# block 1

Fig. 1: block 1, M2 wires
Cells faint in the background.
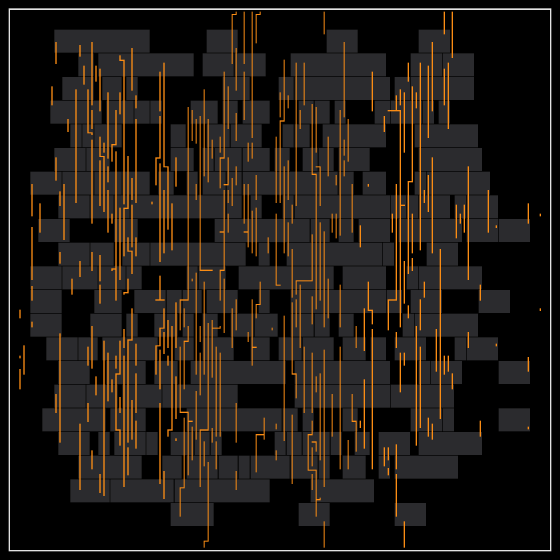

File: src/rtl/int_to_float_serial.sv
// Serial two's-complement integer to {sign, exp, mag} float converter; normalizes one bit per cycle.
// Optional build macro ROUND_NEAREST_EN selects round-half-up instead of truncation of the dropped bits.
module int_to_float_serial #(
    parameter int IN_W  = 12,
    parameter int MAG_W = 8,
    parameter int EXP_W = 4
) (
    input  logic                   clk,
    input  logic                   reset,
    input  logic                   in_valid,
    output logic                   in_ready,
    input  logic [IN_W-1:0]        in_int,
    output logic                   out_valid,
    input  logic                   out_ready,
    output logic [EXP_W+MAG_W:0]   out_float,
    output logic                   busy
);

    typedef enum logic [1:0] {
        IDLE = 2'd0,
        NORM = 2'd1,
        DONE = 2'd2
    } state_t;

    state_t                 state_q;
    logic                   sign_q;
    logic [IN_W-1:0]        abs_q;
    logic [EXP_W-1:0]       exp_q;
    logic                   out_valid_q;
    logic [EXP_W+MAG_W:0]   out_float_q;

    logic [IN_W-1:0]        abs_in_d;
    logic [MAG_W-1:0]       mag_d;
    logic [EXP_W-1:0]       exp_d;

    // The most negative input maps to 100..0, which is still exact as an unsigned magnitude.
    always_comb begin
        abs_in_d = in_int[IN_W-1] ? (~in_int + IN_W'(1)) : in_int;
    end

`ifdef ROUND_NEAREST_EN
    logic             rnd_bit;
    logic [MAG_W:0]   mag_sum_d;

    function automatic logic [MAG_W:0] round_half_up(input logic [MAG_W-1:0] mag,
                                                     input logic             rnd);
        return {1'b0, mag} + {{MAG_W{1'b0}}, rnd};
    endfunction

    if (IN_W > MAG_W) begin : g_rnd
        assign rnd_bit = abs_q[IN_W-MAG_W-1];
    end else begin : g_no_rnd
        assign rnd_bit = 1'b0;
    end

    // A carry out of the magnitude renormalizes to 100..0 with one more exponent step.
    always_comb begin
        mag_sum_d = round_half_up(abs_q[IN_W-1 -: MAG_W], rnd_bit);
        mag_d     = mag_sum_d[MAG_W-1:0];
        exp_d     = exp_q;
        if (mag_sum_d[MAG_W]) begin
            mag_d          = '0;
            mag_d[MAG_W-1] = 1'b1;
            exp_d          = exp_q + EXP_W'(1);
        end
    end
`else
    always_comb begin
        mag_d = abs_q[IN_W-1 -: MAG_W];
        exp_d = exp_q;
    end
`endif

    always_ff @(posedge clk) begin
        if (reset) begin
            state_q     <= IDLE;
            out_valid_q <= 1'b0;
            out_float_q <= '0;
        end else begin
            case (state_q)
                IDLE: begin
                    if (in_valid) begin
                        sign_q <= in_int[IN_W-1];
                        abs_q  <= abs_in_d;
                        exp_q  <= EXP_W'(IN_W);
                        if (in_int == '0) begin
                            out_float_q <= '0;
                            out_valid_q <= 1'b1;
                            state_q     <= DONE;
                        end else begin
                            state_q <= NORM;
                        end
                    end
                end
                NORM: begin
                    if (abs_q[IN_W-1]) begin
                        out_float_q <= {sign_q, exp_d, mag_d};
                        out_valid_q <= 1'b1;
                        state_q     <= DONE;
                    end else begin
                        abs_q <= abs_q << 1;
                        exp_q <= exp_q - EXP_W'(1);
                    end
                end
                DONE: begin
                    if (out_ready) begin
                        out_valid_q <= 1'b0;
                        state_q     <= IDLE;
                    end
                end
                default: begin
                    out_valid_q <= 1'b0;
                    state_q     <= IDLE;
                end
            endcase
        end
    end

    assign in_ready  = (state_q == IDLE) && !reset;
    assign busy      = (state_q == NORM) || (state_q == DONE);
    assign out_valid = out_valid_q;
    assign out_float = out_float_q;

endmodule

File: config.mk
export PLATFORM = sky130hd
export DESIGN_NAME = int_to_float_serial
export DESIGN_NICKNAME = d
export VERILOG_FILES = /design/src/rtl/int_to_float_serial.sv
export SDC_FILE = /design/constraint.sdc
export NUM_CORES = 1
export LEC_CHECK = 0
export CAP_MARGIN = 30
export CORE_MARGIN = 2
export CORE_UTILIZATION = 51
export CTS_CLUSTER_SIZE = 20
export DETAILED_ROUTE_END_ITERATION = 8
export PLACE_DENSITY_LB_ADDON = 0.25
export REMOVE_ABC_BUFFERS = 1
export SLEW_MARGIN = 5
export SYNTH_ARGS = -nofsm -noshare
export SYNTH_HDL_FRONTEND = slang
export SYNTH_SLANG_ARGS = --single-unit
File: constraint.sdc
create_clock -name clk -period 3.3 [get_ports clk]
set_clock_uncertainty 0.05 [all_clocks]
set_input_delay 0.66 -clock clk [delete_from_list [all_inputs] [get_ports clk]]
set_output_delay 0.66 -clock clk [all_outputs]
set_load 0.05 [all_outputs]
# block 2

==> src/rtl/imem_boot_loader.sv <==
// Byte-stream program loader: LE header count, payload words into imem, optional checksum, then core release.
// Write appears 1 cycle after each 4th payload byte; ld_ready drops only in RUN/ERR, so there is no mid-load stall.
module imem_boot_loader #(
  parameter int          DATA_W      = 32,
  parameter int          ADDR_W      = 10,
  parameter logic [31:0] RESET_PC    = 32'h0,
  parameter bit          CHECKSUM_EN = 1'b1
) (
  input  logic              clk,
  input  logic              rst_n,
  input  logic              ld_valid,
  input  logic [7:0]        ld_data,
  output logic              ld_ready,
  input  logic              reload,
  output logic              imem_we,
  output logic [ADDR_W-1:0] imem_addr,
  output logic [DATA_W-1:0] imem_wdata,
  output logic              cpu_rst_n,
  output logic [31:0]       boot_pc,
  output logic              done,
  output logic              err
);

  localparam logic [31:0] MAX_WORDS = 32'(1) << ADDR_W;

  typedef enum logic [2:0] {HDR, DATA, CHK, RUN, ERR} state_t;

  state_t              state_q, state_d;
  logic [1:0]          bcnt_q, bcnt_d;
  logic [23:0]         shift_q, shift_d;
  logic [ADDR_W:0]     nwords_q, nwords_d;
  logic [ADDR_W:0]     widx_q, widx_d;
  logic [7:0]          csum_q, csum_d;
  logic                imem_we_d;
  logic [ADDR_W-1:0]   imem_addr_d;
  logic [DATA_W-1:0]   imem_wdata_d;
  logic                acc;
  logic [31:0]         full;

  assign boot_pc = RESET_PC;
  assign acc     = ld_valid && ld_ready;
  // The three earlier bytes sit in shift_q low-first, so this is the LE word.
  assign full    = {ld_data, shift_q};

  always_ff @(posedge clk or negedge rst_n) begin
    if (!rst_n) begin
      state_q    <= HDR;
      bcnt_q     <= '0;
      shift_q    <= '0;
      nwords_q   <= '0;
      widx_q     <= '0;
      csum_q     <= '0;
      ld_ready   <= 1'b0;
      imem_we    <= 1'b0;
      imem_addr  <= '0;
      imem_wdata <= '0;
      cpu_rst_n  <= 1'b0;
      done       <= 1'b0;
      err        <= 1'b0;
    end else begin
      state_q    <= state_d;
      bcnt_q     <= bcnt_d;
      shift_q    <= shift_d;
      nwords_q   <= nwords_d;
      widx_q     <= widx_d;
      csum_q     <= csum_d;
      ld_ready   <= (state_d == HDR) || (state_d == DATA) || (state_d == CHK);
      imem_we    <= imem_we_d;
      imem_addr  <= imem_addr_d;
      imem_wdata <= imem_wdata_d;
      cpu_rst_n  <= (state_d == RUN);
      done       <= (state_d == RUN);
      err        <= (state_d == ERR);
    end
  end

  always_comb begin
    state_d      = state_q;
    bcnt_d       = bcnt_q;
    shift_d      = shift_q;
    nwords_d     = nwords_q;
    widx_d       = widx_q;
    csum_d       = csum_q;
    imem_we_d    = 1'b0;
    imem_addr_d  = imem_addr;
    imem_wdata_d = imem_wdata;

    if (reload) begin
      // Takes priority over any handshake this cycle; the byte is dropped.
      state_d  = HDR;
      bcnt_d   = '0;
      shift_d  = '0;
      nwords_d = '0;
      widx_d   = '0;
      csum_d   = '0;
    end else if (acc) begin
      shift_d = {ld_data, shift_q[23:8]};
      bcnt_d  = bcnt_q + 2'd1;
      case (state_q)
        HDR: begin
          if (bcnt_q == 2'd3) begin
            widx_d = '0;
            csum_d = '0;
            if (full == 32'd0) begin
              state_d = CHECKSUM_EN ? CHK : RUN;
            end else if (full > MAX_WORDS) begin
              state_d = ERR;
            end else begin
              nwords_d = full[ADDR_W:0];
              state_d  = DATA;
            end
          end
        end
        DATA: begin
          csum_d = csum_q + ld_data;
          if (bcnt_q == 2'd3) begin
            imem_we_d    = 1'b1;
            imem_addr_d  = widx_q[ADDR_W-1:0];
            imem_wdata_d = full[DATA_W-1:0];
            widx_d       = widx_q + 1'b1;
            if (widx_q + 1'b1 == nwords_q) begin
              state_d = CHECKSUM_EN ? CHK : RUN;
            end
          end
        end
        CHK: begin
          state_d = (ld_data == csum_q) ? RUN : ERR;
        end
        default: begin
        end
      endcase
    end
  end

endmodule
==> config.mk <==
export PLATFORM = sky130hd
export DESIGN_NAME = imem_boot_loader
export DESIGN_NICKNAME = d
export VERILOG_FILES = /design/src/rtl/imem_boot_loader.sv
export SDC_FILE = /design/constraint.sdc
export NUM_CORES = 1
export LEC_CHECK = 0
export CAP_MARGIN = 5
export CORE_MARGIN = 4
export CORE_UTILIZATION = 50
export CTS_BUF_LIST = sky130_fd_sc_hd__clkbuf_16
export CTS_CLUSTER_DIAMETER = 200
export CTS_CLUSTER_SIZE = 8
export DETAILED_ROUTE_END_ITERATION = 8
export MAX_ROUTING_LAYER = met4
export PLACE_DENSITY = 0.78
export SETUP_SLACK_MARGIN = 0.02
export SLEW_MARGIN = 10
export SYNTH_ARGS = -nofsm -noshare
export SYNTH_HDL_FRONTEND = slang
export SYNTH_SLANG_ARGS = --single-unit
==> constraint.sdc <==
create_clock -name clk -period 6.42 [get_ports clk]
set_input_delay 1.284 -clock clk [delete_from_list [all_inputs] [get_ports clk]]
set_output_delay 1.284 -clock clk [all_outputs]
set_load 0.005 [all_outputs]
Fig. 2: block 2, M2 wires
Cells faint in the background.
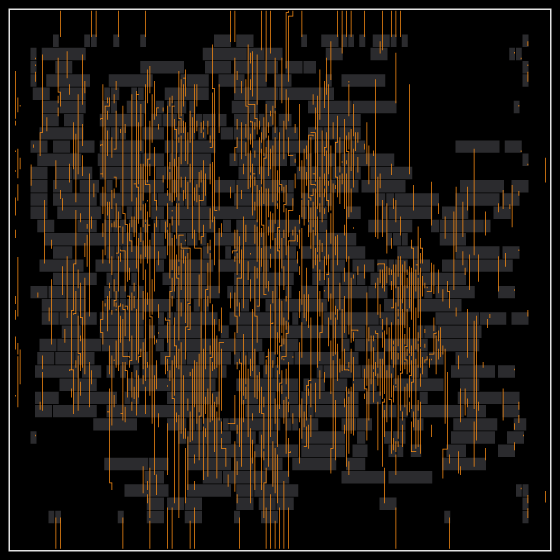
wire length on this layer: 5650 um
longest straight run: 35.4 um

Fig. 3: block 2, met3 routing
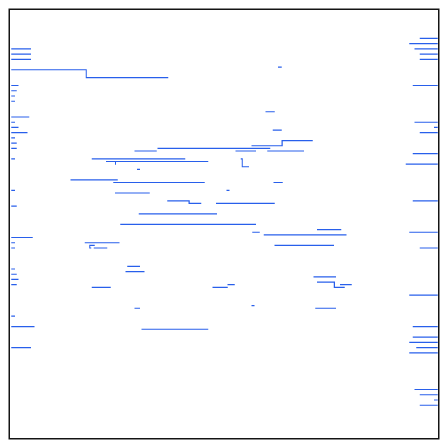
main direction: horizontal
longest straight run: 35.0 um
wire length on this layer: 596 um
nets with wire on the layer: 80
share of all routed wire: 5.2%

==> summary.txt, block 2 <==
flow finished, numbers: status completed, top cell types by occurrence after synthesis 105 x dfrtp_1, 71 x nand2_1, 35 x buf_4, n_diodes 0, htree depth 3, Cells after Synth 503, CTS Hold Bufs 0, clock sink count 105, Worst VDD drop 0.117 mV, post-route cell area 6080 um2, Worst-path clk slew 0.07 ns, crit path cell chain clkdlybuf4s50_1, nand2_1, nor3b_4, nand2_2, buf_4, inv_1, nand4_1, o21ai_0, most frequent cells in the layout 105 x dfrtp_1, 71 x nand2_1, 57 x clkdlybuf4s50_1, Core ar. 10300 um2, Reg-to-Reg Start ld_ready, delay-heaviest family, CP simple AND/OR/NAND/NOR gates, Final Power 0.00132 W, critical path required time 6.69 ns, CTS tree yes, share of the synthesized area in the top cell type 49.5%, layout cells sized above 1 11.4%, global route total overflow 0, routed len/inst 16.6 um, Top Consumer registers, CP arrival 4.18 ns, CP bufs+invs 3, combinational power 0.000119 W, hpwl dp 7770 um
==> block 2: registers in the layout (all words and copies together) (netlist names), 2 cells and up <==
register and cells:
imem_wdata 32, shift_q 24, nwords_q 11, widx_q 11, imem_addr 10, csum_q 8
state_q 3, bcnt_q 2
==> block 2: cell families (layout without fill, tap and decap cells) <==
kind of cell / count (synthesis) / count (layout) / synth area share [%]
AND-OR/OR-AND: 91 / 91 / 10.7
XOR/XNOR: 20 / 20 / 3.56
adder cells (fa/ha/maj): 10 / 10 / 2.50
buffers and inverters: 66 / 83 / 7.82
flip-flops: 105 / 105 / 49.5
multiplexers: 52 / 52 / 11.5
other: 1 / 32 / 0.0706
AND/OR/NAND/NOR: 158 / 158 / 14.4
==> block 2: area by class of cell <==
cell class	count	area, um2
fillers	861	4250
flip-flops and latches	105	2630
multi-input cells	363	2380
repair buffers	61	601
clock buffers	9	225
well taps	136	170
clock inverters	6	43.8
inverters	7	26.3
==> block 2: metrics by stage <==
stage                     hold slack [ns]  instances  utilization (%)
after floorplan                     0.453        534                -
after global placement              0.473        672             56.3
after detailed placement            0.474        672             56.3
after CTS                           0.490        687             58.9
after global routing                0.512        687             58.9
final                               0.487        687             58.9
Fig. 4: block 1, signal metal coverage by tile
The die is cut into 12 by 12 equal tiles; dark blue is low, red is high, scaled to the fullest tile. Values are wire area over tile area, all layers added.
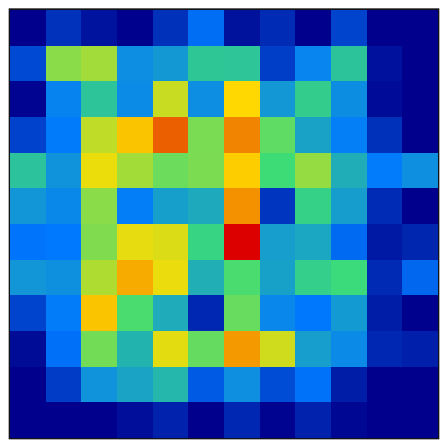
mean over tiles: 0.13
nearly empty tiles: 15%
fullest tile: 0.42

About Fig. 1:
nets with wire on the layer: 185
wire length on this layer: 1520 um

==> summary.txt, block 1 <==
flow finished, numbers: PostCTS Resize Cnt 0, Synthesis Warnings 0, 1st-pass router iterations 4, dominant logic cell type in the layout clkdlybuf4s50_1, Cells after Synth 173, Tightest Pin Transition 0.785 ns, synthesis-to-finish area growth 23.1%, Flop area 831 um2, CTS tree yes, fp util 52.3%, Late-Pin Clk Latency 0.33 ns, Post-synth ARST share 0%, Setup Buffers After CTS 0, flip-flops with a built-in enable 17, # setup viols final 0, vias in the first global route 1233, Post-synth regs 33, routed len/inst 12.7 um, post-synth top area cell edfxtp_1, flip-flops 33, TNS Setup 0 ns, share of the synthesized area in the top cell type 29.7%, startpoint of the worst hold path out_float[11], final hold slack 0.417 ns, worst-path maximum fanout 6, Main logic family simple AND/OR/NAND/NOR gates, status completed, Placed Area 2050 um2, Clock buf/inv share 3.31%, Slew headroom 47.6%, ao+oa area frac 11.9%, Net count, final 224, CTS Hold Bufs 0, flop-to-flop setup slack 0.85 ns, dpl cells 242, combinational share of cell area 36.7%, Worst Hold Endpoint out_float[11], RePlAce Congestion 0.764, adder share 3.64%, DRT antenna net count 0, total CTS buffers 5, Seq/Total Area, Yosys 48.3%, Non-clock buffers, area share 16.1%, Non-clock inverters 11, Worst VDD drop 0.415 mV, simple share 15.3%, Placement Setup Slack 0.265 ns, clock root buffer master clkbuf_4, crit path cell chain clkdlybuf4s50_1, nor2b_1, clkdlybuf4s50_1, utilization after layout 64.5%, routed wire length 3180 um
## block 1: sequential cells by signal (all words and copies together) (netlist names)
name / cells
out_float: 13
sign_q: 1
exp_d: 4
out_valid: 1
abs_q: 12
state_q: 2
## block 1: metal layers
layer | global-route usage (%) | routed length [um] | share of wire (%) | vias up
li1 | - | - | - | 670
met1 | 25.9 | 1450 | 45 | 616
met2 | 31.3 | 1520 | 48 | 39
met3 | 6.83 | 177 | 5.6 | 4
met4 | 8.21 | 42 | 1.3 | 0
met5 | 0 | 0 | 0 | -
## block 1: worst max-delay path by stage
stage               cells past startpoint       start  slack (ns)            to
floorplan                               5  state_q[1]        0.32      abs_q[0]
global placement                        5   in_int[8]        0.31  out_float[2]
detailed placement                      5   in_int[8]        0.26  out_float[9]
CTS                                     3       reset        0.46      in_ready
global route                            3       reset        0.40      in_ready
finish                                  3       reset        0.45      in_ready
## block 1: report_power, final
part | leakage (nW) | total, W | internal [W] | switching (W)
Sequential | 0.284 | 0.000573 | 0.000535 | 0.0000385
Combinational | 0.498 | 0.000529 | 0.000203 | 0.000326
Clock | 0.0413 | 0.000260 | 0.000123 | 0.000136

## Gallery

Met1 routing.
Bar = 20 um. Supply wires on this layer in grey.
(a)
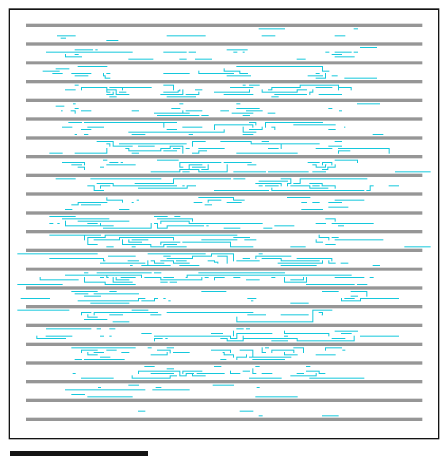
(b)
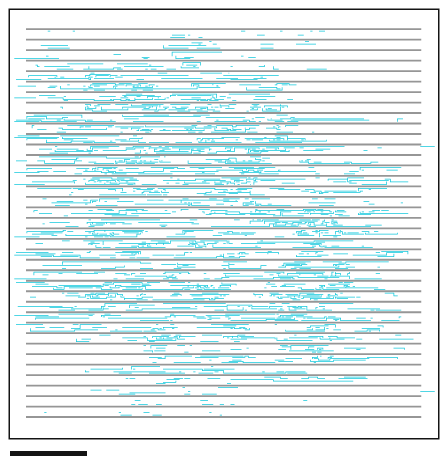
The one with the largest die is (b).
| picture | from |
|---|---|
| (a) | block 1 |
| (b) | block 2 |


# block 3

Fig. 5: block 3, M2 wires
Cells faint in the background.
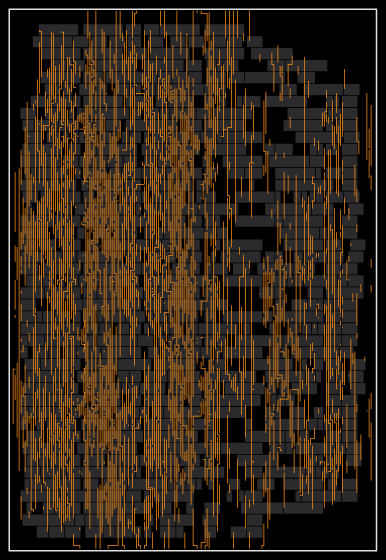

===== src/rtl/vga_pkg.sv =====
`default_nettype none
// ==================================================================
// vga_pkg : VGA geometry constants, RGB pixel type, scale clamp helper
// Rev 1.0
// ==================================================================
package vga_pkg;

  localparam int H_ACTIVE = 640;
  localparam int V_ACTIVE = 480;

  typedef struct packed {
    logic [7:0] r;
    logic [7:0] g;
    logic [7:0] b;
  } rgb_t;

  function automatic logic [1:0] clamp_scale(input logic [1:0] s, input int max_scl);
    if (int'(s) > max_scl) return 2'(max_scl);
    return s;
  endfunction

endpackage
`default_nettype wire


===== src/rtl/sprite_addr_gen.sv =====
`default_nettype none
// ==================================================================
// sprite_addr_gen : frame-start config latch, window test, scale/mirror, ROM address
// Rev 1.0
// ==================================================================
module sprite_addr_gen
  import vga_pkg::*;
#(
  parameter int IMG_W   = 256,
  parameter int IMG_H   = 256,
  parameter int ADDR_W  = 16,
  parameter int MAX_SCL = 2
) (
  input  logic              clk,
  input  logic              rst,
  input  logic              pix_en,
  input  logic [9:0]        x,
  input  logic [9:0]        y,
  input  logic              video_on,
  input  logic [9:0]        origin_x,
  input  logic [9:0]        origin_y,
  input  logic [1:0]        scale_log2,
  input  logic              mirror_x,
  input  logic              key_en,
  output logic [ADDR_W-1:0] rom_addr,
  output logic              in_win,
  output logic              key_act
);

  localparam int COL_W = $clog2(IMG_W);
  localparam int ROW_W = $clog2(IMG_H);

  logic [9:0]       cfg_ox, cfg_oy;
  logic [1:0]       cfg_scl;
  logic             cfg_mir, cfg_key;
  logic             frame_start;
  logic [9:0]       ox, oy;
  logic [1:0]       scl;
  logic             mir, key;
  logic [10:0]      dx, dy;
  logic [12:0]      ext_w, ext_h;
  logic [COL_W-1:0] col;
  logic [ROW_W-1:0] row;
  logic             win;

  assign frame_start = pix_en && (x == 10'd0) && (y == 10'd0);

  // The frame-start pixel itself already renders with the freshly sampled config.
  always_comb begin
    ox  = frame_start ? origin_x : cfg_ox;
    oy  = frame_start ? origin_y : cfg_oy;
    scl = frame_start ? clamp_scale(scale_log2, MAX_SCL) : cfg_scl;
    mir = frame_start ? mirror_x : cfg_mir;
    key = frame_start ? key_en   : cfg_key;
  end

  always_ff @(posedge clk or posedge rst) begin
    if (rst) begin
      cfg_ox  <= '0;
      cfg_oy  <= '0;
      cfg_scl <= '0;
      cfg_mir <= 1'b0;
      cfg_key <= 1'b0;
    end else if (frame_start) begin
      cfg_ox  <= ox;
      cfg_oy  <= oy;
      cfg_scl <= scl;
      cfg_mir <= mir;
      cfg_key <= key;
    end
  end

  // Bit 10 of the differences is the sign: left/above the origin is never in the window.
  always_comb begin
    dx    = {1'b0, x} - {1'b0, ox};
    dy    = {1'b0, y} - {1'b0, oy};
    ext_w = 13'(IMG_W) << scl;
    ext_h = 13'(IMG_H) << scl;
    win   = video_on && !dx[10] && !dy[10] &&
            ({3'b000, dx[9:0]} < ext_w) && ({3'b000, dy[9:0]} < ext_h);
    col   = COL_W'(dx[9:0] >> scl);
    row   = ROW_W'(dy[9:0] >> scl);
    if (mir) col = ~col;
  end

  always_ff @(posedge clk or posedge rst) begin
    if (rst) begin
      rom_addr <= '0;
      in_win   <= 1'b0;
      key_act  <= 1'b0;
    end else if (pix_en) begin
      rom_addr <= win ? ADDR_W'({row, col}) : '0;
      in_win   <= win;
      key_act  <= key;
    end
  end

endmodule
`default_nettype wire


===== src/rtl/vga_sprite_renderer.sv =====
`default_nettype none
// ==================================================================
// vga_sprite_renderer : positioned/scaled/mirrored ROM sprite with colour key, sync-aligned
// Rev 1.0
// ==================================================================
module vga_sprite_renderer
  import vga_pkg::*;
#(
  parameter int               IMG_W     = 256,
  parameter int               IMG_H     = 256,
  parameter int               ADDR_W    = 16,
  parameter int               PIX_W     = 24,
  parameter int               ROM_LAT   = 1,
  parameter int               MAX_SCL   = 2,
  parameter logic [PIX_W-1:0] BG_COLOR  = 24'h000000,
  parameter logic [PIX_W-1:0] KEY_COLOR = 24'hFF00FF
) (
  input  logic              clk,
  input  logic              rst,
  input  logic              pix_en,
  input  logic [9:0]        x,
  input  logic [9:0]        y,
  input  logic              video_on,
  input  logic              hs_in,
  input  logic              vs_in,
  input  logic [9:0]        origin_x,
  input  logic [9:0]        origin_y,
  input  logic [1:0]        scale_log2,
  input  logic              mirror_x,
  input  logic              key_en,
  output logic [ADDR_W-1:0] rom_addr,
  input  logic [PIX_W-1:0]  rom_data,
  output logic [7:0]        r,
  output logic [7:0]        g,
  output logic [7:0]        b,
  output logic              hs_out,
  output logic              vs_out,
  output logic              blank_n
);

  // Raw video_on/syncs skip the address stage, so they need one extra delay slot.
  localparam int SYNC_D = ROM_LAT + 1;

  logic               win_a, key_a;
  logic [ROM_LAT-1:0] win_sr, key_sr;
  logic [SYNC_D-1:0]  von_sr, hs_sr, vs_sr;
  rgb_t               pix;

  sprite_addr_gen #(
    .IMG_W   (IMG_W),
    .IMG_H   (IMG_H),
    .ADDR_W  (ADDR_W),
    .MAX_SCL (MAX_SCL)
  ) u_addr_gen (
    .clk        (clk),
    .rst        (rst),
    .pix_en     (pix_en),
    .x          (x),
    .y          (y),
    .video_on   (video_on),
    .origin_x   (origin_x),
    .origin_y   (origin_y),
    .scale_log2 (scale_log2),
    .mirror_x   (mirror_x),
    .key_en     (key_en),
    .rom_addr   (rom_addr),
    .in_win     (win_a),
    .key_act    (key_a)
  );

  always_ff @(posedge clk or posedge rst) begin
    if (rst) begin
      win_sr <= '0;
      key_sr <= '0;
      von_sr <= '0;
      hs_sr  <= '1;
      vs_sr  <= '1;
    end else if (pix_en) begin
      win_sr <= ROM_LAT'({win_sr, win_a});
      key_sr <= ROM_LAT'({key_sr, key_a});
      von_sr <= SYNC_D'({von_sr, video_on});
      hs_sr  <= SYNC_D'({hs_sr, hs_in});
      vs_sr  <= SYNC_D'({vs_sr, vs_in});
    end
  end

  always_comb begin
    pix = rgb_t'(rom_data);
    if (!von_sr[SYNC_D-1])
      pix = '0;
    else if (!win_sr[ROM_LAT-1] || (key_sr[ROM_LAT-1] && (rom_data == KEY_COLOR)))
      pix = rgb_t'(BG_COLOR);
  end

  always_ff @(posedge clk or posedge rst) begin
    if (rst) begin
      r       <= '0;
      g       <= '0;
      b       <= '0;
      hs_out  <= 1'b1;
      vs_out  <= 1'b1;
      blank_n <= 1'b0;
    end else if (pix_en) begin
      r       <= pix.r;
      g       <= pix.g;
      b       <= pix.b;
      hs_out  <= hs_sr[SYNC_D-1];
      vs_out  <= vs_sr[SYNC_D-1];
      blank_n <= von_sr[SYNC_D-1];
    end
  end

endmodule
`default_nettype wire


===== config.mk =====
export PLATFORM = sky130hd
export DESIGN_NAME = vga_sprite_renderer
export DESIGN_NICKNAME = d
export VERILOG_FILES = /design/src/rtl/vga_pkg.sv /design/src/rtl/sprite_addr_gen.sv /design/src/rtl/vga_sprite_renderer.sv
export SDC_FILE = /design/constraint.sdc
export NUM_CORES = 1
export LEC_CHECK = 0
export CAP_MARGIN = 5
export CORE_ASPECT_RATIO = 1.5
export CORE_MARGIN = 2
export CORE_UTILIZATION = 50
export DETAILED_ROUTE_END_ITERATION = 10
export PLACE_DENSITY = 0.81
export SLEW_MARGIN = 0
export SYNTH_ARGS = -nofsm -noshare
export SYNTH_HDL_FRONTEND = slang
export SYNTH_HIERARCHICAL = 1
export SYNTH_SLANG_ARGS = --single-unit

===== constraint.sdc =====
create_clock -name clk -period 4.3 [get_ports clk]
set_clock_uncertainty 0.2 [all_clocks]
set_input_delay 0.43 -clock clk [delete_from_list [all_inputs] [get_ports clk]]
set_output_delay 0.43 -clock clk [all_outputs]
set_load 0.01 [all_outputs]

# block 4

$ cat src/rtl/lap_stopwatch.sv
// BCD stopwatch with start/stop/clear control, prescaled count ticks and a
// first-word fall-through lap FIFO for a downstream display or UART reader.
module lap_stopwatch #(
  parameter int unsigned DIGITS    = 4,
  parameter int unsigned TICK_DIV  = 1,
  parameter int unsigned WRAP      = 1,
  parameter int unsigned LAP_DEPTH = 4
) (
  input  logic                  clk,
  input  logic                  rst,
  input  logic                  start,
  input  logic                  stop,
  input  logic                  clear,
  input  logic                  lap,
  input  logic                  lap_pop,
  output logic [4*DIGITS-1:0]   bcd_count,
  output logic                  running,
  output logic                  wrapped,
  output logic [4*DIGITS-1:0]   lap_data,
  output logic                  lap_valid,
  output logic                  lap_full,
  output logic                  lap_overrun
);

  localparam int unsigned W  = 4 * DIGITS;
  localparam int unsigned PW = (TICK_DIV > 1) ? $clog2(TICK_DIV) : 1;
  localparam int unsigned AW = $clog2(LAP_DEPTH);
  localparam int unsigned CW = AW + 1;

  typedef enum logic [1:0] {S_IDLE, S_RUN, S_STOP} state_t;

  state_t         r_state;
  state_t         w_next_state;
  logic [PW-1:0]  r_presc;
  logic [W-1:0]   r_count;
  logic           r_running;
  logic           r_wrapped;
  logic [W-1:0]   r_mem [LAP_DEPTH];
  logic [AW-1:0]  r_wr_ptr;
  logic [AW-1:0]  r_rd_ptr;
  logic [CW-1:0]  r_fill;
  logic [W-1:0]   r_lap_data;
  logic           r_lap_valid;
  logic           r_lap_full;
  logic           r_lap_overrun;

  logic [W-1:0]   w_count_inc;
  logic           w_at_max;
  logic           w_tick;
  logic           w_sat;
  logic           w_push;
  logic           w_pop;
  logic           w_write;
  logic [CW-1:0]  w_remain;
  logic [CW-1:0]  w_fill_next;
  logic [AW-1:0]  w_rd_next;
  logic [W-1:0]   w_head_next;

  // Ripple BCD increment; the final carry-out means every digit is 9.
  always_comb begin
    logic v_carry;
    v_carry     = 1'b1;
    w_count_inc = r_count;
    for (int i = 0; i < int'(DIGITS); i++) begin
      if (v_carry) begin
        if (r_count[4*i +: 4] == 4'd9) begin
          w_count_inc[4*i +: 4] = 4'd0;
        end else begin
          w_count_inc[4*i +: 4] = 4'(r_count[4*i +: 4] + 4'd1);
          v_carry               = 1'b0;
        end
      end
    end
    w_at_max = v_carry;
  end

  assign w_tick = (r_state == S_RUN) && (r_presc == PW'(TICK_DIV - 1));
  assign w_sat  = w_tick && w_at_max && (WRAP == 0);

  // Command priority: clear > stop > start.
  always_comb begin
    w_next_state = r_state;
    if (clear) begin
      w_next_state = S_IDLE;
    end else begin
      case (r_state)
        S_IDLE:  if (start && !stop) w_next_state = S_RUN;
        S_RUN:   if (stop || w_sat)  w_next_state = S_STOP;
        S_STOP:  if (start && !stop) w_next_state = S_RUN;
        default: w_next_state = S_IDLE;
      endcase
    end
  end

  // FIFO bookkeeping; the head register is precomputed so lap_data is registered.
  always_comb begin
    w_push      = lap && !clear && (r_state != S_IDLE);
    w_pop       = lap_pop && r_lap_valid && !clear;
    w_write     = w_push && (!r_lap_full || w_pop);
    w_remain    = r_fill - CW'(w_pop);
    w_fill_next = w_remain + CW'(w_write);
    w_rd_next   = r_rd_ptr + AW'(w_pop);
    w_head_next = '0;
    if (w_fill_next != '0) begin
      if (w_remain == '0) w_head_next = r_count;
      else                w_head_next = r_mem[w_rd_next];
    end
  end

  always_ff @(posedge clk or negedge rst) begin
    if (!rst) begin
      r_state       <= S_IDLE;
      r_presc       <= '0;
      r_count       <= '0;
      r_running     <= 1'b0;
      r_wrapped     <= 1'b0;
      r_wr_ptr      <= '0;
      r_rd_ptr      <= '0;
      r_fill        <= '0;
      r_lap_data    <= '0;
      r_lap_valid   <= 1'b0;
      r_lap_full    <= 1'b0;
      r_lap_overrun <= 1'b0;
    end else begin
      r_state   <= w_next_state;
      r_running <= (w_next_state == S_RUN);
      r_wrapped <= 1'b0;
      if (clear) begin
        r_presc       <= '0;
        r_count       <= '0;
        r_wr_ptr      <= '0;
        r_rd_ptr      <= '0;
        r_fill        <= '0;
        r_lap_data    <= '0;
        r_lap_valid   <= 1'b0;
        r_lap_full    <= 1'b0;
        r_lap_overrun <= 1'b0;
      end else begin
        if (r_state == S_RUN) r_presc <= w_tick ? '0 : r_presc + PW'(1);
        else if (r_state == S_IDLE) r_presc <= '0;
        if (w_tick) begin
          if (w_at_max) begin
            r_wrapped <= 1'b1;
            if (WRAP != 0) r_count <= '0;
          end else begin
            r_count <= w_count_inc;
          end
        end
        if (w_write) r_wr_ptr <= r_wr_ptr + AW'(1);
        r_rd_ptr    <= w_rd_next;
        r_fill      <= w_fill_next;
        r_lap_data  <= w_head_next;
        r_lap_valid <= (w_fill_next != '0);
        r_lap_full  <= (w_fill_next == CW'(LAP_DEPTH));
        if (w_push && !w_write) r_lap_overrun <= 1'b1;
      end
    end
  end

  // Lap storage needs no reset; validity is tracked by the pointers.
  always_ff @(posedge clk) begin
    if (w_write) r_mem[r_wr_ptr] <= r_count;
  end

  assign bcd_count   = r_count;
  assign running     = r_running;
  assign wrapped     = r_wrapped;
  assign lap_data    = r_lap_data;
  assign lap_valid   = r_lap_valid;
  assign lap_full    = r_lap_full;
  assign lap_overrun = r_lap_overrun;

endmodule

$ cat config.mk
export PLATFORM = sky130hd
export DESIGN_NAME = lap_stopwatch
export DESIGN_NICKNAME = d
export VERILOG_FILES = /design/src/rtl/lap_stopwatch.sv
export SDC_FILE = /design/constraint.sdc
export NUM_CORES = 1
export LEC_CHECK = 0
export CORE_MARGIN = 2
export CORE_UTILIZATION = 40
export DETAILED_ROUTE_END_ITERATION = 16
export PLACE_DENSITY = 0.59
export SLEW_MARGIN = 20
export SYNTH_ARGS = -nofsm -noshare
export SYNTH_HDL_FRONTEND = slang
export SYNTH_SLANG_ARGS = --single-unit
export TNS_END_PERCENT = 5
$ cat constraint.sdc
create_clock -name clk -period 2.1 [get_ports clk]
set_input_delay 0.315 -clock clk [delete_from_list [all_inputs] [get_ports clk]]
set_output_delay 0.315 -clock clk [all_outputs]
set_load 0.1 [all_outputs]
# block 5

`config.mk`:
```
export PLATFORM = sky130hd
export DESIGN_NAME = mod_ramp_ctrl
export DESIGN_NICKNAME = d
export VERILOG_FILES = /design/src/rtl/mod_ctrl_pkg.sv /design/src/rtl/mod_ramp_step.sv /design/src/rtl/mod_ramp_ctrl.sv
export SDC_FILE = /design/constraint.sdc
export NUM_CORES = 1
export LEC_CHECK = 0
export ABC_AREA = 1
export CORE_MARGIN = 5
export CORE_UTILIZATION = 35
export CTS_CLUSTER_SIZE = 10
export DETAILED_ROUTE_END_ITERATION = 10
export SLEW_MARGIN = 25
export SYNTH_ARGS = -nofsm -noshare
export SYNTH_HDL_FRONTEND = slang
export SYNTH_SLANG_ARGS = --single-unit
```
`constraint.sdc`:
```
create_clock -name clk -period 5.4 [get_ports clk]
set_input_delay 1.08 -clock clk [delete_from_list [all_inputs] [get_ports clk]]
set_output_delay 1.08 -clock clk [all_outputs]
set_load 0.01 [all_outputs]
```
`src/rtl/mod_ctrl_pkg.sv`:
```
// Purpose : shared state encoding, default parameters and target clamp helper for the ramp controller.
// Latency : n/a (declarations only).
// Backpressure : n/a.
package mod_ctrl_pkg;

  typedef enum logic [2:0] {
    ST_IDLE   = 3'd0,
    ST_SETTLE = 3'd1,
    ST_RAMP   = 3'd2,
    ST_HOLD   = 3'd3,
    ST_RAMPDN = 3'd4,
    ST_FAULT  = 3'd5
  } ramp_state_t;

  localparam logic signed [15:0] DEF_LIMIT      = 16'sd30000;
  localparam int unsigned        DEF_SETTLE_CYC = 16;

  // Clamp a requested modulation index into -lim..+lim. Compared in 17 bits so
  // that -32768 against a negated limit cannot overflow.
  function automatic logic signed [15:0] clamp_tgt(input logic signed [15:0] t,
                                                   input logic signed [15:0] lim);
    logic signed [16:0] t17;
    logic signed [16:0] l17;
    t17 = {t[15], t};
    l17 = {lim[15], lim};
    if (t17 > l17) begin
      return lim;
    end else if (t17 < -l17) begin
      return 16'(-l17);
    end
    return t;
  endfunction

endpackage

```
`src/rtl/mod_ramp_step.sv`:
```
// Purpose : one saturating step of cur toward goal by step (step=0 behaves as 1).
// Latency : combinational, zero cycles.
// Backpressure : none.
// Ports   : cur/goal signed 16, step unsigned 16 -> nxt signed 16, done (nxt == goal).
module mod_ramp_step
  import mod_ctrl_pkg::*;
(
  input  logic signed [15:0] cur,
  input  logic signed [15:0] goal,
  input  logic        [15:0] step,
  output logic signed [15:0] nxt,
  output logic               done
);

  logic signed [16:0] diff;
  logic        [16:0] mag;
  logic        [16:0] stp;

  always_comb begin
    stp  = (step == 16'd0) ? 17'd1 : {1'b0, step};
    // 17-bit difference covers the full span between two 16-bit values.
    diff = {goal[15], goal} - {cur[15], cur};
    mag  = diff[16] ? 17'(-diff) : 17'(diff);
    done = (mag <= stp);
    // When not done, |diff| > step, so cur +/- step lies strictly between cur
    // and goal and cannot leave the 16-bit range.
    if (done) begin
      nxt = goal;
    end else if (diff[16]) begin
      nxt = cur - stp[15:0];
    end else begin
      nxt = cur + stp[15:0];
    end
  end

endmodule

```
`src/rtl/mod_ramp_ctrl.sv`:
```
// Purpose : modulator enable/ramp sequencer (IDLE, SETTLE, RAMP, HOLD, RAMPDN, FAULT).
// Latency : all outputs registered; one clk from event to output change.
// Backpressure : none; every input is sampled each clk, pulses must be one cycle wide.
// Ports   : clk, rst (async active-low); start/stop/target_ld/clear pulses, fault level,
//           tick rate strobe, target (signed) and step (unsigned) data;
//           mod_en, mod, at_target, state outputs to the modulator and debug.
module mod_ramp_ctrl
  import mod_ctrl_pkg::*;
#(
  parameter logic signed [15:0] LIMIT      = DEF_LIMIT,
  parameter int unsigned        SETTLE_CYC = DEF_SETTLE_CYC
) (
  input  logic               clk,
  input  logic               rst,
  input  logic               start,
  input  logic               stop,
  input  logic               target_ld,
  input  logic signed [15:0] target,
  input  logic        [15:0] step,
  input  logic               tick,
  input  logic               fault,
  input  logic               clear,
  output logic               mod_en,
  output logic signed [15:0] mod,
  output logic               at_target,
  output logic        [2:0]  state
);

  ramp_state_t        state_q;
  logic signed [15:0] tgt_q;
  logic        [15:0] settle_cnt;
  logic signed [15:0] tgt_in;
  logic signed [15:0] goal;
  logic signed [15:0] step_nxt;
  logic               step_done;
  logic               settle_last;

  assign state       = state_q;
  assign tgt_in      = clamp_tgt(target, LIMIT);
  // A single stepper serves both directions: ramp-down simply aims at zero.
  assign goal        = (state_q == ST_RAMPDN) ? 16'sd0 : tgt_q;
  assign settle_last = ((32'(settle_cnt) + 32'd1) >= SETTLE_CYC);

  mod_ramp_step u_step (
    .cur  (mod),
    .goal (goal),
    .step (step),
    .nxt  (step_nxt),
    .done (step_done)
  );

  always_ff @(posedge clk or negedge rst) begin
    if (!rst) begin
      state_q    <= ST_IDLE;
      mod_en     <= 1'b0;
      mod        <= '0;
      at_target  <= 1'b0;
      tgt_q      <= '0;
      settle_cnt <= '0;
    end else if (fault) begin
      state_q    <= ST_FAULT;
      mod_en     <= 1'b0;
      mod        <= '0;
      at_target  <= 1'b0;
      settle_cnt <= '0;
    end else begin
      case (state_q)
        ST_IDLE: begin
          // stop outranks start, so a simultaneous pair leaves us idle.
          if (!stop) begin
            if (start) begin
              state_q    <= ST_SETTLE;
              tgt_q      <= tgt_in;
              mod_en     <= 1'b1;
              settle_cnt <= '0;
            end else if (target_ld) begin
              tgt_q <= tgt_in;
            end
          end
        end
        ST_SETTLE: begin
          if (stop) begin
            state_q <= ST_RAMPDN;
          end else begin
            if (target_ld) begin
              tgt_q <= tgt_in;
            end
            if (settle_last) begin
              state_q <= ST_RAMP;
            end else begin
              settle_cnt <= settle_cnt + 16'd1;
            end
          end
        end
        ST_RAMP: begin
          if (stop) begin
            state_q   <= ST_RAMPDN;
            at_target <= 1'b0;
          end else if (target_ld) begin
            tgt_q <= tgt_in;
          end else if (tick) begin
            mod <= step_nxt;
            if (step_done) begin
              state_q   <= ST_HOLD;
              at_target <= 1'b1;
            end
          end
        end
        ST_HOLD: begin
          if (stop) begin
            state_q   <= ST_RAMPDN;
            at_target <= 1'b0;
          end else if (target_ld) begin
            tgt_q <= tgt_in;
            if (tgt_in != mod) begin
              state_q   <= ST_RAMP;
              at_target <= 1'b0;
            end
          end
        end
        ST_RAMPDN: begin
          // Already at zero (stopped during settle): nothing left to ramp.
          if (mod == 16'sd0) begin
            state_q <= ST_IDLE;
            mod_en  <= 1'b0;
          end else if (tick) begin
            mod <= step_nxt;
            if (step_done) begin
              state_q <= ST_IDLE;
              mod_en  <= 1'b0;
            end
          end
        end
        ST_FAULT: begin
          // fault is known low here; the fault branch above holds us otherwise.
          if (clear) begin
            state_q <= ST_IDLE;
          end
        end
        default: begin
          state_q   <= ST_IDLE;
          mod_en    <= 1'b0;
          mod       <= '0;
          at_target <= 1'b0;
        end
      endcase
    end
  end

endmodule

```
# block 6

==> src/rtl/fixed_point_pkg.sv <==
// Shared definitions for the pipelined fixed-point adder/subtractor:
// operation encoding, per-beat sign tag and saturation limits.
package fixed_point_pkg;

    typedef enum logic {
        OP_ADD = 1'b0,
        OP_SUB = 1'b1
    } op_e;

    // Operand signs travel with each beat so overflow can be judged at the output.
    typedef struct packed {
        logic a_sgn;
        logic b_sgn;
        logic sub;
    } sign_tag_t;

    function automatic logic [63:0] sat_max_f(input int unsigned n);
        return (64'd1 << (n - 32'd1)) - 64'd1;
    endfunction

    function automatic logic [63:0] sat_min_f(input int unsigned n);
        return 64'd1 << (n - 32'd1);
    endfunction

endpackage

==> src/rtl/fixed_point_add_segment.sv <==
// One W-bit slice of the carry chain: registered sum and carry, held
// whenever the pipeline is not advancing.
module fixed_point_add_segment
    import fixed_point_pkg::*;
#(
    parameter int W = 8
) (
    input  logic         clk,
    input  logic         rst_n,
    input  logic         en,
    input  logic [W-1:0] a,
    input  logic [W-1:0] b,
    input  logic         cin,
    output logic [W-1:0] sum,
    output logic         cout
);

    logic [W-1:0] sum_d, sum_q;
    logic         cout_d, cout_q;

    // Next slice result, or hold while stalled.
    always_comb begin
        sum_d  = sum_q;
        cout_d = cout_q;
        if (en) begin
            {cout_d, sum_d} = {1'b0, a} + {1'b0, b} + {{W{1'b0}}, cin};
        end else begin
            sum_d  = sum_q;
            cout_d = cout_q;
        end
    end

    // Slice state registers.
    always_ff @(posedge clk or negedge rst_n) begin
        if (!rst_n) begin
            sum_q  <= '0;
            cout_q <= 1'b0;
        end else begin
            sum_q  <= sum_d;
            cout_q <= cout_d;
        end
    end

    assign sum  = sum_q;
    assign cout = cout_q;

endmodule

==> src/rtl/fixed_point_addsub_pipe.sv <==
// Pipelined two's complement add/subtract: the carry chain is cut into
// STAGES registered slices with operand skew and result deskew.
module fixed_point_addsub_pipe
    import fixed_point_pkg::*;
#(
    parameter int N        = 32,
    parameter int STAGES   = 4,
    parameter int SATURATE = 0
) (
    input  logic         clk,
    input  logic         rst_n,
    input  logic         in_valid,
    output logic         in_ready,
    input  logic [N-1:0] a,
    input  logic [N-1:0] b,
    input  logic         op,
    input  logic         carry_in,
    output logic         out_valid,
    input  logic         out_ready,
    output logic [N-1:0] c,
    output logic         carry_out,
    output logic         overflow
);

    localparam int W = N / STAGES;
    localparam logic [63:0] SAT_MAX_W = sat_max_f(N);
    localparam logic [63:0] SAT_MIN_W = sat_min_f(N);
    localparam logic [N-1:0] SAT_MAX = SAT_MAX_W[N-1:0];
    localparam logic [N-1:0] SAT_MIN = SAT_MIN_W[N-1:0];

    if ((STAGES < 1) || (STAGES > 8) || ((N % STAGES) != 0)) begin : g_param_check
        $error("fixed_point_addsub_pipe: STAGES must be 1..8 and divide N");
    end

    logic              adv_s;
    logic [N-1:0]      b_eff_s;
    logic              cin_eff_s;
    logic [STAGES-1:0] vld_d, vld_q;
    sign_tag_t         sgn_d [STAGES];
    sign_tag_t         sgn_q [STAGES];
    logic [W-1:0]      seg_sum_s [STAGES];
    logic [STAGES-1:0] seg_cout_s;
    logic [N-1:0]      c_raw_s;
    sign_tag_t         tag_s;
    logic              ovf_s;

    // Subtract is folded into an add of ~b with an inverted carry-in.
    always_comb begin
        adv_s     = out_ready | ~vld_q[STAGES-1];
        b_eff_s   = (op == OP_SUB) ? ~b : b;
        cin_eff_s = (op == OP_SUB) ? ~carry_in : carry_in;
    end

    // Valid bits and sign tags shift with the data.
    always_comb begin
        vld_d = vld_q;
        sgn_d = sgn_q;
        if (adv_s) begin
            vld_d[0] = in_valid;
            sgn_d[0] = '{a_sgn: a[N-1], b_sgn: b_eff_s[N-1], sub: op};
            for (int i = 1; i < STAGES; i++) begin
                vld_d[i] = vld_q[i-1];
                sgn_d[i] = sgn_q[i-1];
            end
        end else begin
            vld_d = vld_q;
            sgn_d = sgn_q;
        end
    end

    // Valid and tag registers.
    always_ff @(posedge clk or negedge rst_n) begin
        if (!rst_n) begin
            vld_q <= '0;
            for (int i = 0; i < STAGES; i++) begin
                sgn_q[i] <= '0;
            end
        end else begin
            vld_q <= vld_d;
            sgn_q <= sgn_d;
        end
    end

    for (genvar k = 0; k < STAGES; k++) begin : g_seg
        localparam int D = STAGES - 1 - k;
        logic [W-1:0] a_in_s, b_in_s;
        logic         cin_in_s;

        if (k == 0) begin : g_head
            assign a_in_s   = a[W-1:0];
            assign b_in_s   = b_eff_s[W-1:0];
            assign cin_in_s = cin_eff_s;
        end else begin : g_skew
            logic [W-1:0] a_sk_d [k];
            logic [W-1:0] a_sk_q [k];
            logic [W-1:0] b_sk_d [k];
            logic [W-1:0] b_sk_q [k];

            // Slice k waits k cycles for the carry from below.
            always_comb begin
                a_sk_d = a_sk_q;
                b_sk_d = b_sk_q;
                if (adv_s) begin
                    a_sk_d[0] = a[k*W +: W];
                    b_sk_d[0] = b_eff_s[k*W +: W];
                    for (int i = 1; i < k; i++) begin
                        a_sk_d[i] = a_sk_q[i-1];
                        b_sk_d[i] = b_sk_q[i-1];
                    end
                end else begin
                    a_sk_d = a_sk_q;
                    b_sk_d = b_sk_q;
                end
            end

            // Operand skew registers.
            always_ff @(posedge clk or negedge rst_n) begin
                if (!rst_n) begin
                    for (int i = 0; i < k; i++) begin
                        a_sk_q[i] <= '0;
                        b_sk_q[i] <= '0;
                    end
                end else begin
                    a_sk_q <= a_sk_d;
                    b_sk_q <= b_sk_d;
                end
            end

            assign a_in_s   = a_sk_q[k-1];
            assign b_in_s   = b_sk_q[k-1];
            assign cin_in_s = seg_cout_s[k-1];
        end

        fixed_point_add_segment #(.W(W)) u_add (
            .clk  (clk),
            .rst_n(rst_n),
            .en   (adv_s),
            .a    (a_in_s),
            .b    (b_in_s),
            .cin  (cin_in_s),
            .sum  (seg_sum_s[k]),
            .cout (seg_cout_s[k])
        );

        if (D == 0) begin : g_direct
            assign c_raw_s[k*W +: W] = seg_sum_s[k];
        end else begin : g_deskew
            logic [W-1:0] ds_d [D];
            logic [W-1:0] ds_q [D];

            // Lower slices finish early and are delayed to line up with the top.
            always_comb begin
                ds_d = ds_q;
                if (adv_s) begin
                    ds_d[0] = seg_sum_s[k];
                    for (int i = 1; i < D; i++) begin
                        ds_d[i] = ds_q[i-1];
                    end
                end else begin
                    ds_d = ds_q;
                end
            end

            // Result deskew registers.
            always_ff @(posedge clk or negedge rst_n) begin
                if (!rst_n) begin
                    for (int i = 0; i < D; i++) begin
                        ds_q[i] <= '0;
                    end
                end else begin
                    ds_q <= ds_d;
                end
            end

            assign c_raw_s[k*W +: W] = ds_q[D-1];
        end
    end

    assign tag_s = sgn_q[STAGES-1];

    // Output decode: overflow from operand signs, optional clamp, borrow polarity.
    always_comb begin
        ovf_s = (tag_s.a_sgn == tag_s.b_sgn) && (c_raw_s[N-1] != tag_s.a_sgn);
        if ((SATURATE != 0) && ovf_s) begin
            c = tag_s.a_sgn ? SAT_MIN : SAT_MAX;
        end else begin
            c = c_raw_s;
        end
        carry_out = tag_s.sub ? ~seg_cout_s[STAGES-1] : seg_cout_s[STAGES-1];
        overflow  = ovf_s;
        out_valid = vld_q[STAGES-1];
        in_ready  = adv_s;
    end

endmodule
==> config.mk <==
export PLATFORM = sky130hd
export DESIGN_NAME = fixed_point_addsub_pipe
export DESIGN_NICKNAME = d
export VERILOG_FILES = /design/src/rtl/fixed_point_pkg.sv /design/src/rtl/fixed_point_add_segment.sv /design/src/rtl/fixed_point_addsub_pipe.sv
export SDC_FILE = /design/constraint.sdc
export NUM_CORES = 1
export LEC_CHECK = 0
export CAP_MARGIN = 10
export CORE_MARGIN = 10
export CORE_UTILIZATION = 28
export DETAILED_ROUTE_END_ITERATION = 10
export SYNTH_ARGS = -nofsm -noshare
export SYNTH_HDL_FRONTEND = slang
export SYNTH_SLANG_ARGS = --single-unit
export TNS_END_PERCENT = 10
==> constraint.sdc <==
create_clock -name clk -period 1.9 [get_ports clk]
set_input_delay 0.475 -clock clk [delete_from_list [all_inputs] [get_ports clk]]
set_output_delay 0.475 -clock clk [all_outputs]
set_load 0.02 [all_outputs]

## Gallery

Metal 4.
Supply wires on this layer in grey.
picture 1
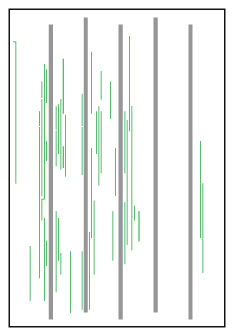
picture 2
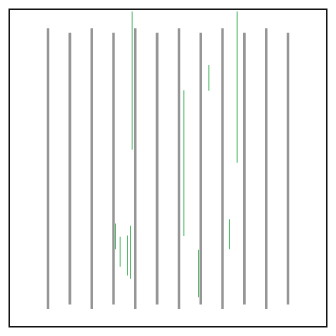
picture 3
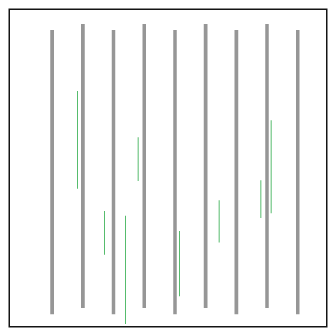
picture 2: block 6
picture 3: block 5
picture 1: block 3

Key to picture 3:
wire length on this layer: 233 um
share of all routed wire: 1.4%
longest straight run: 47.6 um
main direction: vertical
nets with wire on the layer: 7

Fig. 6: block 3, met3 routing
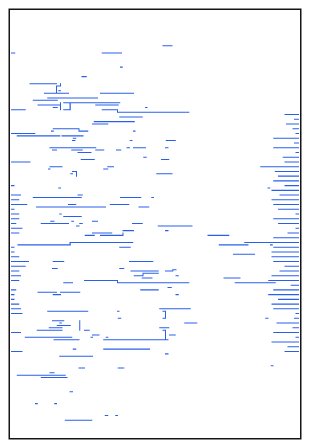
share of all routed wire: 6.3%
longest straight run: 20.5 um
wire length on this layer: 984 um
main direction: horizontal
nets with wire on the layer: 158

Fig. 7: block 3, routing congestion map
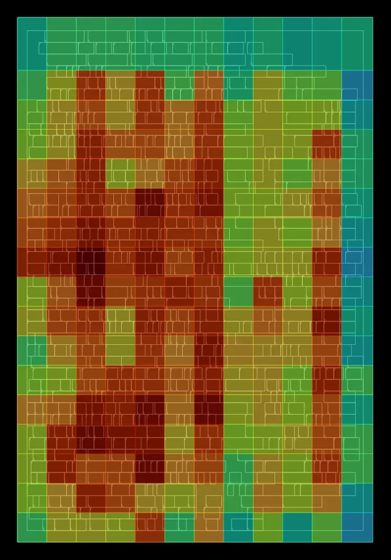
routed len/inst: 18.5 um
utilization after layout: 79.0%

Notes on Fig. 5 above:
longest straight run: 68.7 um
share of all routed wire: 52%
wire length on this layer: 8150 um
main direction: vertical
nets with wire on the layer: 757

==> summary.txt, block 3 <==
flow finished, numbers: status finished, violations left, violated checks negative setup slack, Setup CP Type input port to register, Die H 123 um, clock buffer count 10, hpwl dp 10200 um, syn avg cell area 9.19 um2, Yosys Chip Area 4710 um2, final hold slack 0.272 ns, fp util 51.1%, FF-to-FF path depth 21, width of the die 83.2 um, logic area 2710 um2, startpoint of the worst hold path u_addr_gen/cfg_key, # setup viols final 17, first-pass GRT wire length 23100 um, layout cells sized above 1 29.8%, Clock buf/inv share 3.68%, Unique cell types 66, crit path max-delay cell type or3_4, Well Taps 112, Rows 43, Fill cells 539, crit start category input port, Synth Cell Area 4710 um2, n_diodes 0, gr usage total 28.7%, total CTS buffers 9, post-route cell area 7270 um2, DRT antenna net count 0, Core ar. 9200 um2, Worst Hold Endpoint u_addr_gen/cfg_key, nonclk buf count 233, Largest cell class multi-input combinational cells, worst-path maximum fanout 8, DRC errors left 0, Net count, final 830, CP endpoint u_addr_gen/rom_addr[12], Starting DRT DRC Count 317, TNS Setup -8.74 ns, most frequent cell after synthesis dfrtp_1, crit path launch y[8], IO Count 117, slack of the critical path -0.554 ns, Flop area 1930 um2, Non-clock inverters 56, maximum clock insertion buffer count 2, Worst R2R End u_addr_gen/rom_addr[12], tool warning count 29, Placed Area 6550 um2, max FFs per register 16, HP Class register to register
## block 3: tightest hold or removal path, cell delays in order, from the launching register on
cell and delay (ns):
dfrtp_1 0.32, nand2_1 0.04, nand2_1 0.07
## block 3: logic make-up after synthesis
family          Yosys count  share of synthesized area [%]
xor+xnor                 21                           3.91
fa+ha+maj                22                           6.17
flops                    77                           41.1
buf+inv                  78                           6.57
compound gates          123                           16.9
simple gates            159                           18.2
mux                      32                           7.15
## block 3: routing by layer
| metal | vias up | track usage (%) | part of all wire [%] |
|---|---|---|---|
| li1 | 2206 | - | - |
| met1 | 2325 | 28.5 | 35 |
| met2 | 274 | 52.4 | 52 |
| met3 | 91 | 5.25 | 6.2 |
| met4 | 0 | 22.6 | 6.9 |
| met5 | - | 0 | 0 |
## block 3: cells in the final DEF, fill, tap and decap left out, drive strengths merged, types with 12 or more instances in the layout
| cell | count |
|---|---|
| a21oi | 36 |
| o21ai | 21 |
| mux2i | 19 |
| inv | 57 |
| nand2 | 62 |
| nor2 | 38 |
| clkdlybuf4s50 | 95 |
| xnor2 | 15 |
| buf | 130 |
| dfrtp | 71 |
| ha | 20 |
| o22ai | 12 |
| mux2 | 13 |
| a31oi | 17 |
| nor2b | 22 |
| clkbuf | 13 |
Fig. 8: block 6, routing congestion map
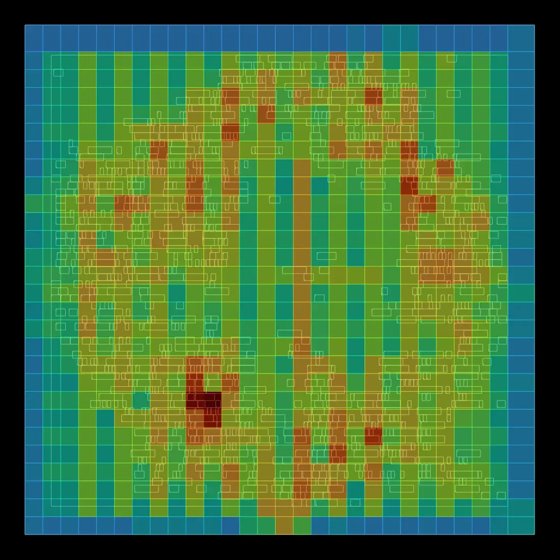
met1 Usage GRT: 13.4%
gr usage total: 11.0%

==> summary.txt, block 6 <==
flow finished, numbers: status finished, violations left, violated checks negative setup slack, flop-to-flop setup slack -0.15 ns, DRT antenna net count 0, crit path cell chain fa_2, fa_2, a21oi_2, o211ai_1, a21oi_2, xor2_1, o21ai_1, Synth Cell Area 8730 um2, Non-clock buffers, area share 13.1%, adder share 5.85%, Clock buf/inv share 5.35%, post-synth top area cell dfrtp_1, CP endpoint g_seg[2].u_add.sum[6], XORs/XNORs by Area 5.02%, fmax 487 MHz, # setup viols final 14, Net count, final 1175, routed wire length 20700 um, Via density 4.34, via count 6424, slack of the critical path -0.154 ns, combinational share of cell area 33.6%, Rows 64, Setup CP Type register to register, DRC errors left 0, vias in the first global route 6656, IO buf count 105
block 6: registers in the layout (all words and copies together) (netlist names):
register and count:
g_seg.u_add.cout 4, g_seg.u_add.sum 32, g_seg.g_skew.b_sk_q 22, g_seg.a_in_s 23, c 16, sgn_q 12, g_seg.g_deskew.ds_q 32, g_seg.b_in_s 23
g_seg.g_skew.a_sk_q 22, vld_q 4
block 6: through the flow:
stage               util, %  hold WS, ns
global placement       33.5        0.449
global route           35.9        0.482
CTS                    35.6        0.469
floorplan                 -        0.179
detailed placement     33.5        0.450
finish                 35.9        0.461
block 6: worst register-to-register path, delay by kind of cell (launching register included):
kind | cells | cell delay (ns)
DFF | 1 | 0.46
xor gates and xnor gates | 1 | 0.16
adders and majority gates | 2 | 0.75
AOI/OAI and AO/OA | 4 | 0.54
block 6: repair_timing:
item,in CTS,in global routing
hold buffers,1,0
hold endpoints to repair,35,0
buffers inserted,5,1
resized,71,19
endpoints found under the setup margin,57,23
pin swaps,24,16
block 6: metal layers:
layer	vias up	GRT usage, %	wire (um)
met5	-	0	0
met4	0	4.29	424
met3	23	2.34	629
met2	92	18.6	10400
met1	3039	13.4	9230
li1	3270	-	-
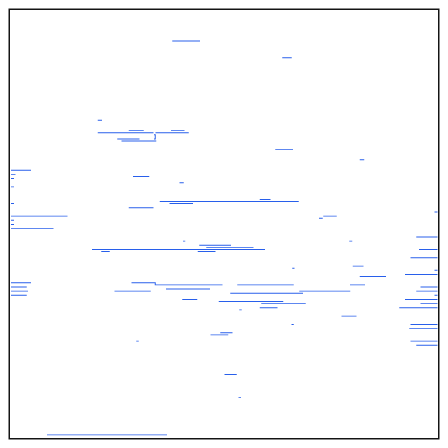
Fig. 9. Met3 routing (block 5).
nets with wire on the layer: 66
wire length on this layer: 643 um

==> summary.txt, block 5 <==
flow finished, numbers: min cycle time layout 4.96 ns, fp util 35.6%, endpoint class of the critical path register, Flop area 1330 um2, Post-synth ARST share 100%, cell depth of the worst setup path 28, Setup CP Type register to register, chip area 19500 um2, crit start category register, status completed, total CTS buffers 5, width of the die 140 um, vias in the first global route 5487, maxcap violations 0, hpwl dp 13900 um, simple share 30.9%, global routing's busiest layer met2, Late-Pin Clk Latency 0.30 ns, slack of the critical path 0.444 ns, post-synth top area cell dfrtp_1, Syn Nets 978, Yosys Chip Area 5890 um2, metal2 WL 7500 um, final setup skew 0.0105 ns, logic area 3960 um2, IO buf count 60
block 5: area by class of cell:
class                   count  share of cell area [%]
flip-flops and latches     53                    19.0
repair buffers             73                    10.1
multi-input cells         674                    56.8
inverters                 146                    7.92
well taps                 220                    3.95
clock buffers               6                    1.99
clock inverters             2                   0.197
block 5: cells by family (layout without fill, tap and decap cells):
group                    Yosys count  after routing
adder cells (fa/ha/maj)           51             51
AND/OR/NAND/NOR                  406            406
flip-flops                        53             53
XOR/XNOR                          65             65
buffers and inverters            160            227
AND-OR/OR-AND                    152            152
block 5: sequential cells by signal (all words and copies together), names as in the netlist:
register	count
state	3
tgt_q	16
settle_cnt	16
mod_en	1
mod	16
at_target	1
block 5: repair_timing:
action                     CTS  global route
hold buffers                 0             0
gates resized                0             7
setup endpoints to repair    0            19
block 5: tightest hold or removal path: stages (launching register included):
cell and delay (ns):
dfrtp_1 0.35, nand2_1 0.05, o21ai_0 0.06
Fig. 10: block 4, routing congestion map
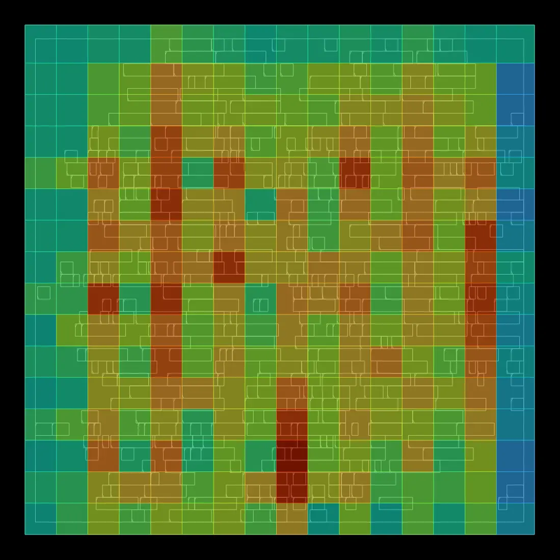
met1 Usage GRT: 21.5%
routed len/inst: 17.3 um
met3 GRT Util: 2.78%
utilization after layout: 52.5%

Fig. 11: block 4, signal metal coverage by tile
The die is cut into 22 by 22 equal tiles; dark blue is low, red is high, scaled to the fullest tile. Values are wire area over tile area, all layers added.
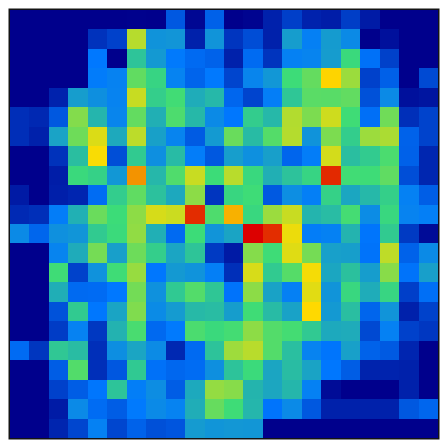
fullest tile: 0.40
densest ninth of the die: middle
nearly empty tiles: 15%
emptiest ninth of the die: bottom right

==> summary.txt, block 4 <==
flow finished, numbers: hpwl dp 6340 um, critical path required time 2.34 ns, Yosys Chip Area 4650 um2, max layer used met4, flop-to-flop setup slack 0.02 ns, CP dominant cell by count ha_4, CTS tree yes, crit-path max cell delay 0.50 ns, global routing's busiest layer met2, CP endpoint lap_data[13], DRT antenna net count 0, clock sink count 111, status completed, Starting DRT DRC Count 133, XORs/XNORs by Area 0.753%, n_diodes 0, dpl cells 539, worst-path maximum fanout 8, dominant logic cell type in the layout buf_4, most frequent cells in the layout 73 x buf_4, 64 x edfxtp_1, 41 x nor2_1, 41 x dfrtp_1, 18 x nor3_1, Unique cell types 42, tool warning count 36, width of the die 112 um, 1st-pass router iterations 6, Flop area 3110 um2, Worst-path clk slew 0.07 ns, IO Count 44, ao+oa area frac 4.84%, Fill cells 974, flip-flops with a built-in enable 64, post-route cell area 5970 um2, Final Hold Fails 0, TNS Setup 0 ns, adder share 4.57%, Setup Buffers After CTS 0, Synth mux share 8.60%, top cell types by occurrence after synthesis 64 x edfxtp_1, 47 x dfrtp_1, 42 x nor2_1, CP bufs+invs 2, HP Class input port to asynchronous set/reset pin, chip area 12500 um2, yosys cell count 326, IO buf count 43, delay-heaviest family, CP adder cells
block 4: layout make-up:
| class | count | area share, % |
|---|---|---|
| Clock buffer | 12 | 4.13 |
| Multi-Input combinational cell | 186 | 25.5 |
| Tap cell | 143 | 3.00 |
| Inverter | 14 | 0.880 |
| Sequential cell | 111 | 52.0 |
| Timing Repair Buffer | 90 | 13.2 |
| Clock inverter | 4 | 1.30 |
block 4: sequential cells by signal, summed over array words and instances (netlist names), 2 cells and up:
name       count
bcd_count     16
lap_data      16
r_fill         3
r_mem         64
r_rd_ptr       2
r_state        2
r_wr_ptr       2

# block 7

Fig. 12: block 7, metal 4
Supply wires on this layer in grey.
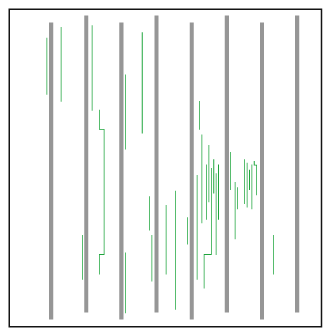

File: src/rtl/tempsens_sweep_ctrl_if.sv
// Record stream from the sweep controller to its consumer: one (code, average)
// record per DAC step, transferred when o_valid and i_ready are both high.
interface tempsens_sweep_ctrl_if #(
   parameter int DAC_W = 6,
   parameter int RES_W = 20
);
   logic             o_valid;
   logic             i_ready;
   logic [DAC_W-1:0] o_code;
   logic [RES_W-1:0] o_avg;

   modport master (
      output o_valid,
      output o_code,
      output o_avg,
      input  i_ready
   );

   modport slave (
      input  o_valid,
      input  o_code,
      input  o_avg,
      output i_ready
   );
endinterface

File: src/rtl/tempsens_sweep_ctrl.sv
// Steps the tempsens DAC code over a programmed range, averages 2**AVG_LOG2
// conversions per code and hands out one (code, average) record per step.
module tempsens_sweep_ctrl #(
   parameter int RES_W    = 20,
   parameter int DAC_W    = 6,
   parameter int AVG_LOG2 = 2,
   parameter int SETTLE   = 3,
   parameter int TIMEOUT  = 4095
) (
   input  logic             clk,
   input  logic             reset,
   input  logic             i_start,
   input  logic [DAC_W-1:0] i_dac_first,
   input  logic [DAC_W-1:0] i_dac_last,
   output logic             o_busy,
   output logic [DAC_W-1:0] o_ts_dac_code,
   output logic             o_ts_start,
   input  logic             i_ts_done,
   input  logic [RES_W-1:0] i_ts_res,
   output logic             o_timeout,
   tempsens_sweep_ctrl_if.master rec
);

   localparam int ACC_W = RES_W + AVG_LOG2;
   localparam int CNT_W = AVG_LOG2 + 1;
   localparam int SET_W = (SETTLE > 1) ? $clog2(SETTLE) : 1;
   localparam int TMO_W = (TIMEOUT > 1) ? $clog2(TIMEOUT) : 1;

   localparam logic [CNT_W-1:0] CNT_FULL   = CNT_W'(1 << AVG_LOG2);
   localparam logic [SET_W-1:0] SET_RELOAD = SET_W'(SETTLE - 1);
   localparam logic [TMO_W-1:0] TMO_RELOAD = TMO_W'(TIMEOUT - 1);

   typedef enum logic [2:0] {
      S_IDLE,
      S_SETTLE,
      S_TRIG,
      S_WAIT,
      S_OUT
   } state_t;

   state_t           state_q;
   logic [DAC_W-1:0] code_q;
   logic [DAC_W-1:0] last_q;
   logic             down_q;
   logic [ACC_W-1:0] acc_q;
   logic [CNT_W-1:0] cnt_q;
   logic [SET_W-1:0] settle_q;
   logic [TMO_W-1:0] tmo_q;
   logic             busy_q;
   logic [DAC_W-1:0] ts_dac_code_q;
   logic             ts_start_q;
   logic             timeout_q;
   logic             valid_q;
   logic [DAC_W-1:0] rec_code_q;
   logic [RES_W-1:0] rec_avg_q;

   logic [ACC_W-1:0] acc_sum;
   logic [CNT_W-1:0] cnt_inc;
   logic [DAC_W-1:0] code_step;

   // Truncating mean: the accumulator is wide enough that the sum never wraps.
   function automatic logic [RES_W-1:0] avg_trunc(input logic [ACC_W-1:0] acc);
      return acc[ACC_W-1 -: RES_W];
   endfunction

   assign acc_sum   = acc_q + ACC_W'(i_ts_res);
   assign cnt_inc   = cnt_q + CNT_W'(1);
   assign code_step = down_q ? (code_q - DAC_W'(1)) : (code_q + DAC_W'(1));

   always_ff @(posedge clk) begin
      if (reset) begin
         state_q       <= S_IDLE;
         code_q        <= '0;
         last_q        <= '0;
         down_q        <= 1'b0;
         acc_q         <= '0;
         cnt_q         <= '0;
         settle_q      <= '0;
         tmo_q         <= '0;
         busy_q        <= 1'b0;
         ts_dac_code_q <= '0;
         ts_start_q    <= 1'b0;
         timeout_q     <= 1'b0;
         valid_q       <= 1'b0;
         rec_code_q    <= '0;
         rec_avg_q     <= '0;
      end else begin
         ts_start_q <= 1'b0;
         case (state_q)
            S_IDLE: begin
               if (i_start) begin
                  last_q        <= i_dac_last;
                  down_q        <= (i_dac_first > i_dac_last);
                  code_q        <= i_dac_first;
                  ts_dac_code_q <= i_dac_first;
                  timeout_q     <= 1'b0;
                  busy_q        <= 1'b1;
                  settle_q      <= SET_RELOAD;
                  acc_q         <= '0;
                  cnt_q         <= '0;
                  state_q       <= S_SETTLE;
               end
            end

            S_SETTLE: begin
               acc_q <= '0;
               cnt_q <= '0;
               if (settle_q == '0) begin
                  state_q <= S_TRIG;
               end else begin
                  settle_q <= settle_q - SET_W'(1);
               end
            end

            S_TRIG: begin
               ts_start_q <= 1'b1;
               tmo_q      <= TMO_RELOAD;
               state_q    <= S_WAIT;
            end

            // A done arriving on the expiry cycle is still taken as a good sample.
            S_WAIT: begin
               if (i_ts_done) begin
                  acc_q <= acc_sum;
                  cnt_q <= cnt_inc;
                  if (cnt_inc == CNT_FULL) begin
                     rec_code_q <= code_q;
                     rec_avg_q  <= avg_trunc(acc_sum);
                     valid_q    <= 1'b1;
                     state_q    <= S_OUT;
                  end else begin
                     state_q <= S_TRIG;
                  end
               end else if (tmo_q == '0) begin
                  timeout_q  <= 1'b1;
                  rec_code_q <= code_q;
                  rec_avg_q  <= '1;
                  valid_q    <= 1'b1;
                  state_q    <= S_OUT;
               end else begin
                  tmo_q <= tmo_q - TMO_W'(1);
               end
            end

            S_OUT: begin
               if (rec.i_ready) begin
                  valid_q <= 1'b0;
                  if (code_q == last_q) begin
                     busy_q  <= 1'b0;
                     state_q <= S_IDLE;
                  end else begin
                     code_q        <= code_step;
                     ts_dac_code_q <= code_step;
                     settle_q      <= SET_RELOAD;
                     acc_q         <= '0;
                     cnt_q         <= '0;
                     state_q       <= S_SETTLE;
                  end
               end
            end

            default: state_q <= S_IDLE;
         endcase
      end
   end

   assign o_busy        = busy_q;
   assign o_ts_dac_code = ts_dac_code_q;
   assign o_ts_start    = ts_start_q;
   assign o_timeout     = timeout_q;
   assign rec.o_valid   = valid_q;
   assign rec.o_code    = rec_code_q;
   assign rec.o_avg     = rec_avg_q;

endmodule

File: src/flat_wrapper.sv
// flat-port wrapper written by rule: the top's interface ports become plain ports
module tempsens_sweep_ctrl_flat 
#(
   parameter int RES_W    = 20,
   parameter int DAC_W    = 6,
   parameter int AVG_LOG2 = 2,
   parameter int SETTLE   = 3,
   parameter int TIMEOUT  = 4095
)
  (clk, reset, i_start, i_dac_first, i_dac_last, o_busy, o_ts_dac_code, o_ts_start, i_ts_done, i_ts_res, o_timeout, rec_o_valid, rec_o_code, rec_o_avg, rec_i_ready);
  tempsens_sweep_ctrl_if #(.DAC_W(DAC_W), .RES_W(RES_W)) rec_i ();
  input  logic clk;
  input  logic reset;
  input  logic i_start;
  input  logic [DAC_W-1:0] i_dac_first;
  input  logic [DAC_W-1:0] i_dac_last;
  output logic o_busy;
  output logic [DAC_W-1:0] o_ts_dac_code;
  output logic o_ts_start;
  input  logic i_ts_done;
  input  logic [RES_W-1:0] i_ts_res;
  output logic o_timeout;
  output wire logic [$bits(rec_i.o_valid)-1:0] rec_o_valid;
  output wire logic [$bits(rec_i.o_code)-1:0] rec_o_code;
  output wire logic [$bits(rec_i.o_avg)-1:0] rec_o_avg;
  input wire logic [$bits(rec_i.i_ready)-1:0] rec_i_ready;
  assign rec_o_valid = rec_i.o_valid;
  assign rec_o_code = rec_i.o_code;
  assign rec_o_avg = rec_i.o_avg;
  assign rec_i.i_ready = rec_i_ready;
  tempsens_sweep_ctrl #(.RES_W(RES_W), .DAC_W(DAC_W), .AVG_LOG2(AVG_LOG2), .SETTLE(SETTLE), .TIMEOUT(TIMEOUT)) u_core (.clk(clk), .reset(reset), .i_start(i_start), .i_dac_first(i_dac_first), .i_dac_last(i_dac_last), .o_busy(o_busy), .o_ts_dac_code(o_ts_dac_code), .o_ts_start(o_ts_start), .i_ts_done(i_ts_done), .i_ts_res(i_ts_res), .o_timeout(o_timeout), .rec(rec_i));
endmodule
File: config.mk
export PLATFORM = sky130hd
export DESIGN_NAME = tempsens_sweep_ctrl_flat
export DESIGN_NICKNAME = d
export VERILOG_FILES = /design/src/rtl/tempsens_sweep_ctrl_if.sv /design/src/rtl/tempsens_sweep_ctrl.sv /design/src/flat_wrapper.sv
export SDC_FILE = /design/constraint.sdc
export NUM_CORES = 1
export LEC_CHECK = 0
export CAP_MARGIN = 20
export CELL_PAD_IN_SITES_DETAIL_PLACEMENT = 1
export CELL_PAD_IN_SITES_GLOBAL_PLACEMENT = 1
export CORE_AREA = 2 2 118 120
export CTS_BUF_LIST = sky130_fd_sc_hd__clkbuf_4 sky130_fd_sc_hd__clkbuf_8
export CTS_CLUSTER_DIAMETER = 120
export CTS_CLUSTER_SIZE = 14
export DETAILED_ROUTE_END_ITERATION = 10
export DIE_AREA = 0 0 120 122
export GPL_ROUTABILITY_DRIVEN = 0
export PLACE_DENSITY = 0.85
export SLEW_MARGIN = 20
export SYNTH_ARGS = -nofsm -noshare
export SYNTH_HDL_FRONTEND = slang
export SYNTH_SLANG_ARGS = --single-unit
File: constraint.sdc
create_clock -name clk -period 2 [get_ports clk]
set_input_delay 0.3 -clock clk [delete_from_list [all_inputs] [get_ports clk]]
set_output_delay 0.3 -clock clk [all_outputs]
set_load 0.02 [all_outputs]
# block 8

### config.mk
export PLATFORM = sky130hd
export DESIGN_NAME = cnn16_mem_arbiter
export DESIGN_NICKNAME = d
export VERILOG_FILES = /design/src/rtl/cnn16_mem_arbiter.sv
export SDC_FILE = /design/constraint.sdc
export NUM_CORES = 1
export LEC_CHECK = 0
export CORE_AREA = 3 3 80 82
export CTS_BUF_LIST = sky130_fd_sc_hd__clkbuf_4 sky130_fd_sc_hd__clkbuf_8
export DETAILED_ROUTE_END_ITERATION = 12
export DIE_AREA = 0 0 83 85
export PLACE_DENSITY = 0.91
export SYNTH_ARGS = -nofsm -noshare
export SYNTH_HDL_FRONTEND = slang
export SYNTH_SLANG_ARGS = --single-unit
### constraint.sdc
create_clock -name clk -period 3.6 [get_ports clk]
set_input_delay 0.36 -clock clk [delete_from_list [all_inputs] [get_ports clk]]
set_output_delay 0.36 -clock clk [all_outputs]
set_load 0.005 [all_outputs]
### src/rtl/cnn16_mem_arbiter.sv
// cnn16_mem_arbiter
//   Shares the single-port synchronous cnn16_ram between the CPU (port 0)
//   and the convolution/DMA engine (port 1). Port 1 has fixed priority; a
//   starvation counter forces a port-0 grant after MAX_BURST consecutive
//   port-1 grants while port 0 is waiting.
//
// Ports:
//   clk, rst                      clock, synchronous active-high reset
//   req0_* / req1_*               valid/ready request, write flag, address,
//                                 write data, plus read return (rvalid/rdata)
//   ram_mem_write/address/data_in RAM drive from the granted port
//   ram_data_out                  RAM read data (1-cycle registered latency)
//   busy                          a grant or a read return this cycle
module cnn16_mem_arbiter #(
  parameter int DATA_WIDTH = 16,
  parameter int ADDR_WIDTH = 12,
  parameter int MAX_BURST  = 8
) (
  input  logic                  clk,
  input  logic                  rst,
  input  logic                  req0_valid,
  input  logic                  req0_write,
  input  logic [ADDR_WIDTH-1:0] req0_addr,
  input  logic [DATA_WIDTH-1:0] req0_wdata,
  output logic                  req0_ready,
  output logic                  req0_rvalid,
  output logic [DATA_WIDTH-1:0] req0_rdata,
  input  logic                  req1_valid,
  input  logic                  req1_write,
  input  logic [ADDR_WIDTH-1:0] req1_addr,
  input  logic [DATA_WIDTH-1:0] req1_wdata,
  output logic                  req1_ready,
  output logic                  req1_rvalid,
  output logic [DATA_WIDTH-1:0] req1_rdata,
  output logic                  ram_mem_write,
  output logic [ADDR_WIDTH-1:0] ram_address,
  output logic [DATA_WIDTH-1:0] ram_data_in,
  input  logic [DATA_WIDTH-1:0] ram_data_out,
  output logic                  busy
);

  typedef enum logic [1:0] {IDLE = 2'd0, OWN0 = 2'd1, OWN1 = 2'd2} owner_t;

  localparam logic [7:0] BURST_CAP = 8'(MAX_BURST);

  logic [1:0]            port_write;
  logic [1:0]            grant;
  logic [1:0]            rvalid;
  logic [1:0]            rd_pend_reg;
  logic [7:0]            starve_cnt_reg, starve_cnt_next;
  owner_t                state_reg, state_next;
  logic [ADDR_WIDTH-1:0] addr_hold_reg;
  logic [DATA_WIDTH-1:0] data_hold_reg;
  logic [DATA_WIDTH-1:0] rdata [2];

  assign port_write = {req1_write, req0_write};

  // Port 1 wins unless port 0 is waiting and has already watched a full
  // burst of port-1 grants go by.
  always_comb begin
    grant = 2'b00;
    if (!rst) begin
      if (req1_valid && (!req0_valid || (starve_cnt_reg < BURST_CAP)))
        grant = 2'b10;
      else if (req0_valid)
        grant = 2'b01;
    end
  end

  assign req0_ready = grant[0];
  assign req1_ready = grant[1];

  // Counts port-1 grants that port 0 had to sit through; any cycle where
  // port 0 is served or not asking restarts the count.
  always_comb begin
    starve_cnt_next = starve_cnt_reg;
    if (grant[0] || !req0_valid)
      starve_cnt_next = 8'd0;
    else if (grant[1] && (starve_cnt_reg < BURST_CAP))
      starve_cnt_next = starve_cnt_reg + 8'd1;
  end

  always_ff @(posedge clk) begin
    if (rst) starve_cnt_reg <= 8'd0;
    else     starve_cnt_reg <= starve_cnt_next;
  end

  // Read-pending flags plus the last granted address/data, which the RAM
  // bus keeps showing while nobody is granted.
  always_ff @(posedge clk) begin
    if (rst) begin
      rd_pend_reg   <= 2'b00;
      addr_hold_reg <= '0;
      data_hold_reg <= '0;
    end else begin
      rd_pend_reg <= grant & ~port_write;
      if (grant[1]) begin
        addr_hold_reg <= req1_addr;
        data_hold_reg <= req1_wdata;
      end else if (grant[0]) begin
        addr_hold_reg <= req0_addr;
        data_hold_reg <= req0_wdata;
      end
    end
  end

  always_comb begin
    ram_mem_write = |(grant & port_write);
    ram_address   = addr_hold_reg;
    ram_data_in   = data_hold_reg;
    if (rst) begin
      ram_address = '0;
      ram_data_in = '0;
    end else if (grant[1]) begin
      ram_address = req1_addr;
      ram_data_in = req1_wdata;
    end else if (grant[0]) begin
      ram_address = req0_addr;
      ram_data_in = req0_wdata;
    end
  end

  // Read return: the pending flag lines up with the RAM's registered output.
  // Reset masks a flag set by a read accepted just before reset rose.
  generate
    for (genvar gi = 0; gi < 2; gi++) begin : g_ret
      assign rvalid[gi] = rd_pend_reg[gi] & ~rst;
      assign rdata[gi]  = rvalid[gi] ? ram_data_out : '0;
    end
  endgenerate

  assign req0_rvalid = rvalid[0];
  assign req1_rvalid = rvalid[1];
  assign req0_rdata  = rdata[0];
  assign req1_rdata  = rdata[1];

  // Owner FSM: state register
  always_ff @(posedge clk) begin
    if (rst) state_reg <= IDLE;
    else     state_reg <= state_next;
  end

  // Owner FSM: next state is whoever is granted now
  always_comb begin
    state_next = IDLE;
    if (grant[1])      state_next = OWN1;
    else if (grant[0]) state_next = OWN0;
  end

  // Owner FSM: outputs. A read return is only possible in the cycle after
  // some port owned the RAM.
  always_comb begin
    busy = 1'b0;
    if (!rst) begin
      case (state_reg)
        OWN0, OWN1: busy = (|grant) | (|rvalid);
        default:    busy = |grant;
      endcase
    end
  end

endmodule

# block 9

**src/rtl/synth_sequencer.sv**
```systemverilog
// Per-sample voice/filter/volume sequencer: walks enabled voices, then filter and volume, then flags the sample.
// Strobes and muxes are registered one cycle after their state; a ready handshake gates every WAIT state, with a watchdog.
module synth_sequencer #(
  parameter int NUM_VOICES  = 3,
  parameter int IDX_W       = (NUM_VOICES > 1) ? $clog2(NUM_VOICES) : 1,
  parameter int TIMEOUT_CYC = 1023
) (
  input  logic                    clk_i,
  input  logic                    rst_i,
  input  logic                    sample_tick_i,
  input  logic [8*NUM_VOICES-1:0] freq_lo_i,
  input  logic [8*NUM_VOICES-1:0] freq_hi_i,
  input  logic [8*NUM_VOICES-1:0] pw_lo_i,
  input  logic [8*NUM_VOICES-1:0] pw_hi_i,
  input  logic [8*NUM_VOICES-1:0] control_i,
  input  logic [8*NUM_VOICES-1:0] ad_i,
  input  logic [8*NUM_VOICES-1:0] sr_i,
  input  logic [NUM_VOICES-1:0]   voice_en_i,
  input  logic [NUM_VOICES-1:0]   filt_en_i,
  input  logic                    voice_ready_i,
  input  logic                    env_ready_i,
  input  logic                    mult_ready_i,
  input  logic                    filt_ready_i,
  output logic                    voice_start_o,
  output logic                    env_start_o,
  output logic                    mult_start_o,
  output logic                    filt_start_o,
  output logic [IDX_W-1:0]        voice_idx_o,
  output logic [15:0]             voice_freq_o,
  output logic [11:0]             voice_pw_o,
  output logic [3:0]              voice_wave_o,
  output logic                    voice_ring_mod_o,
  output logic                    voice_sync_o,
  output logic                    env_gate_o,
  output logic [3:0]              env_attack_o,
  output logic [3:0]              env_decay_o,
  output logic [3:0]              env_sustain_o,
  output logic [3:0]              env_release_o,
  output logic [1:0]              mult_in_mux_o,
  output logic                    accum_en_o,
  output logic                    accum_rst_o,
  output logic                    accum_mux_o,
  output logic                    audio_valid_o,
  output logic                    busy_o,
  output logic                    overrun_o,
  output logic                    timeout_o
);

  localparam int CNT_W = (TIMEOUT_CYC > 0) ? $clog2(TIMEOUT_CYC + 1) : 1;

  typedef enum logic [3:0] {
    S_IDLE, S_SCAN, S_SYN, S_SYN_WAIT, S_ENV, S_ENV_WAIT,
    S_ACCUM, S_FILT, S_FILT_WAIT, S_VOL, S_VOL_WAIT, S_DONE
  } state_t;

  state_t                  state_q, state_d;
  logic [IDX_W-1:0]        cur_q, cur_d;
  logic [NUM_VOICES-1:0]   en_q, en_d;
  logic [CNT_W-1:0]        wait_cnt_q, wait_cnt_d;
  logic                    last_voice;
  logic                    wd_expired;
  logic                    timeout_d;
  logic                    voice_start_d, env_start_d, mult_start_d, filt_start_d;
  logic                    accum_en_d, accum_rst_d, accum_mux_d, audio_valid_d;
  logic [1:0]              mux_d;

  assign last_voice = (cur_q == IDX_W'(NUM_VOICES - 1));
  assign wd_expired = (TIMEOUT_CYC != 0) && (wait_cnt_q == CNT_W'(TIMEOUT_CYC));
  assign busy_o     = (state_q != S_IDLE);

  // Voice fields follow cur_q directly so the datapath sees them while the strobe is in flight.
  assign voice_idx_o      = cur_q;
  assign voice_freq_o     = {freq_hi_i[{cur_q, 3'b000} +: 8], freq_lo_i[{cur_q, 3'b000} +: 8]};
  assign voice_pw_o       = {pw_hi_i[{cur_q, 3'b000} +: 4], pw_lo_i[{cur_q, 3'b000} +: 8]};
  assign voice_wave_o     = control_i[{cur_q, 3'b100} +: 4];
  assign voice_ring_mod_o = control_i[{cur_q, 3'b010}];
  assign voice_sync_o     = control_i[{cur_q, 3'b001}];
  assign env_gate_o       = control_i[{cur_q, 3'b000}];
  assign env_attack_o     = ad_i[{cur_q, 3'b100} +: 4];
  assign env_decay_o      = ad_i[{cur_q, 3'b000} +: 4];
  assign env_sustain_o    = sr_i[{cur_q, 3'b100} +: 4];
  assign env_release_o    = sr_i[{cur_q, 3'b000} +: 4];

  always_ff @(posedge clk_i) begin
    if (rst_i) begin
      state_q       <= S_IDLE;
      cur_q         <= '0;
      en_q          <= '0;
      wait_cnt_q    <= '0;
      voice_start_o <= 1'b0;
      env_start_o   <= 1'b0;
      mult_start_o  <= 1'b0;
      filt_start_o  <= 1'b0;
      mult_in_mux_o <= 2'd0;
      accum_en_o    <= 1'b0;
      accum_rst_o   <= 1'b0;
      accum_mux_o   <= 1'b0;
      audio_valid_o <= 1'b0;
      overrun_o     <= 1'b0;
      timeout_o     <= 1'b0;
    end else begin
      state_q       <= state_d;
      cur_q         <= cur_d;
      en_q          <= en_d;
      wait_cnt_q    <= wait_cnt_d;
      voice_start_o <= voice_start_d;
      env_start_o   <= env_start_d;
      mult_start_o  <= mult_start_d;
      filt_start_o  <= filt_start_d;
      mult_in_mux_o <= mux_d;
      accum_en_o    <= accum_en_d;
      accum_rst_o   <= accum_rst_d;
      accum_mux_o   <= accum_mux_d;
      audio_valid_o <= audio_valid_d;
      overrun_o     <= sample_tick_i && (state_q != S_IDLE);
      timeout_o     <= timeout_d;
    end
  end

  always_comb begin
    state_d       = state_q;
    cur_d         = cur_q;
    en_d          = en_q;
    wait_cnt_d    = wait_cnt_q;
    timeout_d     = 1'b0;
    voice_start_d = 1'b0;
    env_start_d   = 1'b0;
    mult_start_d  = 1'b0;
    filt_start_d  = 1'b0;
    mux_d         = 2'd0;
    accum_en_d    = 1'b0;
    accum_rst_d   = 1'b0;
    accum_mux_d   = 1'b0;
    audio_valid_d = 1'b0;

    unique case (state_q)
      S_IDLE: begin
        accum_rst_d = 1'b1;
        if (sample_tick_i) begin
          en_d    = voice_en_i;
          cur_d   = '0;
          state_d = S_SCAN;
        end
      end
      S_SCAN: begin
        if (en_q[cur_q]) state_d = S_SYN;
        else if (last_voice) state_d = S_FILT;
        else cur_d = cur_q + IDX_W'(1);
      end
      S_SYN: begin
        voice_start_d = 1'b1;
        wait_cnt_d    = '0;
        state_d       = S_SYN_WAIT;
      end
      S_SYN_WAIT: begin
        if (voice_ready_i) begin
          state_d = S_ENV;
        end else if (wd_expired) begin
          // Dead voice: drop its contribution and keep the rest of the frame alive.
          timeout_d = 1'b1;
          if (last_voice) state_d = S_FILT;
          else begin
            cur_d   = cur_q + IDX_W'(1);
            state_d = S_SCAN;
          end
        end else begin
          wait_cnt_d = wait_cnt_q + CNT_W'(1);
        end
      end
      S_ENV: begin
        env_start_d = 1'b1;
        wait_cnt_d  = '0;
        state_d     = S_ENV_WAIT;
      end
      S_ENV_WAIT: begin
        if (env_ready_i) begin
          state_d = S_ACCUM;
        end else if (wd_expired) begin
          timeout_d = 1'b1;
          if (last_voice) state_d = S_FILT;
          else begin
            cur_d   = cur_q + IDX_W'(1);
            state_d = S_SCAN;
          end
        end else begin
          wait_cnt_d = wait_cnt_q + CNT_W'(1);
        end
      end
      S_ACCUM: begin
        accum_en_d  = 1'b1;
        accum_mux_d = filt_en_i[cur_q];
        if (last_voice) state_d = S_FILT;
        else begin
          cur_d   = cur_q + IDX_W'(1);
          state_d = S_SCAN;
        end
      end
      S_FILT: begin
        filt_start_d = 1'b1;
        mux_d        = 2'd1;
        wait_cnt_d   = '0;
        state_d      = S_FILT_WAIT;
      end
      S_FILT_WAIT: begin
        mux_d = 2'd1;
        if (filt_ready_i) state_d = S_VOL;
        else if (wd_expired) begin
          timeout_d = 1'b1;
          state_d   = S_IDLE;
        end else wait_cnt_d = wait_cnt_q + CNT_W'(1);
      end
      S_VOL: begin
        mult_start_d = 1'b1;
        mux_d        = 2'd2;
        wait_cnt_d   = '0;
        state_d      = S_VOL_WAIT;
      end
      S_VOL_WAIT: begin
        mux_d = 2'd2;
        if (mult_ready_i) state_d = S_DONE;
        else if (wd_expired) begin
          timeout_d = 1'b1;
          state_d   = S_IDLE;
        end else wait_cnt_d = wait_cnt_q + CNT_W'(1);
      end
      S_DONE: begin
        audio_valid_d = 1'b1;
        state_d       = S_IDLE;
      end
      default: state_d = S_IDLE;
    endcase
  end

endmodule

```
**config.mk**
```make
export PLATFORM = sky130hd
export DESIGN_NAME = synth_sequencer
export DESIGN_NICKNAME = d
export VERILOG_FILES = /design/src/rtl/synth_sequencer.sv
export SDC_FILE = /design/constraint.sdc
export NUM_CORES = 1
export LEC_CHECK = 0
export CORE_MARGIN = 5
export CORE_UTILIZATION = 28
export CTS_CLUSTER_DIAMETER = 30
export DETAILED_ROUTE_END_ITERATION = 10
export PLACE_DENSITY = 0.78
export SYNTH_ARGS = -nofsm -noshare
export SYNTH_HDL_FRONTEND = slang
export SYNTH_SLANG_ARGS = --single-unit
```
**constraint.sdc**
```tcl
create_clock -name clk_i -period 1.9 [get_ports clk_i]
set_clock_uncertainty 0.2 [all_clocks]
set_input_delay 0.19 -clock clk_i [delete_from_list [all_inputs] [get_ports clk_i]]
set_output_delay 0.19 -clock clk_i [all_outputs]
set_load 0.05 [all_outputs]
```
Fig. 13: block 9, routing congestion map
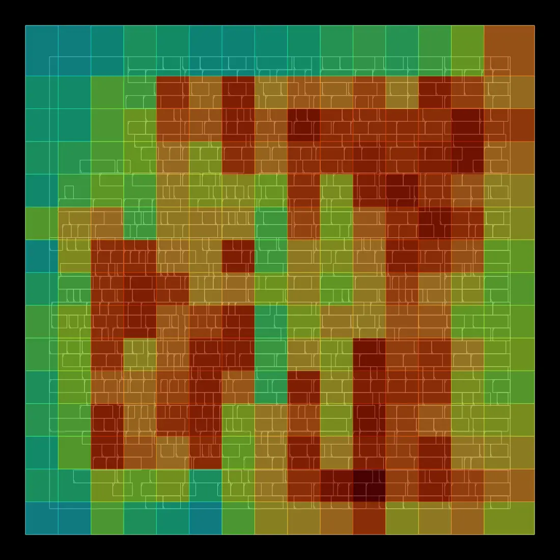
met3 GRT Util: 5.90%
gr usage total: 26.5%
routed len/inst: 25.7 um
GR Util met2: 51.7%
global routing's busiest layer: met2

==> summary.txt, block 9 <==
flow finished, numbers: share of the synthesized area in the top cell type 23.4%, combinational power share 76.6%, slack of the critical path -0.157 ns, Syn Nets 544, total CTS buffers 5, Final Hold Fails 0, min cycle time layout 2.06 ns, routed length on met3 1570 um, Fill cells 509, startpoint of the worst hold path en_q[2], # setup viols final 56, Yosys Chip Area 2650 um2, Synth Cell Area 2650 um2, Cells after Synth 361, max FFs per register 10, HP Class register to register, violated checks negative setup slack, flip-flops with a built-in enable 0, syn avg cell area 7.33 um2, antenna violations before repair 2, most frequent cells in the layout 165 x clkdlybuf4s50_1, 59 x buf_12, 50 x o21ai_4, largest register by flop count wait_cnt_q, Synth mux share 22.0%, CP bufs+invs 4, met1 Usage GRT 27.6%, adder share 0.945%, status finished, violations left, post-synth top area cell dfxtp_1, Die H 107 um, final hold slack 0.262 ns, fp util 28.7%, Slew headroom 64.0%, global route total overflow 0, XORs/XNORs by Area 2.32%, Unique cell types 49, flop-to-flop setup slack -0.05 ns, PostCTS Resize Cnt 66, vias in the first global route 4056, via count 4125, tool warning count 43, delay-heaviest family, CP buffers and inverters, simple share 24.6%, Worst R2R End wait_cnt_q[6], Final Power 0.00542 W, crit-path max cell delay 0.37 ns, DRC errors left 0, maxcap violations 0, RePlAce Congestion 0.914
-- block 9: layout make-up --
| class | instances | area (um2) | area share, % |
|---|---|---|---|
| sequential | 31 | 637 | 8.64 |
| multi-input combinational | 297 | 2950 | 40.1 |
| inverter | 7 | 26.3 | 0.357 |
| clock inverter | 1 | 5.00 | 0.0679 |
| timing repair buffer | 287 | 3490 | 47.4 |
| clock buffer | 7 | 86.3 | 1.17 |
| antenna | 3 | 7.51 | 0.102 |
| tap | 129 | 161 | 2.19 |
-- block 9: cell usage after synthesis (all sizes together) (3+ instances only) --
master	n
nor2	19
nor3	6
nand2b	4
nand2	63
xnor2	6
inv	6
mux2i	57
a21boi	4
or3	4
a21oi	15
nor2b	3
or4	5
nor3b	4
buf	7
a211oi	3
a31oi	3
dfxtp	31
nand3	9
nand4	3
o21ai	60
clkbuf	20
-- block 9: power groups by stage --
| stage | Combinational [W] | Sequential, W | Clock, W |
|---|---|---|---|
| floorplan | 0.00190 | 0.000780 | 0 |
| global placement | 0.00360 | 0.000744 | 0 |
| detailed placement | 0.00365 | 0.000746 | 0 |
| CTS | 0.00383 | 0.000724 | 0.000552 |
| global route | 0.00425 | 0.000731 | 0.000582 |
| finish | 0.00415 | 0.000725 | 0.000543 |
Fig. 14: block 8, M2 wires
Cells faint in the background.
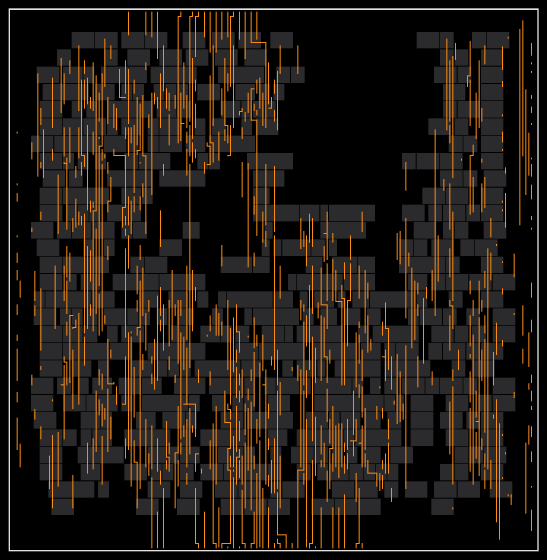
nets with wire on the layer: 409
share of all routed wire: 47%

==> summary.txt, block 8 <==
flow finished, numbers: status completed, Main logic family simple AND/OR/NAND/NOR gates, PostCTS Resize Cnt 0, Setup CP Type input port to output port, flip-flops with a built-in enable 0, Well Taps 75, CP arrival 2.58 ns, CTS tree yes, Seq/Total Area, Yosys 35.6%, 1st-pass router iterations 4, Tightest Pin Transition 0.820 ns, Pleak 1.34 nW, DRC errors left 0, crit start category input port, Post-synth ARST share 0%, Synth mux share 0%, Fill cells 528, Slew headroom 45.2%, layout cells sized above 1 5.72%
block 8: final timing paths:
| kind | slack (ns) | startpoint | to |
|---|---|---|---|
| worst max-delay path | 0.66 | req1_valid | ram_data_in[15] |
| worst max register to register | 1.67 | starve_cnt_reg[7] | addr_hold_reg[11] |
| worst min-delay path | 0.47 | starve_cnt_reg[0] | starve_cnt_reg[0] |
| worst min register to register | 0.47 | starve_cnt_reg[0] | starve_cnt_reg[0] |
block 8: routing by layer:
metal / wire length, um / part of all wire (%) / vias to the layer above / track usage, %
met4: 206 / 2.9 / 0 / 7.73
met2: 3280 / 47 / 130 / 33.2
met5: 0 / 0 / - / 0
met3: 538 / 7.7 / 22 / 6.12
li1: - / - / 1236 / -
met1: 2960 / 42 / 1127 / 23.0
block 8: power groups by stage:
stage,clock network [W],registers [W],logic [W]
3_5_place_dp,0,0.000503,0.000318
4_1_cts,0.000296,0.000493,0.000320
2_1_floorplan,0,0.000500,0.000137
5_1_grt,0.000312,0.000495,0.000346
6_report,0.000285,0.000492,0.000318
3_3_place_gp,0,0.000501,0.000312
Fig. 15: block 7, met1 routing
Bar = 20 um. Supply wires on this layer in grey.
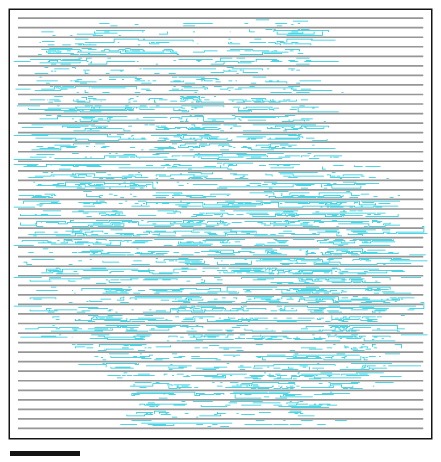
longest straight run: 34.0 um
share of all routed wire: 39%
nets with wire on the layer: 783

About Fig. 12:
share of all routed wire: 4.0%
wire length on this layer: 744 um
nets with wire on the layer: 27

==> summary.txt, block 7 <==
flow finished, numbers: status finished, violations left, violated checks negative setup slack, IO buf count 72, via count 5283, Flop area 1710 um2, 1st-pass router iterations 4, top cells, area dfxtp_1 34%, ha_1 8.5%, a21oi_1 7.4%, nor2_1 5.5%, nand2_1 4.3%, utilization after layout 53.9%, DRT met1 WL 7340 um, most frequent cell after synthesis dfxtp_1, flip-flops with a built-in enable 0, Net count, final 834, slack of the critical path -0.327 ns, top cell types by occurrence after synthesis 85 x dfxtp_1, 74 x a21oi_1, 73 x nor2_1, Core ar. 13500 um2, worst-path maximum fanout 3, total CTS buffers 9, Synth mux share 1.83%, Non-clock inverters 26, nonclk buf count 178, Post-synth regs 85, Post-synth ARST share 0%, HP Class input port to register, metal2 WL 9710 um, global route total overflow 0, met3 GRT Util 4.63%, chip area 14600 um2, Via density 5.59, Synth Cell Area 4990 um2, XORs/XNORs by Area 6.85%, adder share 9.33%, combinational gate count 461, flop share of the area 23.5%, # setup viols final 32
block 7: metrics by stage:
| stage | cells | power (W) | area [um2] | setup TNS (ns) | hold slack, ns |
|---|---|---|---|---|---|
| floorplan | 603 | 0.00278 | 5010 | -0.549 | 0.429 |
| global placement | 914 | 0.00322 | 6500 | -17.79 | 0.445 |
| detailed placement | 914 | 0.00330 | 6500 | -20.86 | 0.461 |
| CTS | 933 | 0.00456 | 6930 | -3.16 | 0.186 |
| global route | 945 | 0.00495 | 7280 | -6.89 | 0.246 |
| finish | 945 | 0.00474 | 7280 | -4.36 | 0.221 |
block 7: power breakdown:
part | internal (W) | switching (W)
logic | 0.000710 | 0.000840
clock network | 0.000574 | 0.000650
registers | 0.00181 | 0.000152
total | 0.00309 | 0.00164
block 7: critical path: stages, from the launching register on:
cell and delay (ns):
dfxtp_2 0.36, ha_4 0.14, inv_2 0.04, fa_2 0.34, nand2b_4 0.16, a21o_1 0.20, a21oi_4 0.18, o31a_1 0.27
a31oi_1 0.14, xor2_1 0.23, o21ai_0 0.13

# block 10

Fig. 16: block 10, routing congestion map
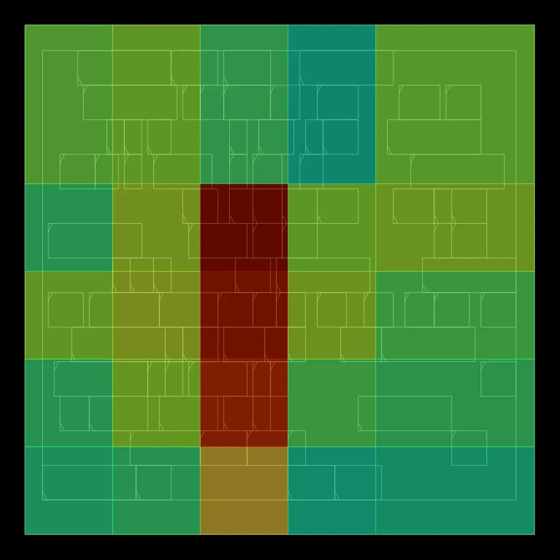

## config.mk

```make
export PLATFORM = sky130hd
export DESIGN_NAME = mem_port_arbiter
export DESIGN_NICKNAME = d
export VERILOG_FILES = /design/src/rtl/mem_arb_pkg.sv /design/src/rtl/mem_port_arbiter_rr_pick3.sv /design/src/rtl/mem_port_arbiter.sv
export SDC_FILE = /design/constraint.sdc
export NUM_CORES = 1
export LEC_CHECK = 0
export CAP_MARGIN = 20
export CORE_UTILIZATION = 45
export DETAILED_ROUTE_END_ITERATION = 7
export PLACE_DENSITY_LB_ADDON = 0.08
export SKIP_CTS_REPAIR_TIMING = 1
export SLEW_MARGIN = 10
export SYNTH_ARGS = -nofsm -noshare
export SYNTH_HDL_FRONTEND = slang
export SYNTH_SLANG_ARGS = --single-unit
```

## constraint.sdc

```tcl
create_clock -name clk -period 2.1 [get_ports clk]
set_clock_uncertainty 0.05 [all_clocks]
set_input_delay 0.21 -clock clk [delete_from_list [all_inputs] [get_ports clk]]
set_output_delay 0.21 -clock clk [all_outputs]
set_load 0.1 [all_outputs]
```

## src/rtl/mem_arb_pkg.sv

```systemverilog
// Shared types and helpers for the three-requester memory port arbiter.
package mem_arb_pkg;

    localparam int NUM_REQ = 3;
    localparam int SEL_W   = 2;

    typedef enum logic [1:0] {
        IDLE  = 2'd0,
        ISSUE = 2'd1,
        WAIT  = 2'd2
    } arb_state_t;

    // Requester index to one-hot grant vector; index 3 maps to no grant.
    function automatic logic [NUM_REQ-1:0] onehot3(input logic [SEL_W-1:0] idx);
        logic [NUM_REQ-1:0] vec;
        case (idx)
            2'd0:    vec = 3'b001;
            2'd1:    vec = 3'b010;
            2'd2:    vec = 3'b100;
            default: vec = 3'b000;
        endcase
        return vec;
    endfunction

endpackage

```

## src/rtl/mem_port_arbiter_rr_pick3.sv

```systemverilog
// Combinational round-robin pick over three requesters, scanning upward
// from the requester after the last grant and wrapping past index 2.
module rr_pick3
    import mem_arb_pkg::*;
(
    input  logic [NUM_REQ-1:0] req,
    input  logic [SEL_W-1:0]   last,
    output logic               any,
    output logic [SEL_W-1:0]   idx
);

    // Priority scan with the starting point rotated by the previous winner.
    always_comb begin
        any = |req;
        case (last)
            2'd0:    idx = req[1] ? 2'd1 : (req[2] ? 2'd2 : 2'd0);
            2'd1:    idx = req[2] ? 2'd2 : (req[0] ? 2'd0 : 2'd1);
            default: idx = req[0] ? 2'd0 : (req[1] ? 2'd1 : 2'd2);
        endcase
    end

endmodule

```

## src/rtl/mem_port_arbiter.sv

```systemverilog
// Round-robin arbiter and request/response sequencer sharing one memory port
// between three requesters. All outputs come straight from flops.
module mem_port_arbiter
    import mem_arb_pkg::*;
#(
    parameter int TIMEOUT_CYCLES = 0,
    parameter int CNT_W          = 8
) (
    input  logic               clk,
    input  logic               rst,
    input  logic [NUM_REQ-1:0] req,
    output logic [NUM_REQ-1:0] gnt,
    output logic [SEL_W-1:0]   sel,
    output logic [NUM_REQ-1:0] done,
    output logic               timeout_err,
    output logic               busy,
    output logic               mem_req_valid,
    input  logic               mem_req_ready,
    input  logic               mem_resp_valid
);

    // Counter value seen in the final WAIT cycle before a timeout fires.
    localparam logic [CNT_W-1:0] TO_LAST =
        CNT_W'((TIMEOUT_CYCLES > 0) ? TIMEOUT_CYCLES - 1 : 0);

    arb_state_t         state_q, state_d;
    logic [NUM_REQ-1:0] gnt_q, gnt_d;
    logic [SEL_W-1:0]   sel_q, sel_d;
    logic [NUM_REQ-1:0] done_q, done_d;
    logic               timeout_err_q, timeout_err_d;
    logic               busy_q, busy_d;
    logic               mem_req_valid_q, mem_req_valid_d;
    logic [CNT_W-1:0]   cnt_q, cnt_d;
    logic [SEL_W-1:0]   last_q, last_d;

    logic               pick_any;
    logic [SEL_W-1:0]   pick_idx;

    rr_pick3 u_pick (
        .req  (req),
        .last (last_q),
        .any  (pick_any),
        .idx  (pick_idx)
    );

    // Next-state and registered-output decode for the IDLE/ISSUE/WAIT sequence.
    always_comb begin
        // NOTE: every signal gets a default before the case so no path can leave it unassigned and infer a latch.
        state_d         = state_q;
        gnt_d           = gnt_q;
        sel_d           = sel_q;
        done_d          = '0;
        timeout_err_d   = 1'b0;
        mem_req_valid_d = mem_req_valid_q;
        cnt_d           = cnt_q;
        last_d          = last_q;

        case (state_q)
            IDLE: begin
                gnt_d           = '0;
                mem_req_valid_d = 1'b0;
                if (pick_any) begin
                    gnt_d           = onehot3(pick_idx);
                    sel_d           = pick_idx;
                    last_d          = pick_idx;
                    mem_req_valid_d = 1'b1;
                    state_d         = ISSUE;
                end
            end
            ISSUE: begin
                if (mem_req_ready) begin
                    mem_req_valid_d = 1'b0;
                    if (mem_resp_valid) begin
                        done_d  = gnt_q;
                        gnt_d   = '0;
                        state_d = IDLE;
                    end else begin
                        cnt_d   = '0;
                        state_d = WAIT;
                    end
                end
            end
            WAIT: begin
                mem_req_valid_d = 1'b0;
                cnt_d           = cnt_q + CNT_W'(1);
                if (mem_resp_valid) begin
                    done_d  = gnt_q;
                    gnt_d   = '0;
                    state_d = IDLE;
                end else if (TIMEOUT_CYCLES != 0 && cnt_q == TO_LAST) begin
                    timeout_err_d = 1'b1;
                    gnt_d         = '0;
                    state_d       = IDLE;
                end
            end
            default: begin
                gnt_d           = '0;
                mem_req_valid_d = 1'b0;
                state_d         = IDLE;
            end
        endcase

        busy_d = (state_d != IDLE);
    end

    // State and output registers with synchronous reset.
    always_ff @(posedge clk) begin
        // NOTE: non-blocking assignments so every flop samples pre-edge values regardless of statement order.
        if (rst) begin
            state_q         <= IDLE;
            gnt_q           <= '0;
            sel_q           <= '0;
            done_q          <= '0;
            timeout_err_q   <= 1'b0;
            busy_q          <= 1'b0;
            mem_req_valid_q <= 1'b0;
            cnt_q           <= '0;
            last_q          <= 2'd2;
        end else begin
            state_q         <= state_d;
            gnt_q           <= gnt_d;
            sel_q           <= sel_d;
            done_q          <= done_d;
            timeout_err_q   <= timeout_err_d;
            busy_q          <= busy_d;
            mem_req_valid_q <= mem_req_valid_d;
            cnt_q           <= cnt_d;
            last_q          <= last_d;
        end
    end

    assign gnt           = gnt_q;
    assign sel           = sel_q;
    assign done          = done_q;
    assign timeout_err   = timeout_err_q;
    assign busy          = busy_q;
    assign mem_req_valid = mem_req_valid_q;

endmodule

```

# block 11

==> config.mk <==
export PLATFORM = sky130hd
export DESIGN_NAME = fg_config_bank
export DESIGN_NICKNAME = d
export VERILOG_FILES = /design/src/rtl/fg_pkg.sv /design/src/rtl/FG_Synchronizer.sv /design/src/rtl/fg_config_bank.sv
export SDC_FILE = /design/constraint.sdc
export NUM_CORES = 1
export LEC_CHECK = 0
export ABC_AREA = 0
export CAP_MARGIN = 30
export CORE_MARGIN = 8
export CORE_UTILIZATION = 47
export CTS_CLUSTER_DIAMETER = 120
export CTS_CLUSTER_SIZE = 16
export DETAILED_ROUTE_END_ITERATION = 7
export PLACE_DENSITY_LB_ADDON = 0.2
export SETUP_SLACK_MARGIN = 0.2
export SLEW_MARGIN = 20
export SYNTH_ARGS = -nofsm -noshare
export SYNTH_HDL_FRONTEND = slang
export SYNTH_SLANG_ARGS = --single-unit
==> constraint.sdc <==
create_clock -name clk_i -period 5 [get_ports clk_i]
set_input_delay 1.5 -clock clk_i [delete_from_list [all_inputs] [get_ports clk_i]]
set_output_delay 1.5 -clock clk_i [all_outputs]
set_load 0.03 [all_outputs]
==> src/rtl/fg_pkg.sv <==
`default_nettype none
// +----------------------------------------------------------------------------+
// | fg_pkg : shared types and constants for the function-generator config bank |
// | Rev 1.0                                                                    |
// +----------------------------------------------------------------------------+
package fg_pkg;

  typedef enum logic [0:0] {
    ST_IDLE    = 1'b0,
    ST_PENDING = 1'b1
  } commit_state_t;

  // Bit positions inside a control-address write
  localparam int COMMIT_BIT  = 0;
  localparam int CLR_ERR_BIT = 1;

  // Power-up contents of the seven legacy registers, reg0 in the MSBs
  localparam logic [55:0] FG_DEFAULT_RESET_VALUES = 56'h54_10_00_00_00_32_80;

endpackage : fg_pkg
`default_nettype wire

==> src/rtl/FG_Synchronizer.sv <==
`default_nettype none
// +----------------------------------------------------------------------------+
// | FG_Synchronizer : multi-stage single-bit synchroniser, async active-high rst |
// | Rev 1.0                                                                    |
// +----------------------------------------------------------------------------+
module FG_Synchronizer #(
  parameter int   STAGES    = 2,
  parameter logic RESET_VAL = 1'b1
) (
  input  logic clk_i,
  input  logic rst_i,
  input  logic d_i,
  output logic q_o
);

  logic [STAGES-1:0] r_sync;

  always_ff @(posedge clk_i or posedge rst_i) begin
    if (rst_i) begin
      r_sync <= {STAGES{RESET_VAL}};
    end else begin
      r_sync <= {r_sync[STAGES-2:0], d_i};
    end
  end

  assign q_o = r_sync[STAGES-1];

endmodule : FG_Synchronizer
`default_nettype wire

==> src/rtl/fg_config_bank.sv <==
`default_nettype none
// +----------------------------------------------------------------------------+
// | fg_config_bank : double-buffered config registers with period-aligned commit |
// | Rev 1.0                                                                    |
// +----------------------------------------------------------------------------+
module fg_config_bank
  import fg_pkg::*;
#(
  parameter int NUM_REGS    = 7,
  parameter int DATA_WIDTH  = 8,
  parameter int ADDR_WIDTH  = 3,
  parameter int SYNC_STAGES = 2,
  parameter logic [NUM_REGS*DATA_WIDTH-1:0] RESET_VALUES = FG_DEFAULT_RESET_VALUES,
  parameter int COMMIT_ADDR = 2**ADDR_WIDTH-1
) (
  input  logic                           clk_i,
  input  logic                           rst_i,
  input  logic [DATA_WIDTH-1:0]          data_i,
  input  logic [ADDR_WIDTH-1:0]          addr_i,
  input  logic                           wr_n_async_i,
  input  logic                           en_n_async_i,
  input  logic                           period_end_i,
  output logic                           enable_o,
  output logic [NUM_REGS*DATA_WIDTH-1:0] CR_bus_o,
  output logic [DATA_WIDTH-1:0]          rdata_o,
  output logic                           commit_pending_o,
  output logic                           cfg_update_STRB_o,
  output logic                           addr_err_o
);

  localparam logic [ADDR_WIDTH:0]   c_num_regs    = (ADDR_WIDTH+1)'(NUM_REGS);
  localparam logic [ADDR_WIDTH-1:0] c_commit_addr = ADDR_WIDTH'(COMMIT_ADDR);

  logic                  w_wr_n_sync;
  logic                  w_en_n_sync;
  logic                  r_wr_n_prev;
  logic                  w_wr_event;
  logic                  w_addr_mapped;
  logic                  w_addr_ctrl;
  logic                  w_wr_shadow;
  logic                  w_wr_ctrl;
  logic                  w_wr_unmapped;
  logic                  w_commit_req;
  logic                  w_copy;
  logic                  r_strb;
  logic                  r_addr_err;
  logic [DATA_WIDTH-1:0] r_rdata;
  logic [DATA_WIDTH-1:0] w_rdata_next;
  commit_state_t         r_state;
  commit_state_t         w_state_next;

  logic [DATA_WIDTH-1:0] r_shadow [NUM_REGS];
  logic [DATA_WIDTH-1:0] r_active [NUM_REGS];

  FG_Synchronizer #(
    .STAGES    (SYNC_STAGES),
    .RESET_VAL (1'b1)
  ) u_wr_sync (
    .clk_i (clk_i),
    .rst_i (rst_i),
    .d_i   (wr_n_async_i),
    .q_o   (w_wr_n_sync)
  );

  FG_Synchronizer #(
    .STAGES    (SYNC_STAGES),
    .RESET_VAL (1'b1)
  ) u_en_sync (
    .clk_i (clk_i),
    .rst_i (rst_i),
    .d_i   (en_n_async_i),
    .q_o   (w_en_n_sync)
  );

  assign enable_o = ~w_en_n_sync;

  // One write per falling edge of the synchronised strobe
  always_ff @(posedge clk_i or posedge rst_i) begin
    if (rst_i) begin
      r_wr_n_prev <= 1'b1;
    end else begin
      r_wr_n_prev <= w_wr_n_sync;
    end
  end

  assign w_wr_event    = r_wr_n_prev & ~w_wr_n_sync;
  assign w_addr_mapped = ({1'b0, addr_i} < c_num_regs);
  assign w_addr_ctrl   = (addr_i == c_commit_addr) & ~w_addr_mapped;
  assign w_wr_shadow   = w_wr_event & w_addr_mapped;
  assign w_wr_ctrl     = w_wr_event & w_addr_ctrl;
  assign w_wr_unmapped = w_wr_event & ~w_addr_mapped & ~w_addr_ctrl;
  assign w_commit_req  = w_wr_ctrl & data_i[COMMIT_BIT];

  always_ff @(posedge clk_i or posedge rst_i) begin
    if (rst_i) begin
      r_state <= ST_IDLE;
    end else begin
      r_state <= w_state_next;
    end
  end

  always_comb begin
    w_state_next = r_state;
    w_copy       = 1'b0;
    case (r_state)
      ST_IDLE: begin
        if (w_commit_req) begin
          if (enable_o) begin
            w_state_next = ST_PENDING;
          end else begin
            w_copy = 1'b1;
          end
        end
      end
      ST_PENDING: begin
        if (period_end_i || !enable_o) begin
          w_copy       = 1'b1;
          w_state_next = ST_IDLE;
        end
      end
      default: w_state_next = ST_IDLE;
    endcase
  end

  // Non-blocking copy samples the shadow before any same-cycle write lands
  always_ff @(posedge clk_i or posedge rst_i) begin
    if (rst_i) begin
      for (int i = 0; i < NUM_REGS; i++) begin
        r_shadow[i] <= RESET_VALUES[(NUM_REGS-1-i)*DATA_WIDTH +: DATA_WIDTH];
        r_active[i] <= RESET_VALUES[(NUM_REGS-1-i)*DATA_WIDTH +: DATA_WIDTH];
      end
    end else begin
      for (int i = 0; i < NUM_REGS; i++) begin
        if (w_wr_shadow && (addr_i == ADDR_WIDTH'(i))) begin
          r_shadow[i] <= data_i;
        end
        if (w_copy) begin
          r_active[i] <= r_shadow[i];
        end
      end
    end
  end

  always_ff @(posedge clk_i or posedge rst_i) begin
    if (rst_i) begin
      r_strb     <= 1'b0;
      r_addr_err <= 1'b0;
    end else begin
      r_strb <= w_copy;
      if (w_wr_unmapped) begin
        r_addr_err <= 1'b1;
      end else if (w_wr_ctrl && data_i[CLR_ERR_BIT]) begin
        r_addr_err <= 1'b0;
      end
    end
  end

  always_comb begin
    w_rdata_next = '0;
    for (int i = 0; i < NUM_REGS; i++) begin
      if (addr_i == ADDR_WIDTH'(i)) begin
        w_rdata_next = r_shadow[i];
      end
    end
  end

  always_ff @(posedge clk_i or posedge rst_i) begin
    if (rst_i) begin
      r_rdata <= '0;
    end else begin
      r_rdata <= w_rdata_next;
    end
  end

  for (genvar gi = 0; gi < NUM_REGS; gi++) begin : g_cr_bus
    assign CR_bus_o[(NUM_REGS-1-gi)*DATA_WIDTH +: DATA_WIDTH] = r_active[gi];
  end

  assign rdata_o           = r_rdata;
  assign commit_pending_o  = (r_state == ST_PENDING);
  assign cfg_update_STRB_o = r_strb;
  assign addr_err_o        = r_addr_err;

endmodule : fg_config_bank
`default_nettype wire

Fig. 17: block 10, met3 routing
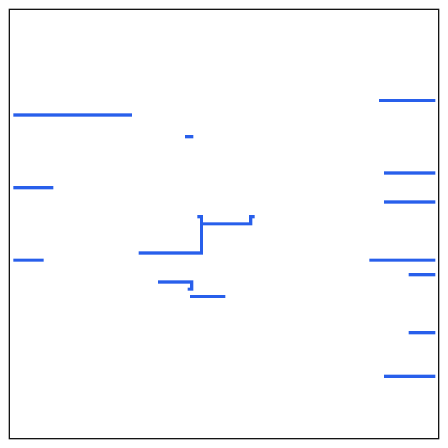
longest straight run: 10.8 um
nets with wire on the layer: 13
share of all routed wire: 5.1%
main direction: horizontal
wire length on this layer: 67.6 um

About Fig. 16:
met3 GRT Util: 6.67%
gr usage total: 19.8%

==> summary.txt, block 10 <==
flow finished, numbers: crit start category register, global route total overflow 0, routed len/inst 12.7 um, Placed Area 788 um2, endpoint class of the critical path register, Seq/Total Area, Yosys 39.8%, htree depth 1, post-synth top area cell dfxtp_1, IO Count 18, combinational power 0.000309 W, clock root buffer master clkbuf_4, status completed, FF-to-FF path depth 5, IO buf count 16, maximum clock insertion buffer count 2, crit path launch state_q[0], fp util 49.6%, flop-to-flop setup slack 0.44 ns, CTS tree yes, total CTS buffers 3, via count 569, Worst-path clk slew 0.08 ns, P_sw 0.000327 W, chip area 1610 um2, Unique cell types 29, routed wire length 1320 um, startpoint of the worst hold path gnt[0]
==> block 10: critical path, cell delays in order (launching register included) <==
cell	delay, ns
dfxtp_1	0.40
inv_1	0.11
ha_1	0.33
a21oi_1	0.36
nand4b_1	0.18
o32ai_1	0.14
==> block 10: cells by family (layout without fill, tap and decap cells) <==
kind of cell,after synthesis,after routing,synth area share (%)
DFF,13,13,39.8
buffers and inverters,11,28,7.47
adders and majority gates,5,5,9.58
and+or+nand+nor,22,22,19.0
other,1,1,0.574
AOI/OAI and AO/OA,20,20,23.6
==> block 10: area by class of cell <==
class	count	area, um2
Fill cell	121	503
Tap cell	15	18.8
Multi-Input combinational cell	48	344
Clock buffer	4	26.3
Inverter	8	30.0
Timing Repair Buffer	16	135
Sequential cell	13	260
==> block 10: metrics by stage <==
stage          instances  total power, W
2_1_floorplan         72        0.000543
3_3_place_gp         100        0.000604
3_5_place_dp         100        0.000607
4_1_cts              104        0.000760
5_1_grt              104        0.000801
6_report             104        0.000756
==> block 10: routing by layer <==
layer / share of wire [%] / vias up / track usage [%]
li1: - / 289 / -
met1: 48 / 261 / 25.0
met2: 46 / 17 / 29.4
met3: 5.1 / 2 / 6.67
met4: 1.1 / 0 / 10.3
met5: 0 / - / 0
Fig. 18: block 11, signal metal coverage by tile
The die is cut into 25 by 25 equal tiles; dark blue is low, red is high, scaled to the fullest tile. Values are wire area over tile area, all layers added.
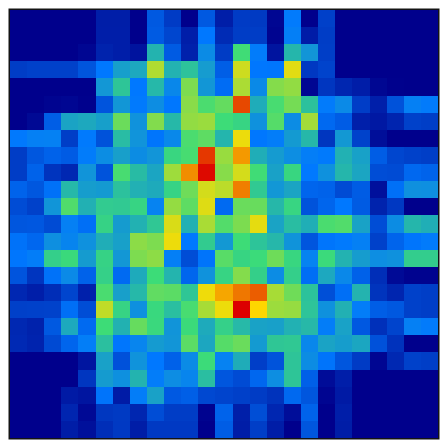
emptiest ninth of the die: top right
nearly empty tiles: 19%
tiles over half the peak: 13%
fullest tile: 0.45
mean over tiles: 0.12
densest ninth of the die: middle

==> summary.txt, block 11 <==
flow finished, numbers: flip-flops with a built-in enable 0, routed len/inst 18.6 um, Placement Setup Slack 1.23 ns, min cycle time layout 3.40 ns, XORs/XNORs by Area 0%, clock sink count 128, post-synth top area cell dfrtp_1, Starting DRT DRC Count 247, met1 Usage GRT 20.5%, global routing's busiest layer met2, crit path cell chain clkdlybuf4s50_1, nand2_4, nor3_4, a21oi_4, buf_12, mux2_4, utilization after layout 61.3%, crit path launch addr_i[1], Final Max Tran Viols 0, Via density 5.20, Reg-to-Reg Start r_wr_n_prev, Main logic family multiplexers, endpoint class of the critical path register, most frequent cell after synthesis dfrtp_1, TNS Setup 0 ns, crit-path max cell delay 1.06 ns, ao+oa area frac 4.22%, hpwl dp 7510 um, routed length on met3 614 um, startpoint of the worst hold path u_wr_sync.r_sync[0], n_diodes 0, cell depth of the worst setup path 6, Seq/Total Area, Yosys 60.1%, tool warning count 28, pwr/cell area 492 nW/um2, fp util 47.7%, Core ar. 11300 um2, IO Count 84, htree depth 4, via count 3087, Pleak 3.16 nW, critical path required time 5.29 ns, largest net degree at the start of global routing 129, global route total overflow 0, dpl cells 562, HP Class register to register, Fill cells 883, Cells after Synth 348, Final Cycle Share 68.1%, FF-to-FF path depth 4, Most used DFF post-synth dfrtp_1, Net count, final 454, Final Hold Fails 0, sequential power share 41.9%, synthesis-to-finish area growth 28.6%, status completed, CTS Hold Bufs 0, post-route cell area 6910 um2, Unique cell types 31, CP bufs+invs 2, adder share 0%, chip area 15100 um2
## block 11: registers in the layout, summed over array words and instances, names as in the netlist
register / cells
CR_bus_o: 56
rdata_o: 8
commit_pending_o: 1
r_shadow: 56
cfg_update_STRB_o: 1
u_en_sync.r_sync: 2
u_wr_sync.r_sync: 2
addr_err_o: 1
r_wr_n_prev: 1
## block 11: cell type report
| cell class | instances | area (um2) | share of cell area [%] |
|---|---|---|---|
| Tap cell | 143 | 179 | 2.59 |
| Multi-Input combinational cell | 191 | 1990 | 28.9 |
| Sequential cell | 128 | 3230 | 46.8 |
| Timing Repair Buffer | 88 | 893 | 12.9 |
| Clock buffer | 25 | 475 | 6.88 |
| Clock inverter | 7 | 87.6 | 1.27 |
| Inverter | 12 | 48.8 | 0.707 |
## block 11: power groups by stage
stage / clock (W) / sequential [W] / combinational, W
4_1_cts: 0.00119 / 0.00143 / 0.000820
6_report: 0.00117 / 0.00142 / 0.000807
3_5_place_dp: 0 / 0.00144 / 0.000815
3_3_place_gp: 0 / 0.00143 / 0.000802
5_1_grt: 0.00124 / 0.00146 / 0.000857
2_1_floorplan: 0 / 0.00161 / 0.000307


==> screenshots <==
Met3 routing.
panel A
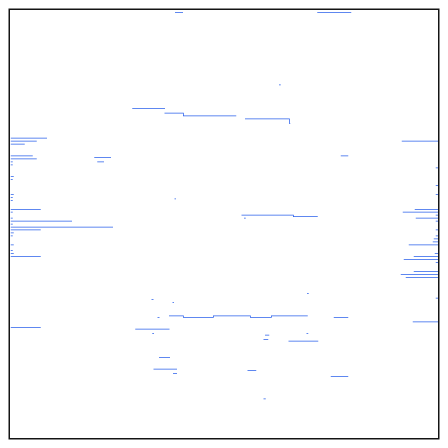
panel B
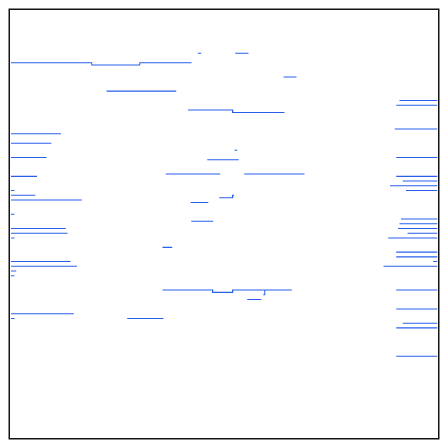
panel C
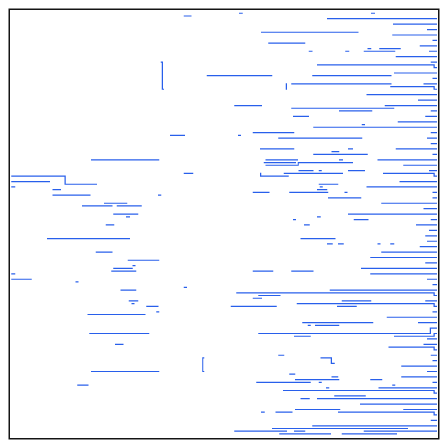
panel D
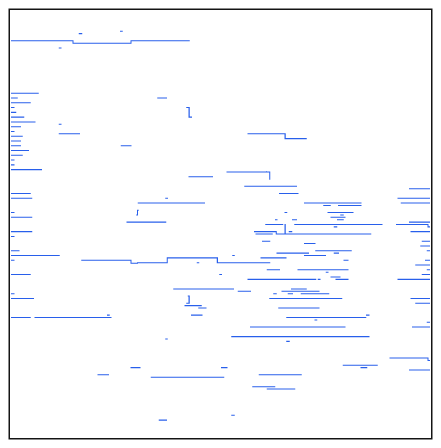
panel E
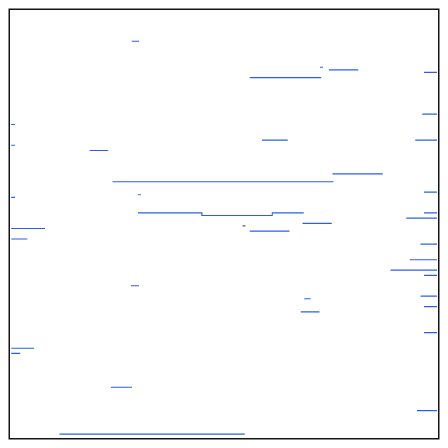
panel F
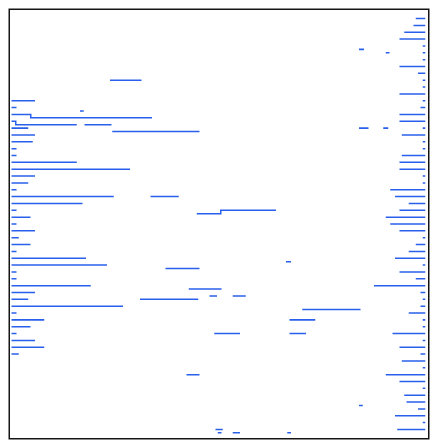
| picture | from |
|---|---|
| panel C | block 9 |
| panel B | block 11 |
| panel A | block 6 |
| panel F | block 8 |
| panel D | block 7 |
| panel E | block 4 |


==> gallery <==
Met1 routing.
image #1
Bar = 50 um. Supply wires on this layer in grey.
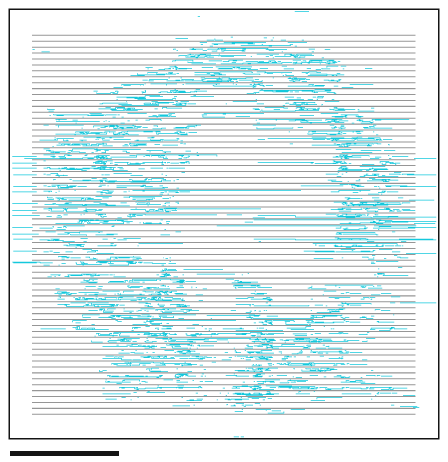
image #2
Bar = 20 um. Supply wires on this layer in grey.
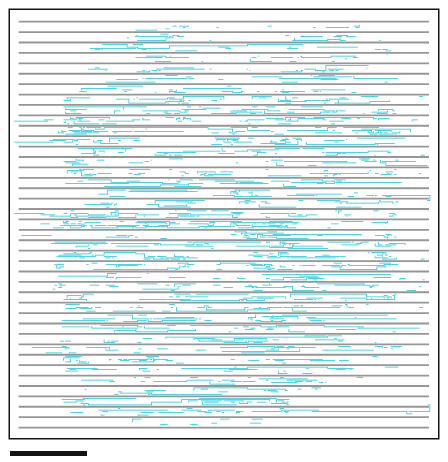
image #3
Bar = 20 um. Supply wires on this layer in grey.
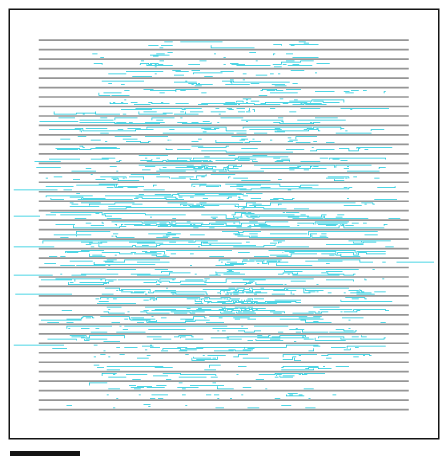
image #4
Bar = 10 um. Supply wires on this layer in grey.
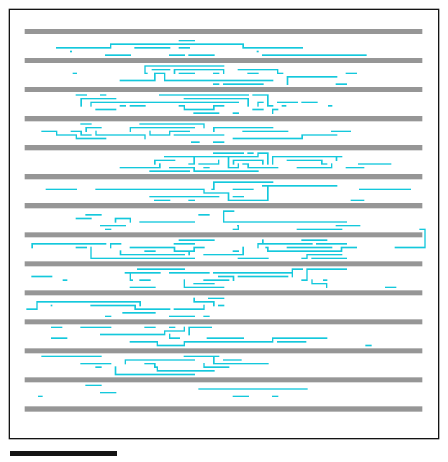
image #5
Bar = 50 um. Supply wires on this layer in grey.
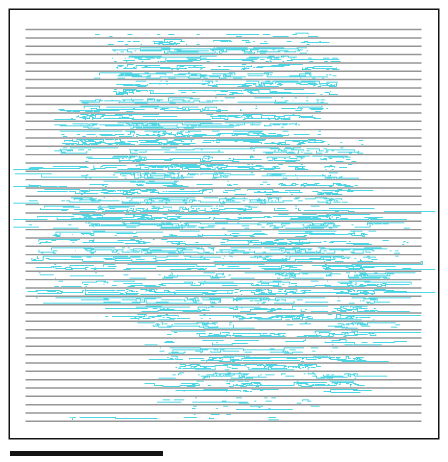
image #6
Bar = 20 um. Supply wires on this layer in grey.
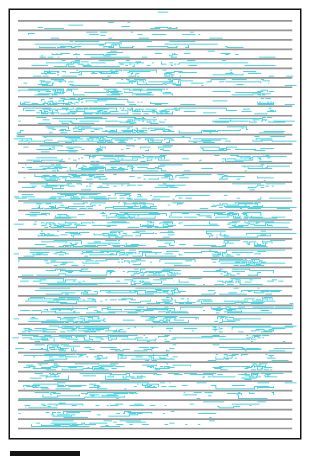
block 6 -> image #1
block 10 -> image #4
block 5 -> image #5
block 3 -> image #6
block 11 -> image #3
block 4 -> image #2
- smallest die: image #4

Power is estimated from default activity; no workload was simulated.
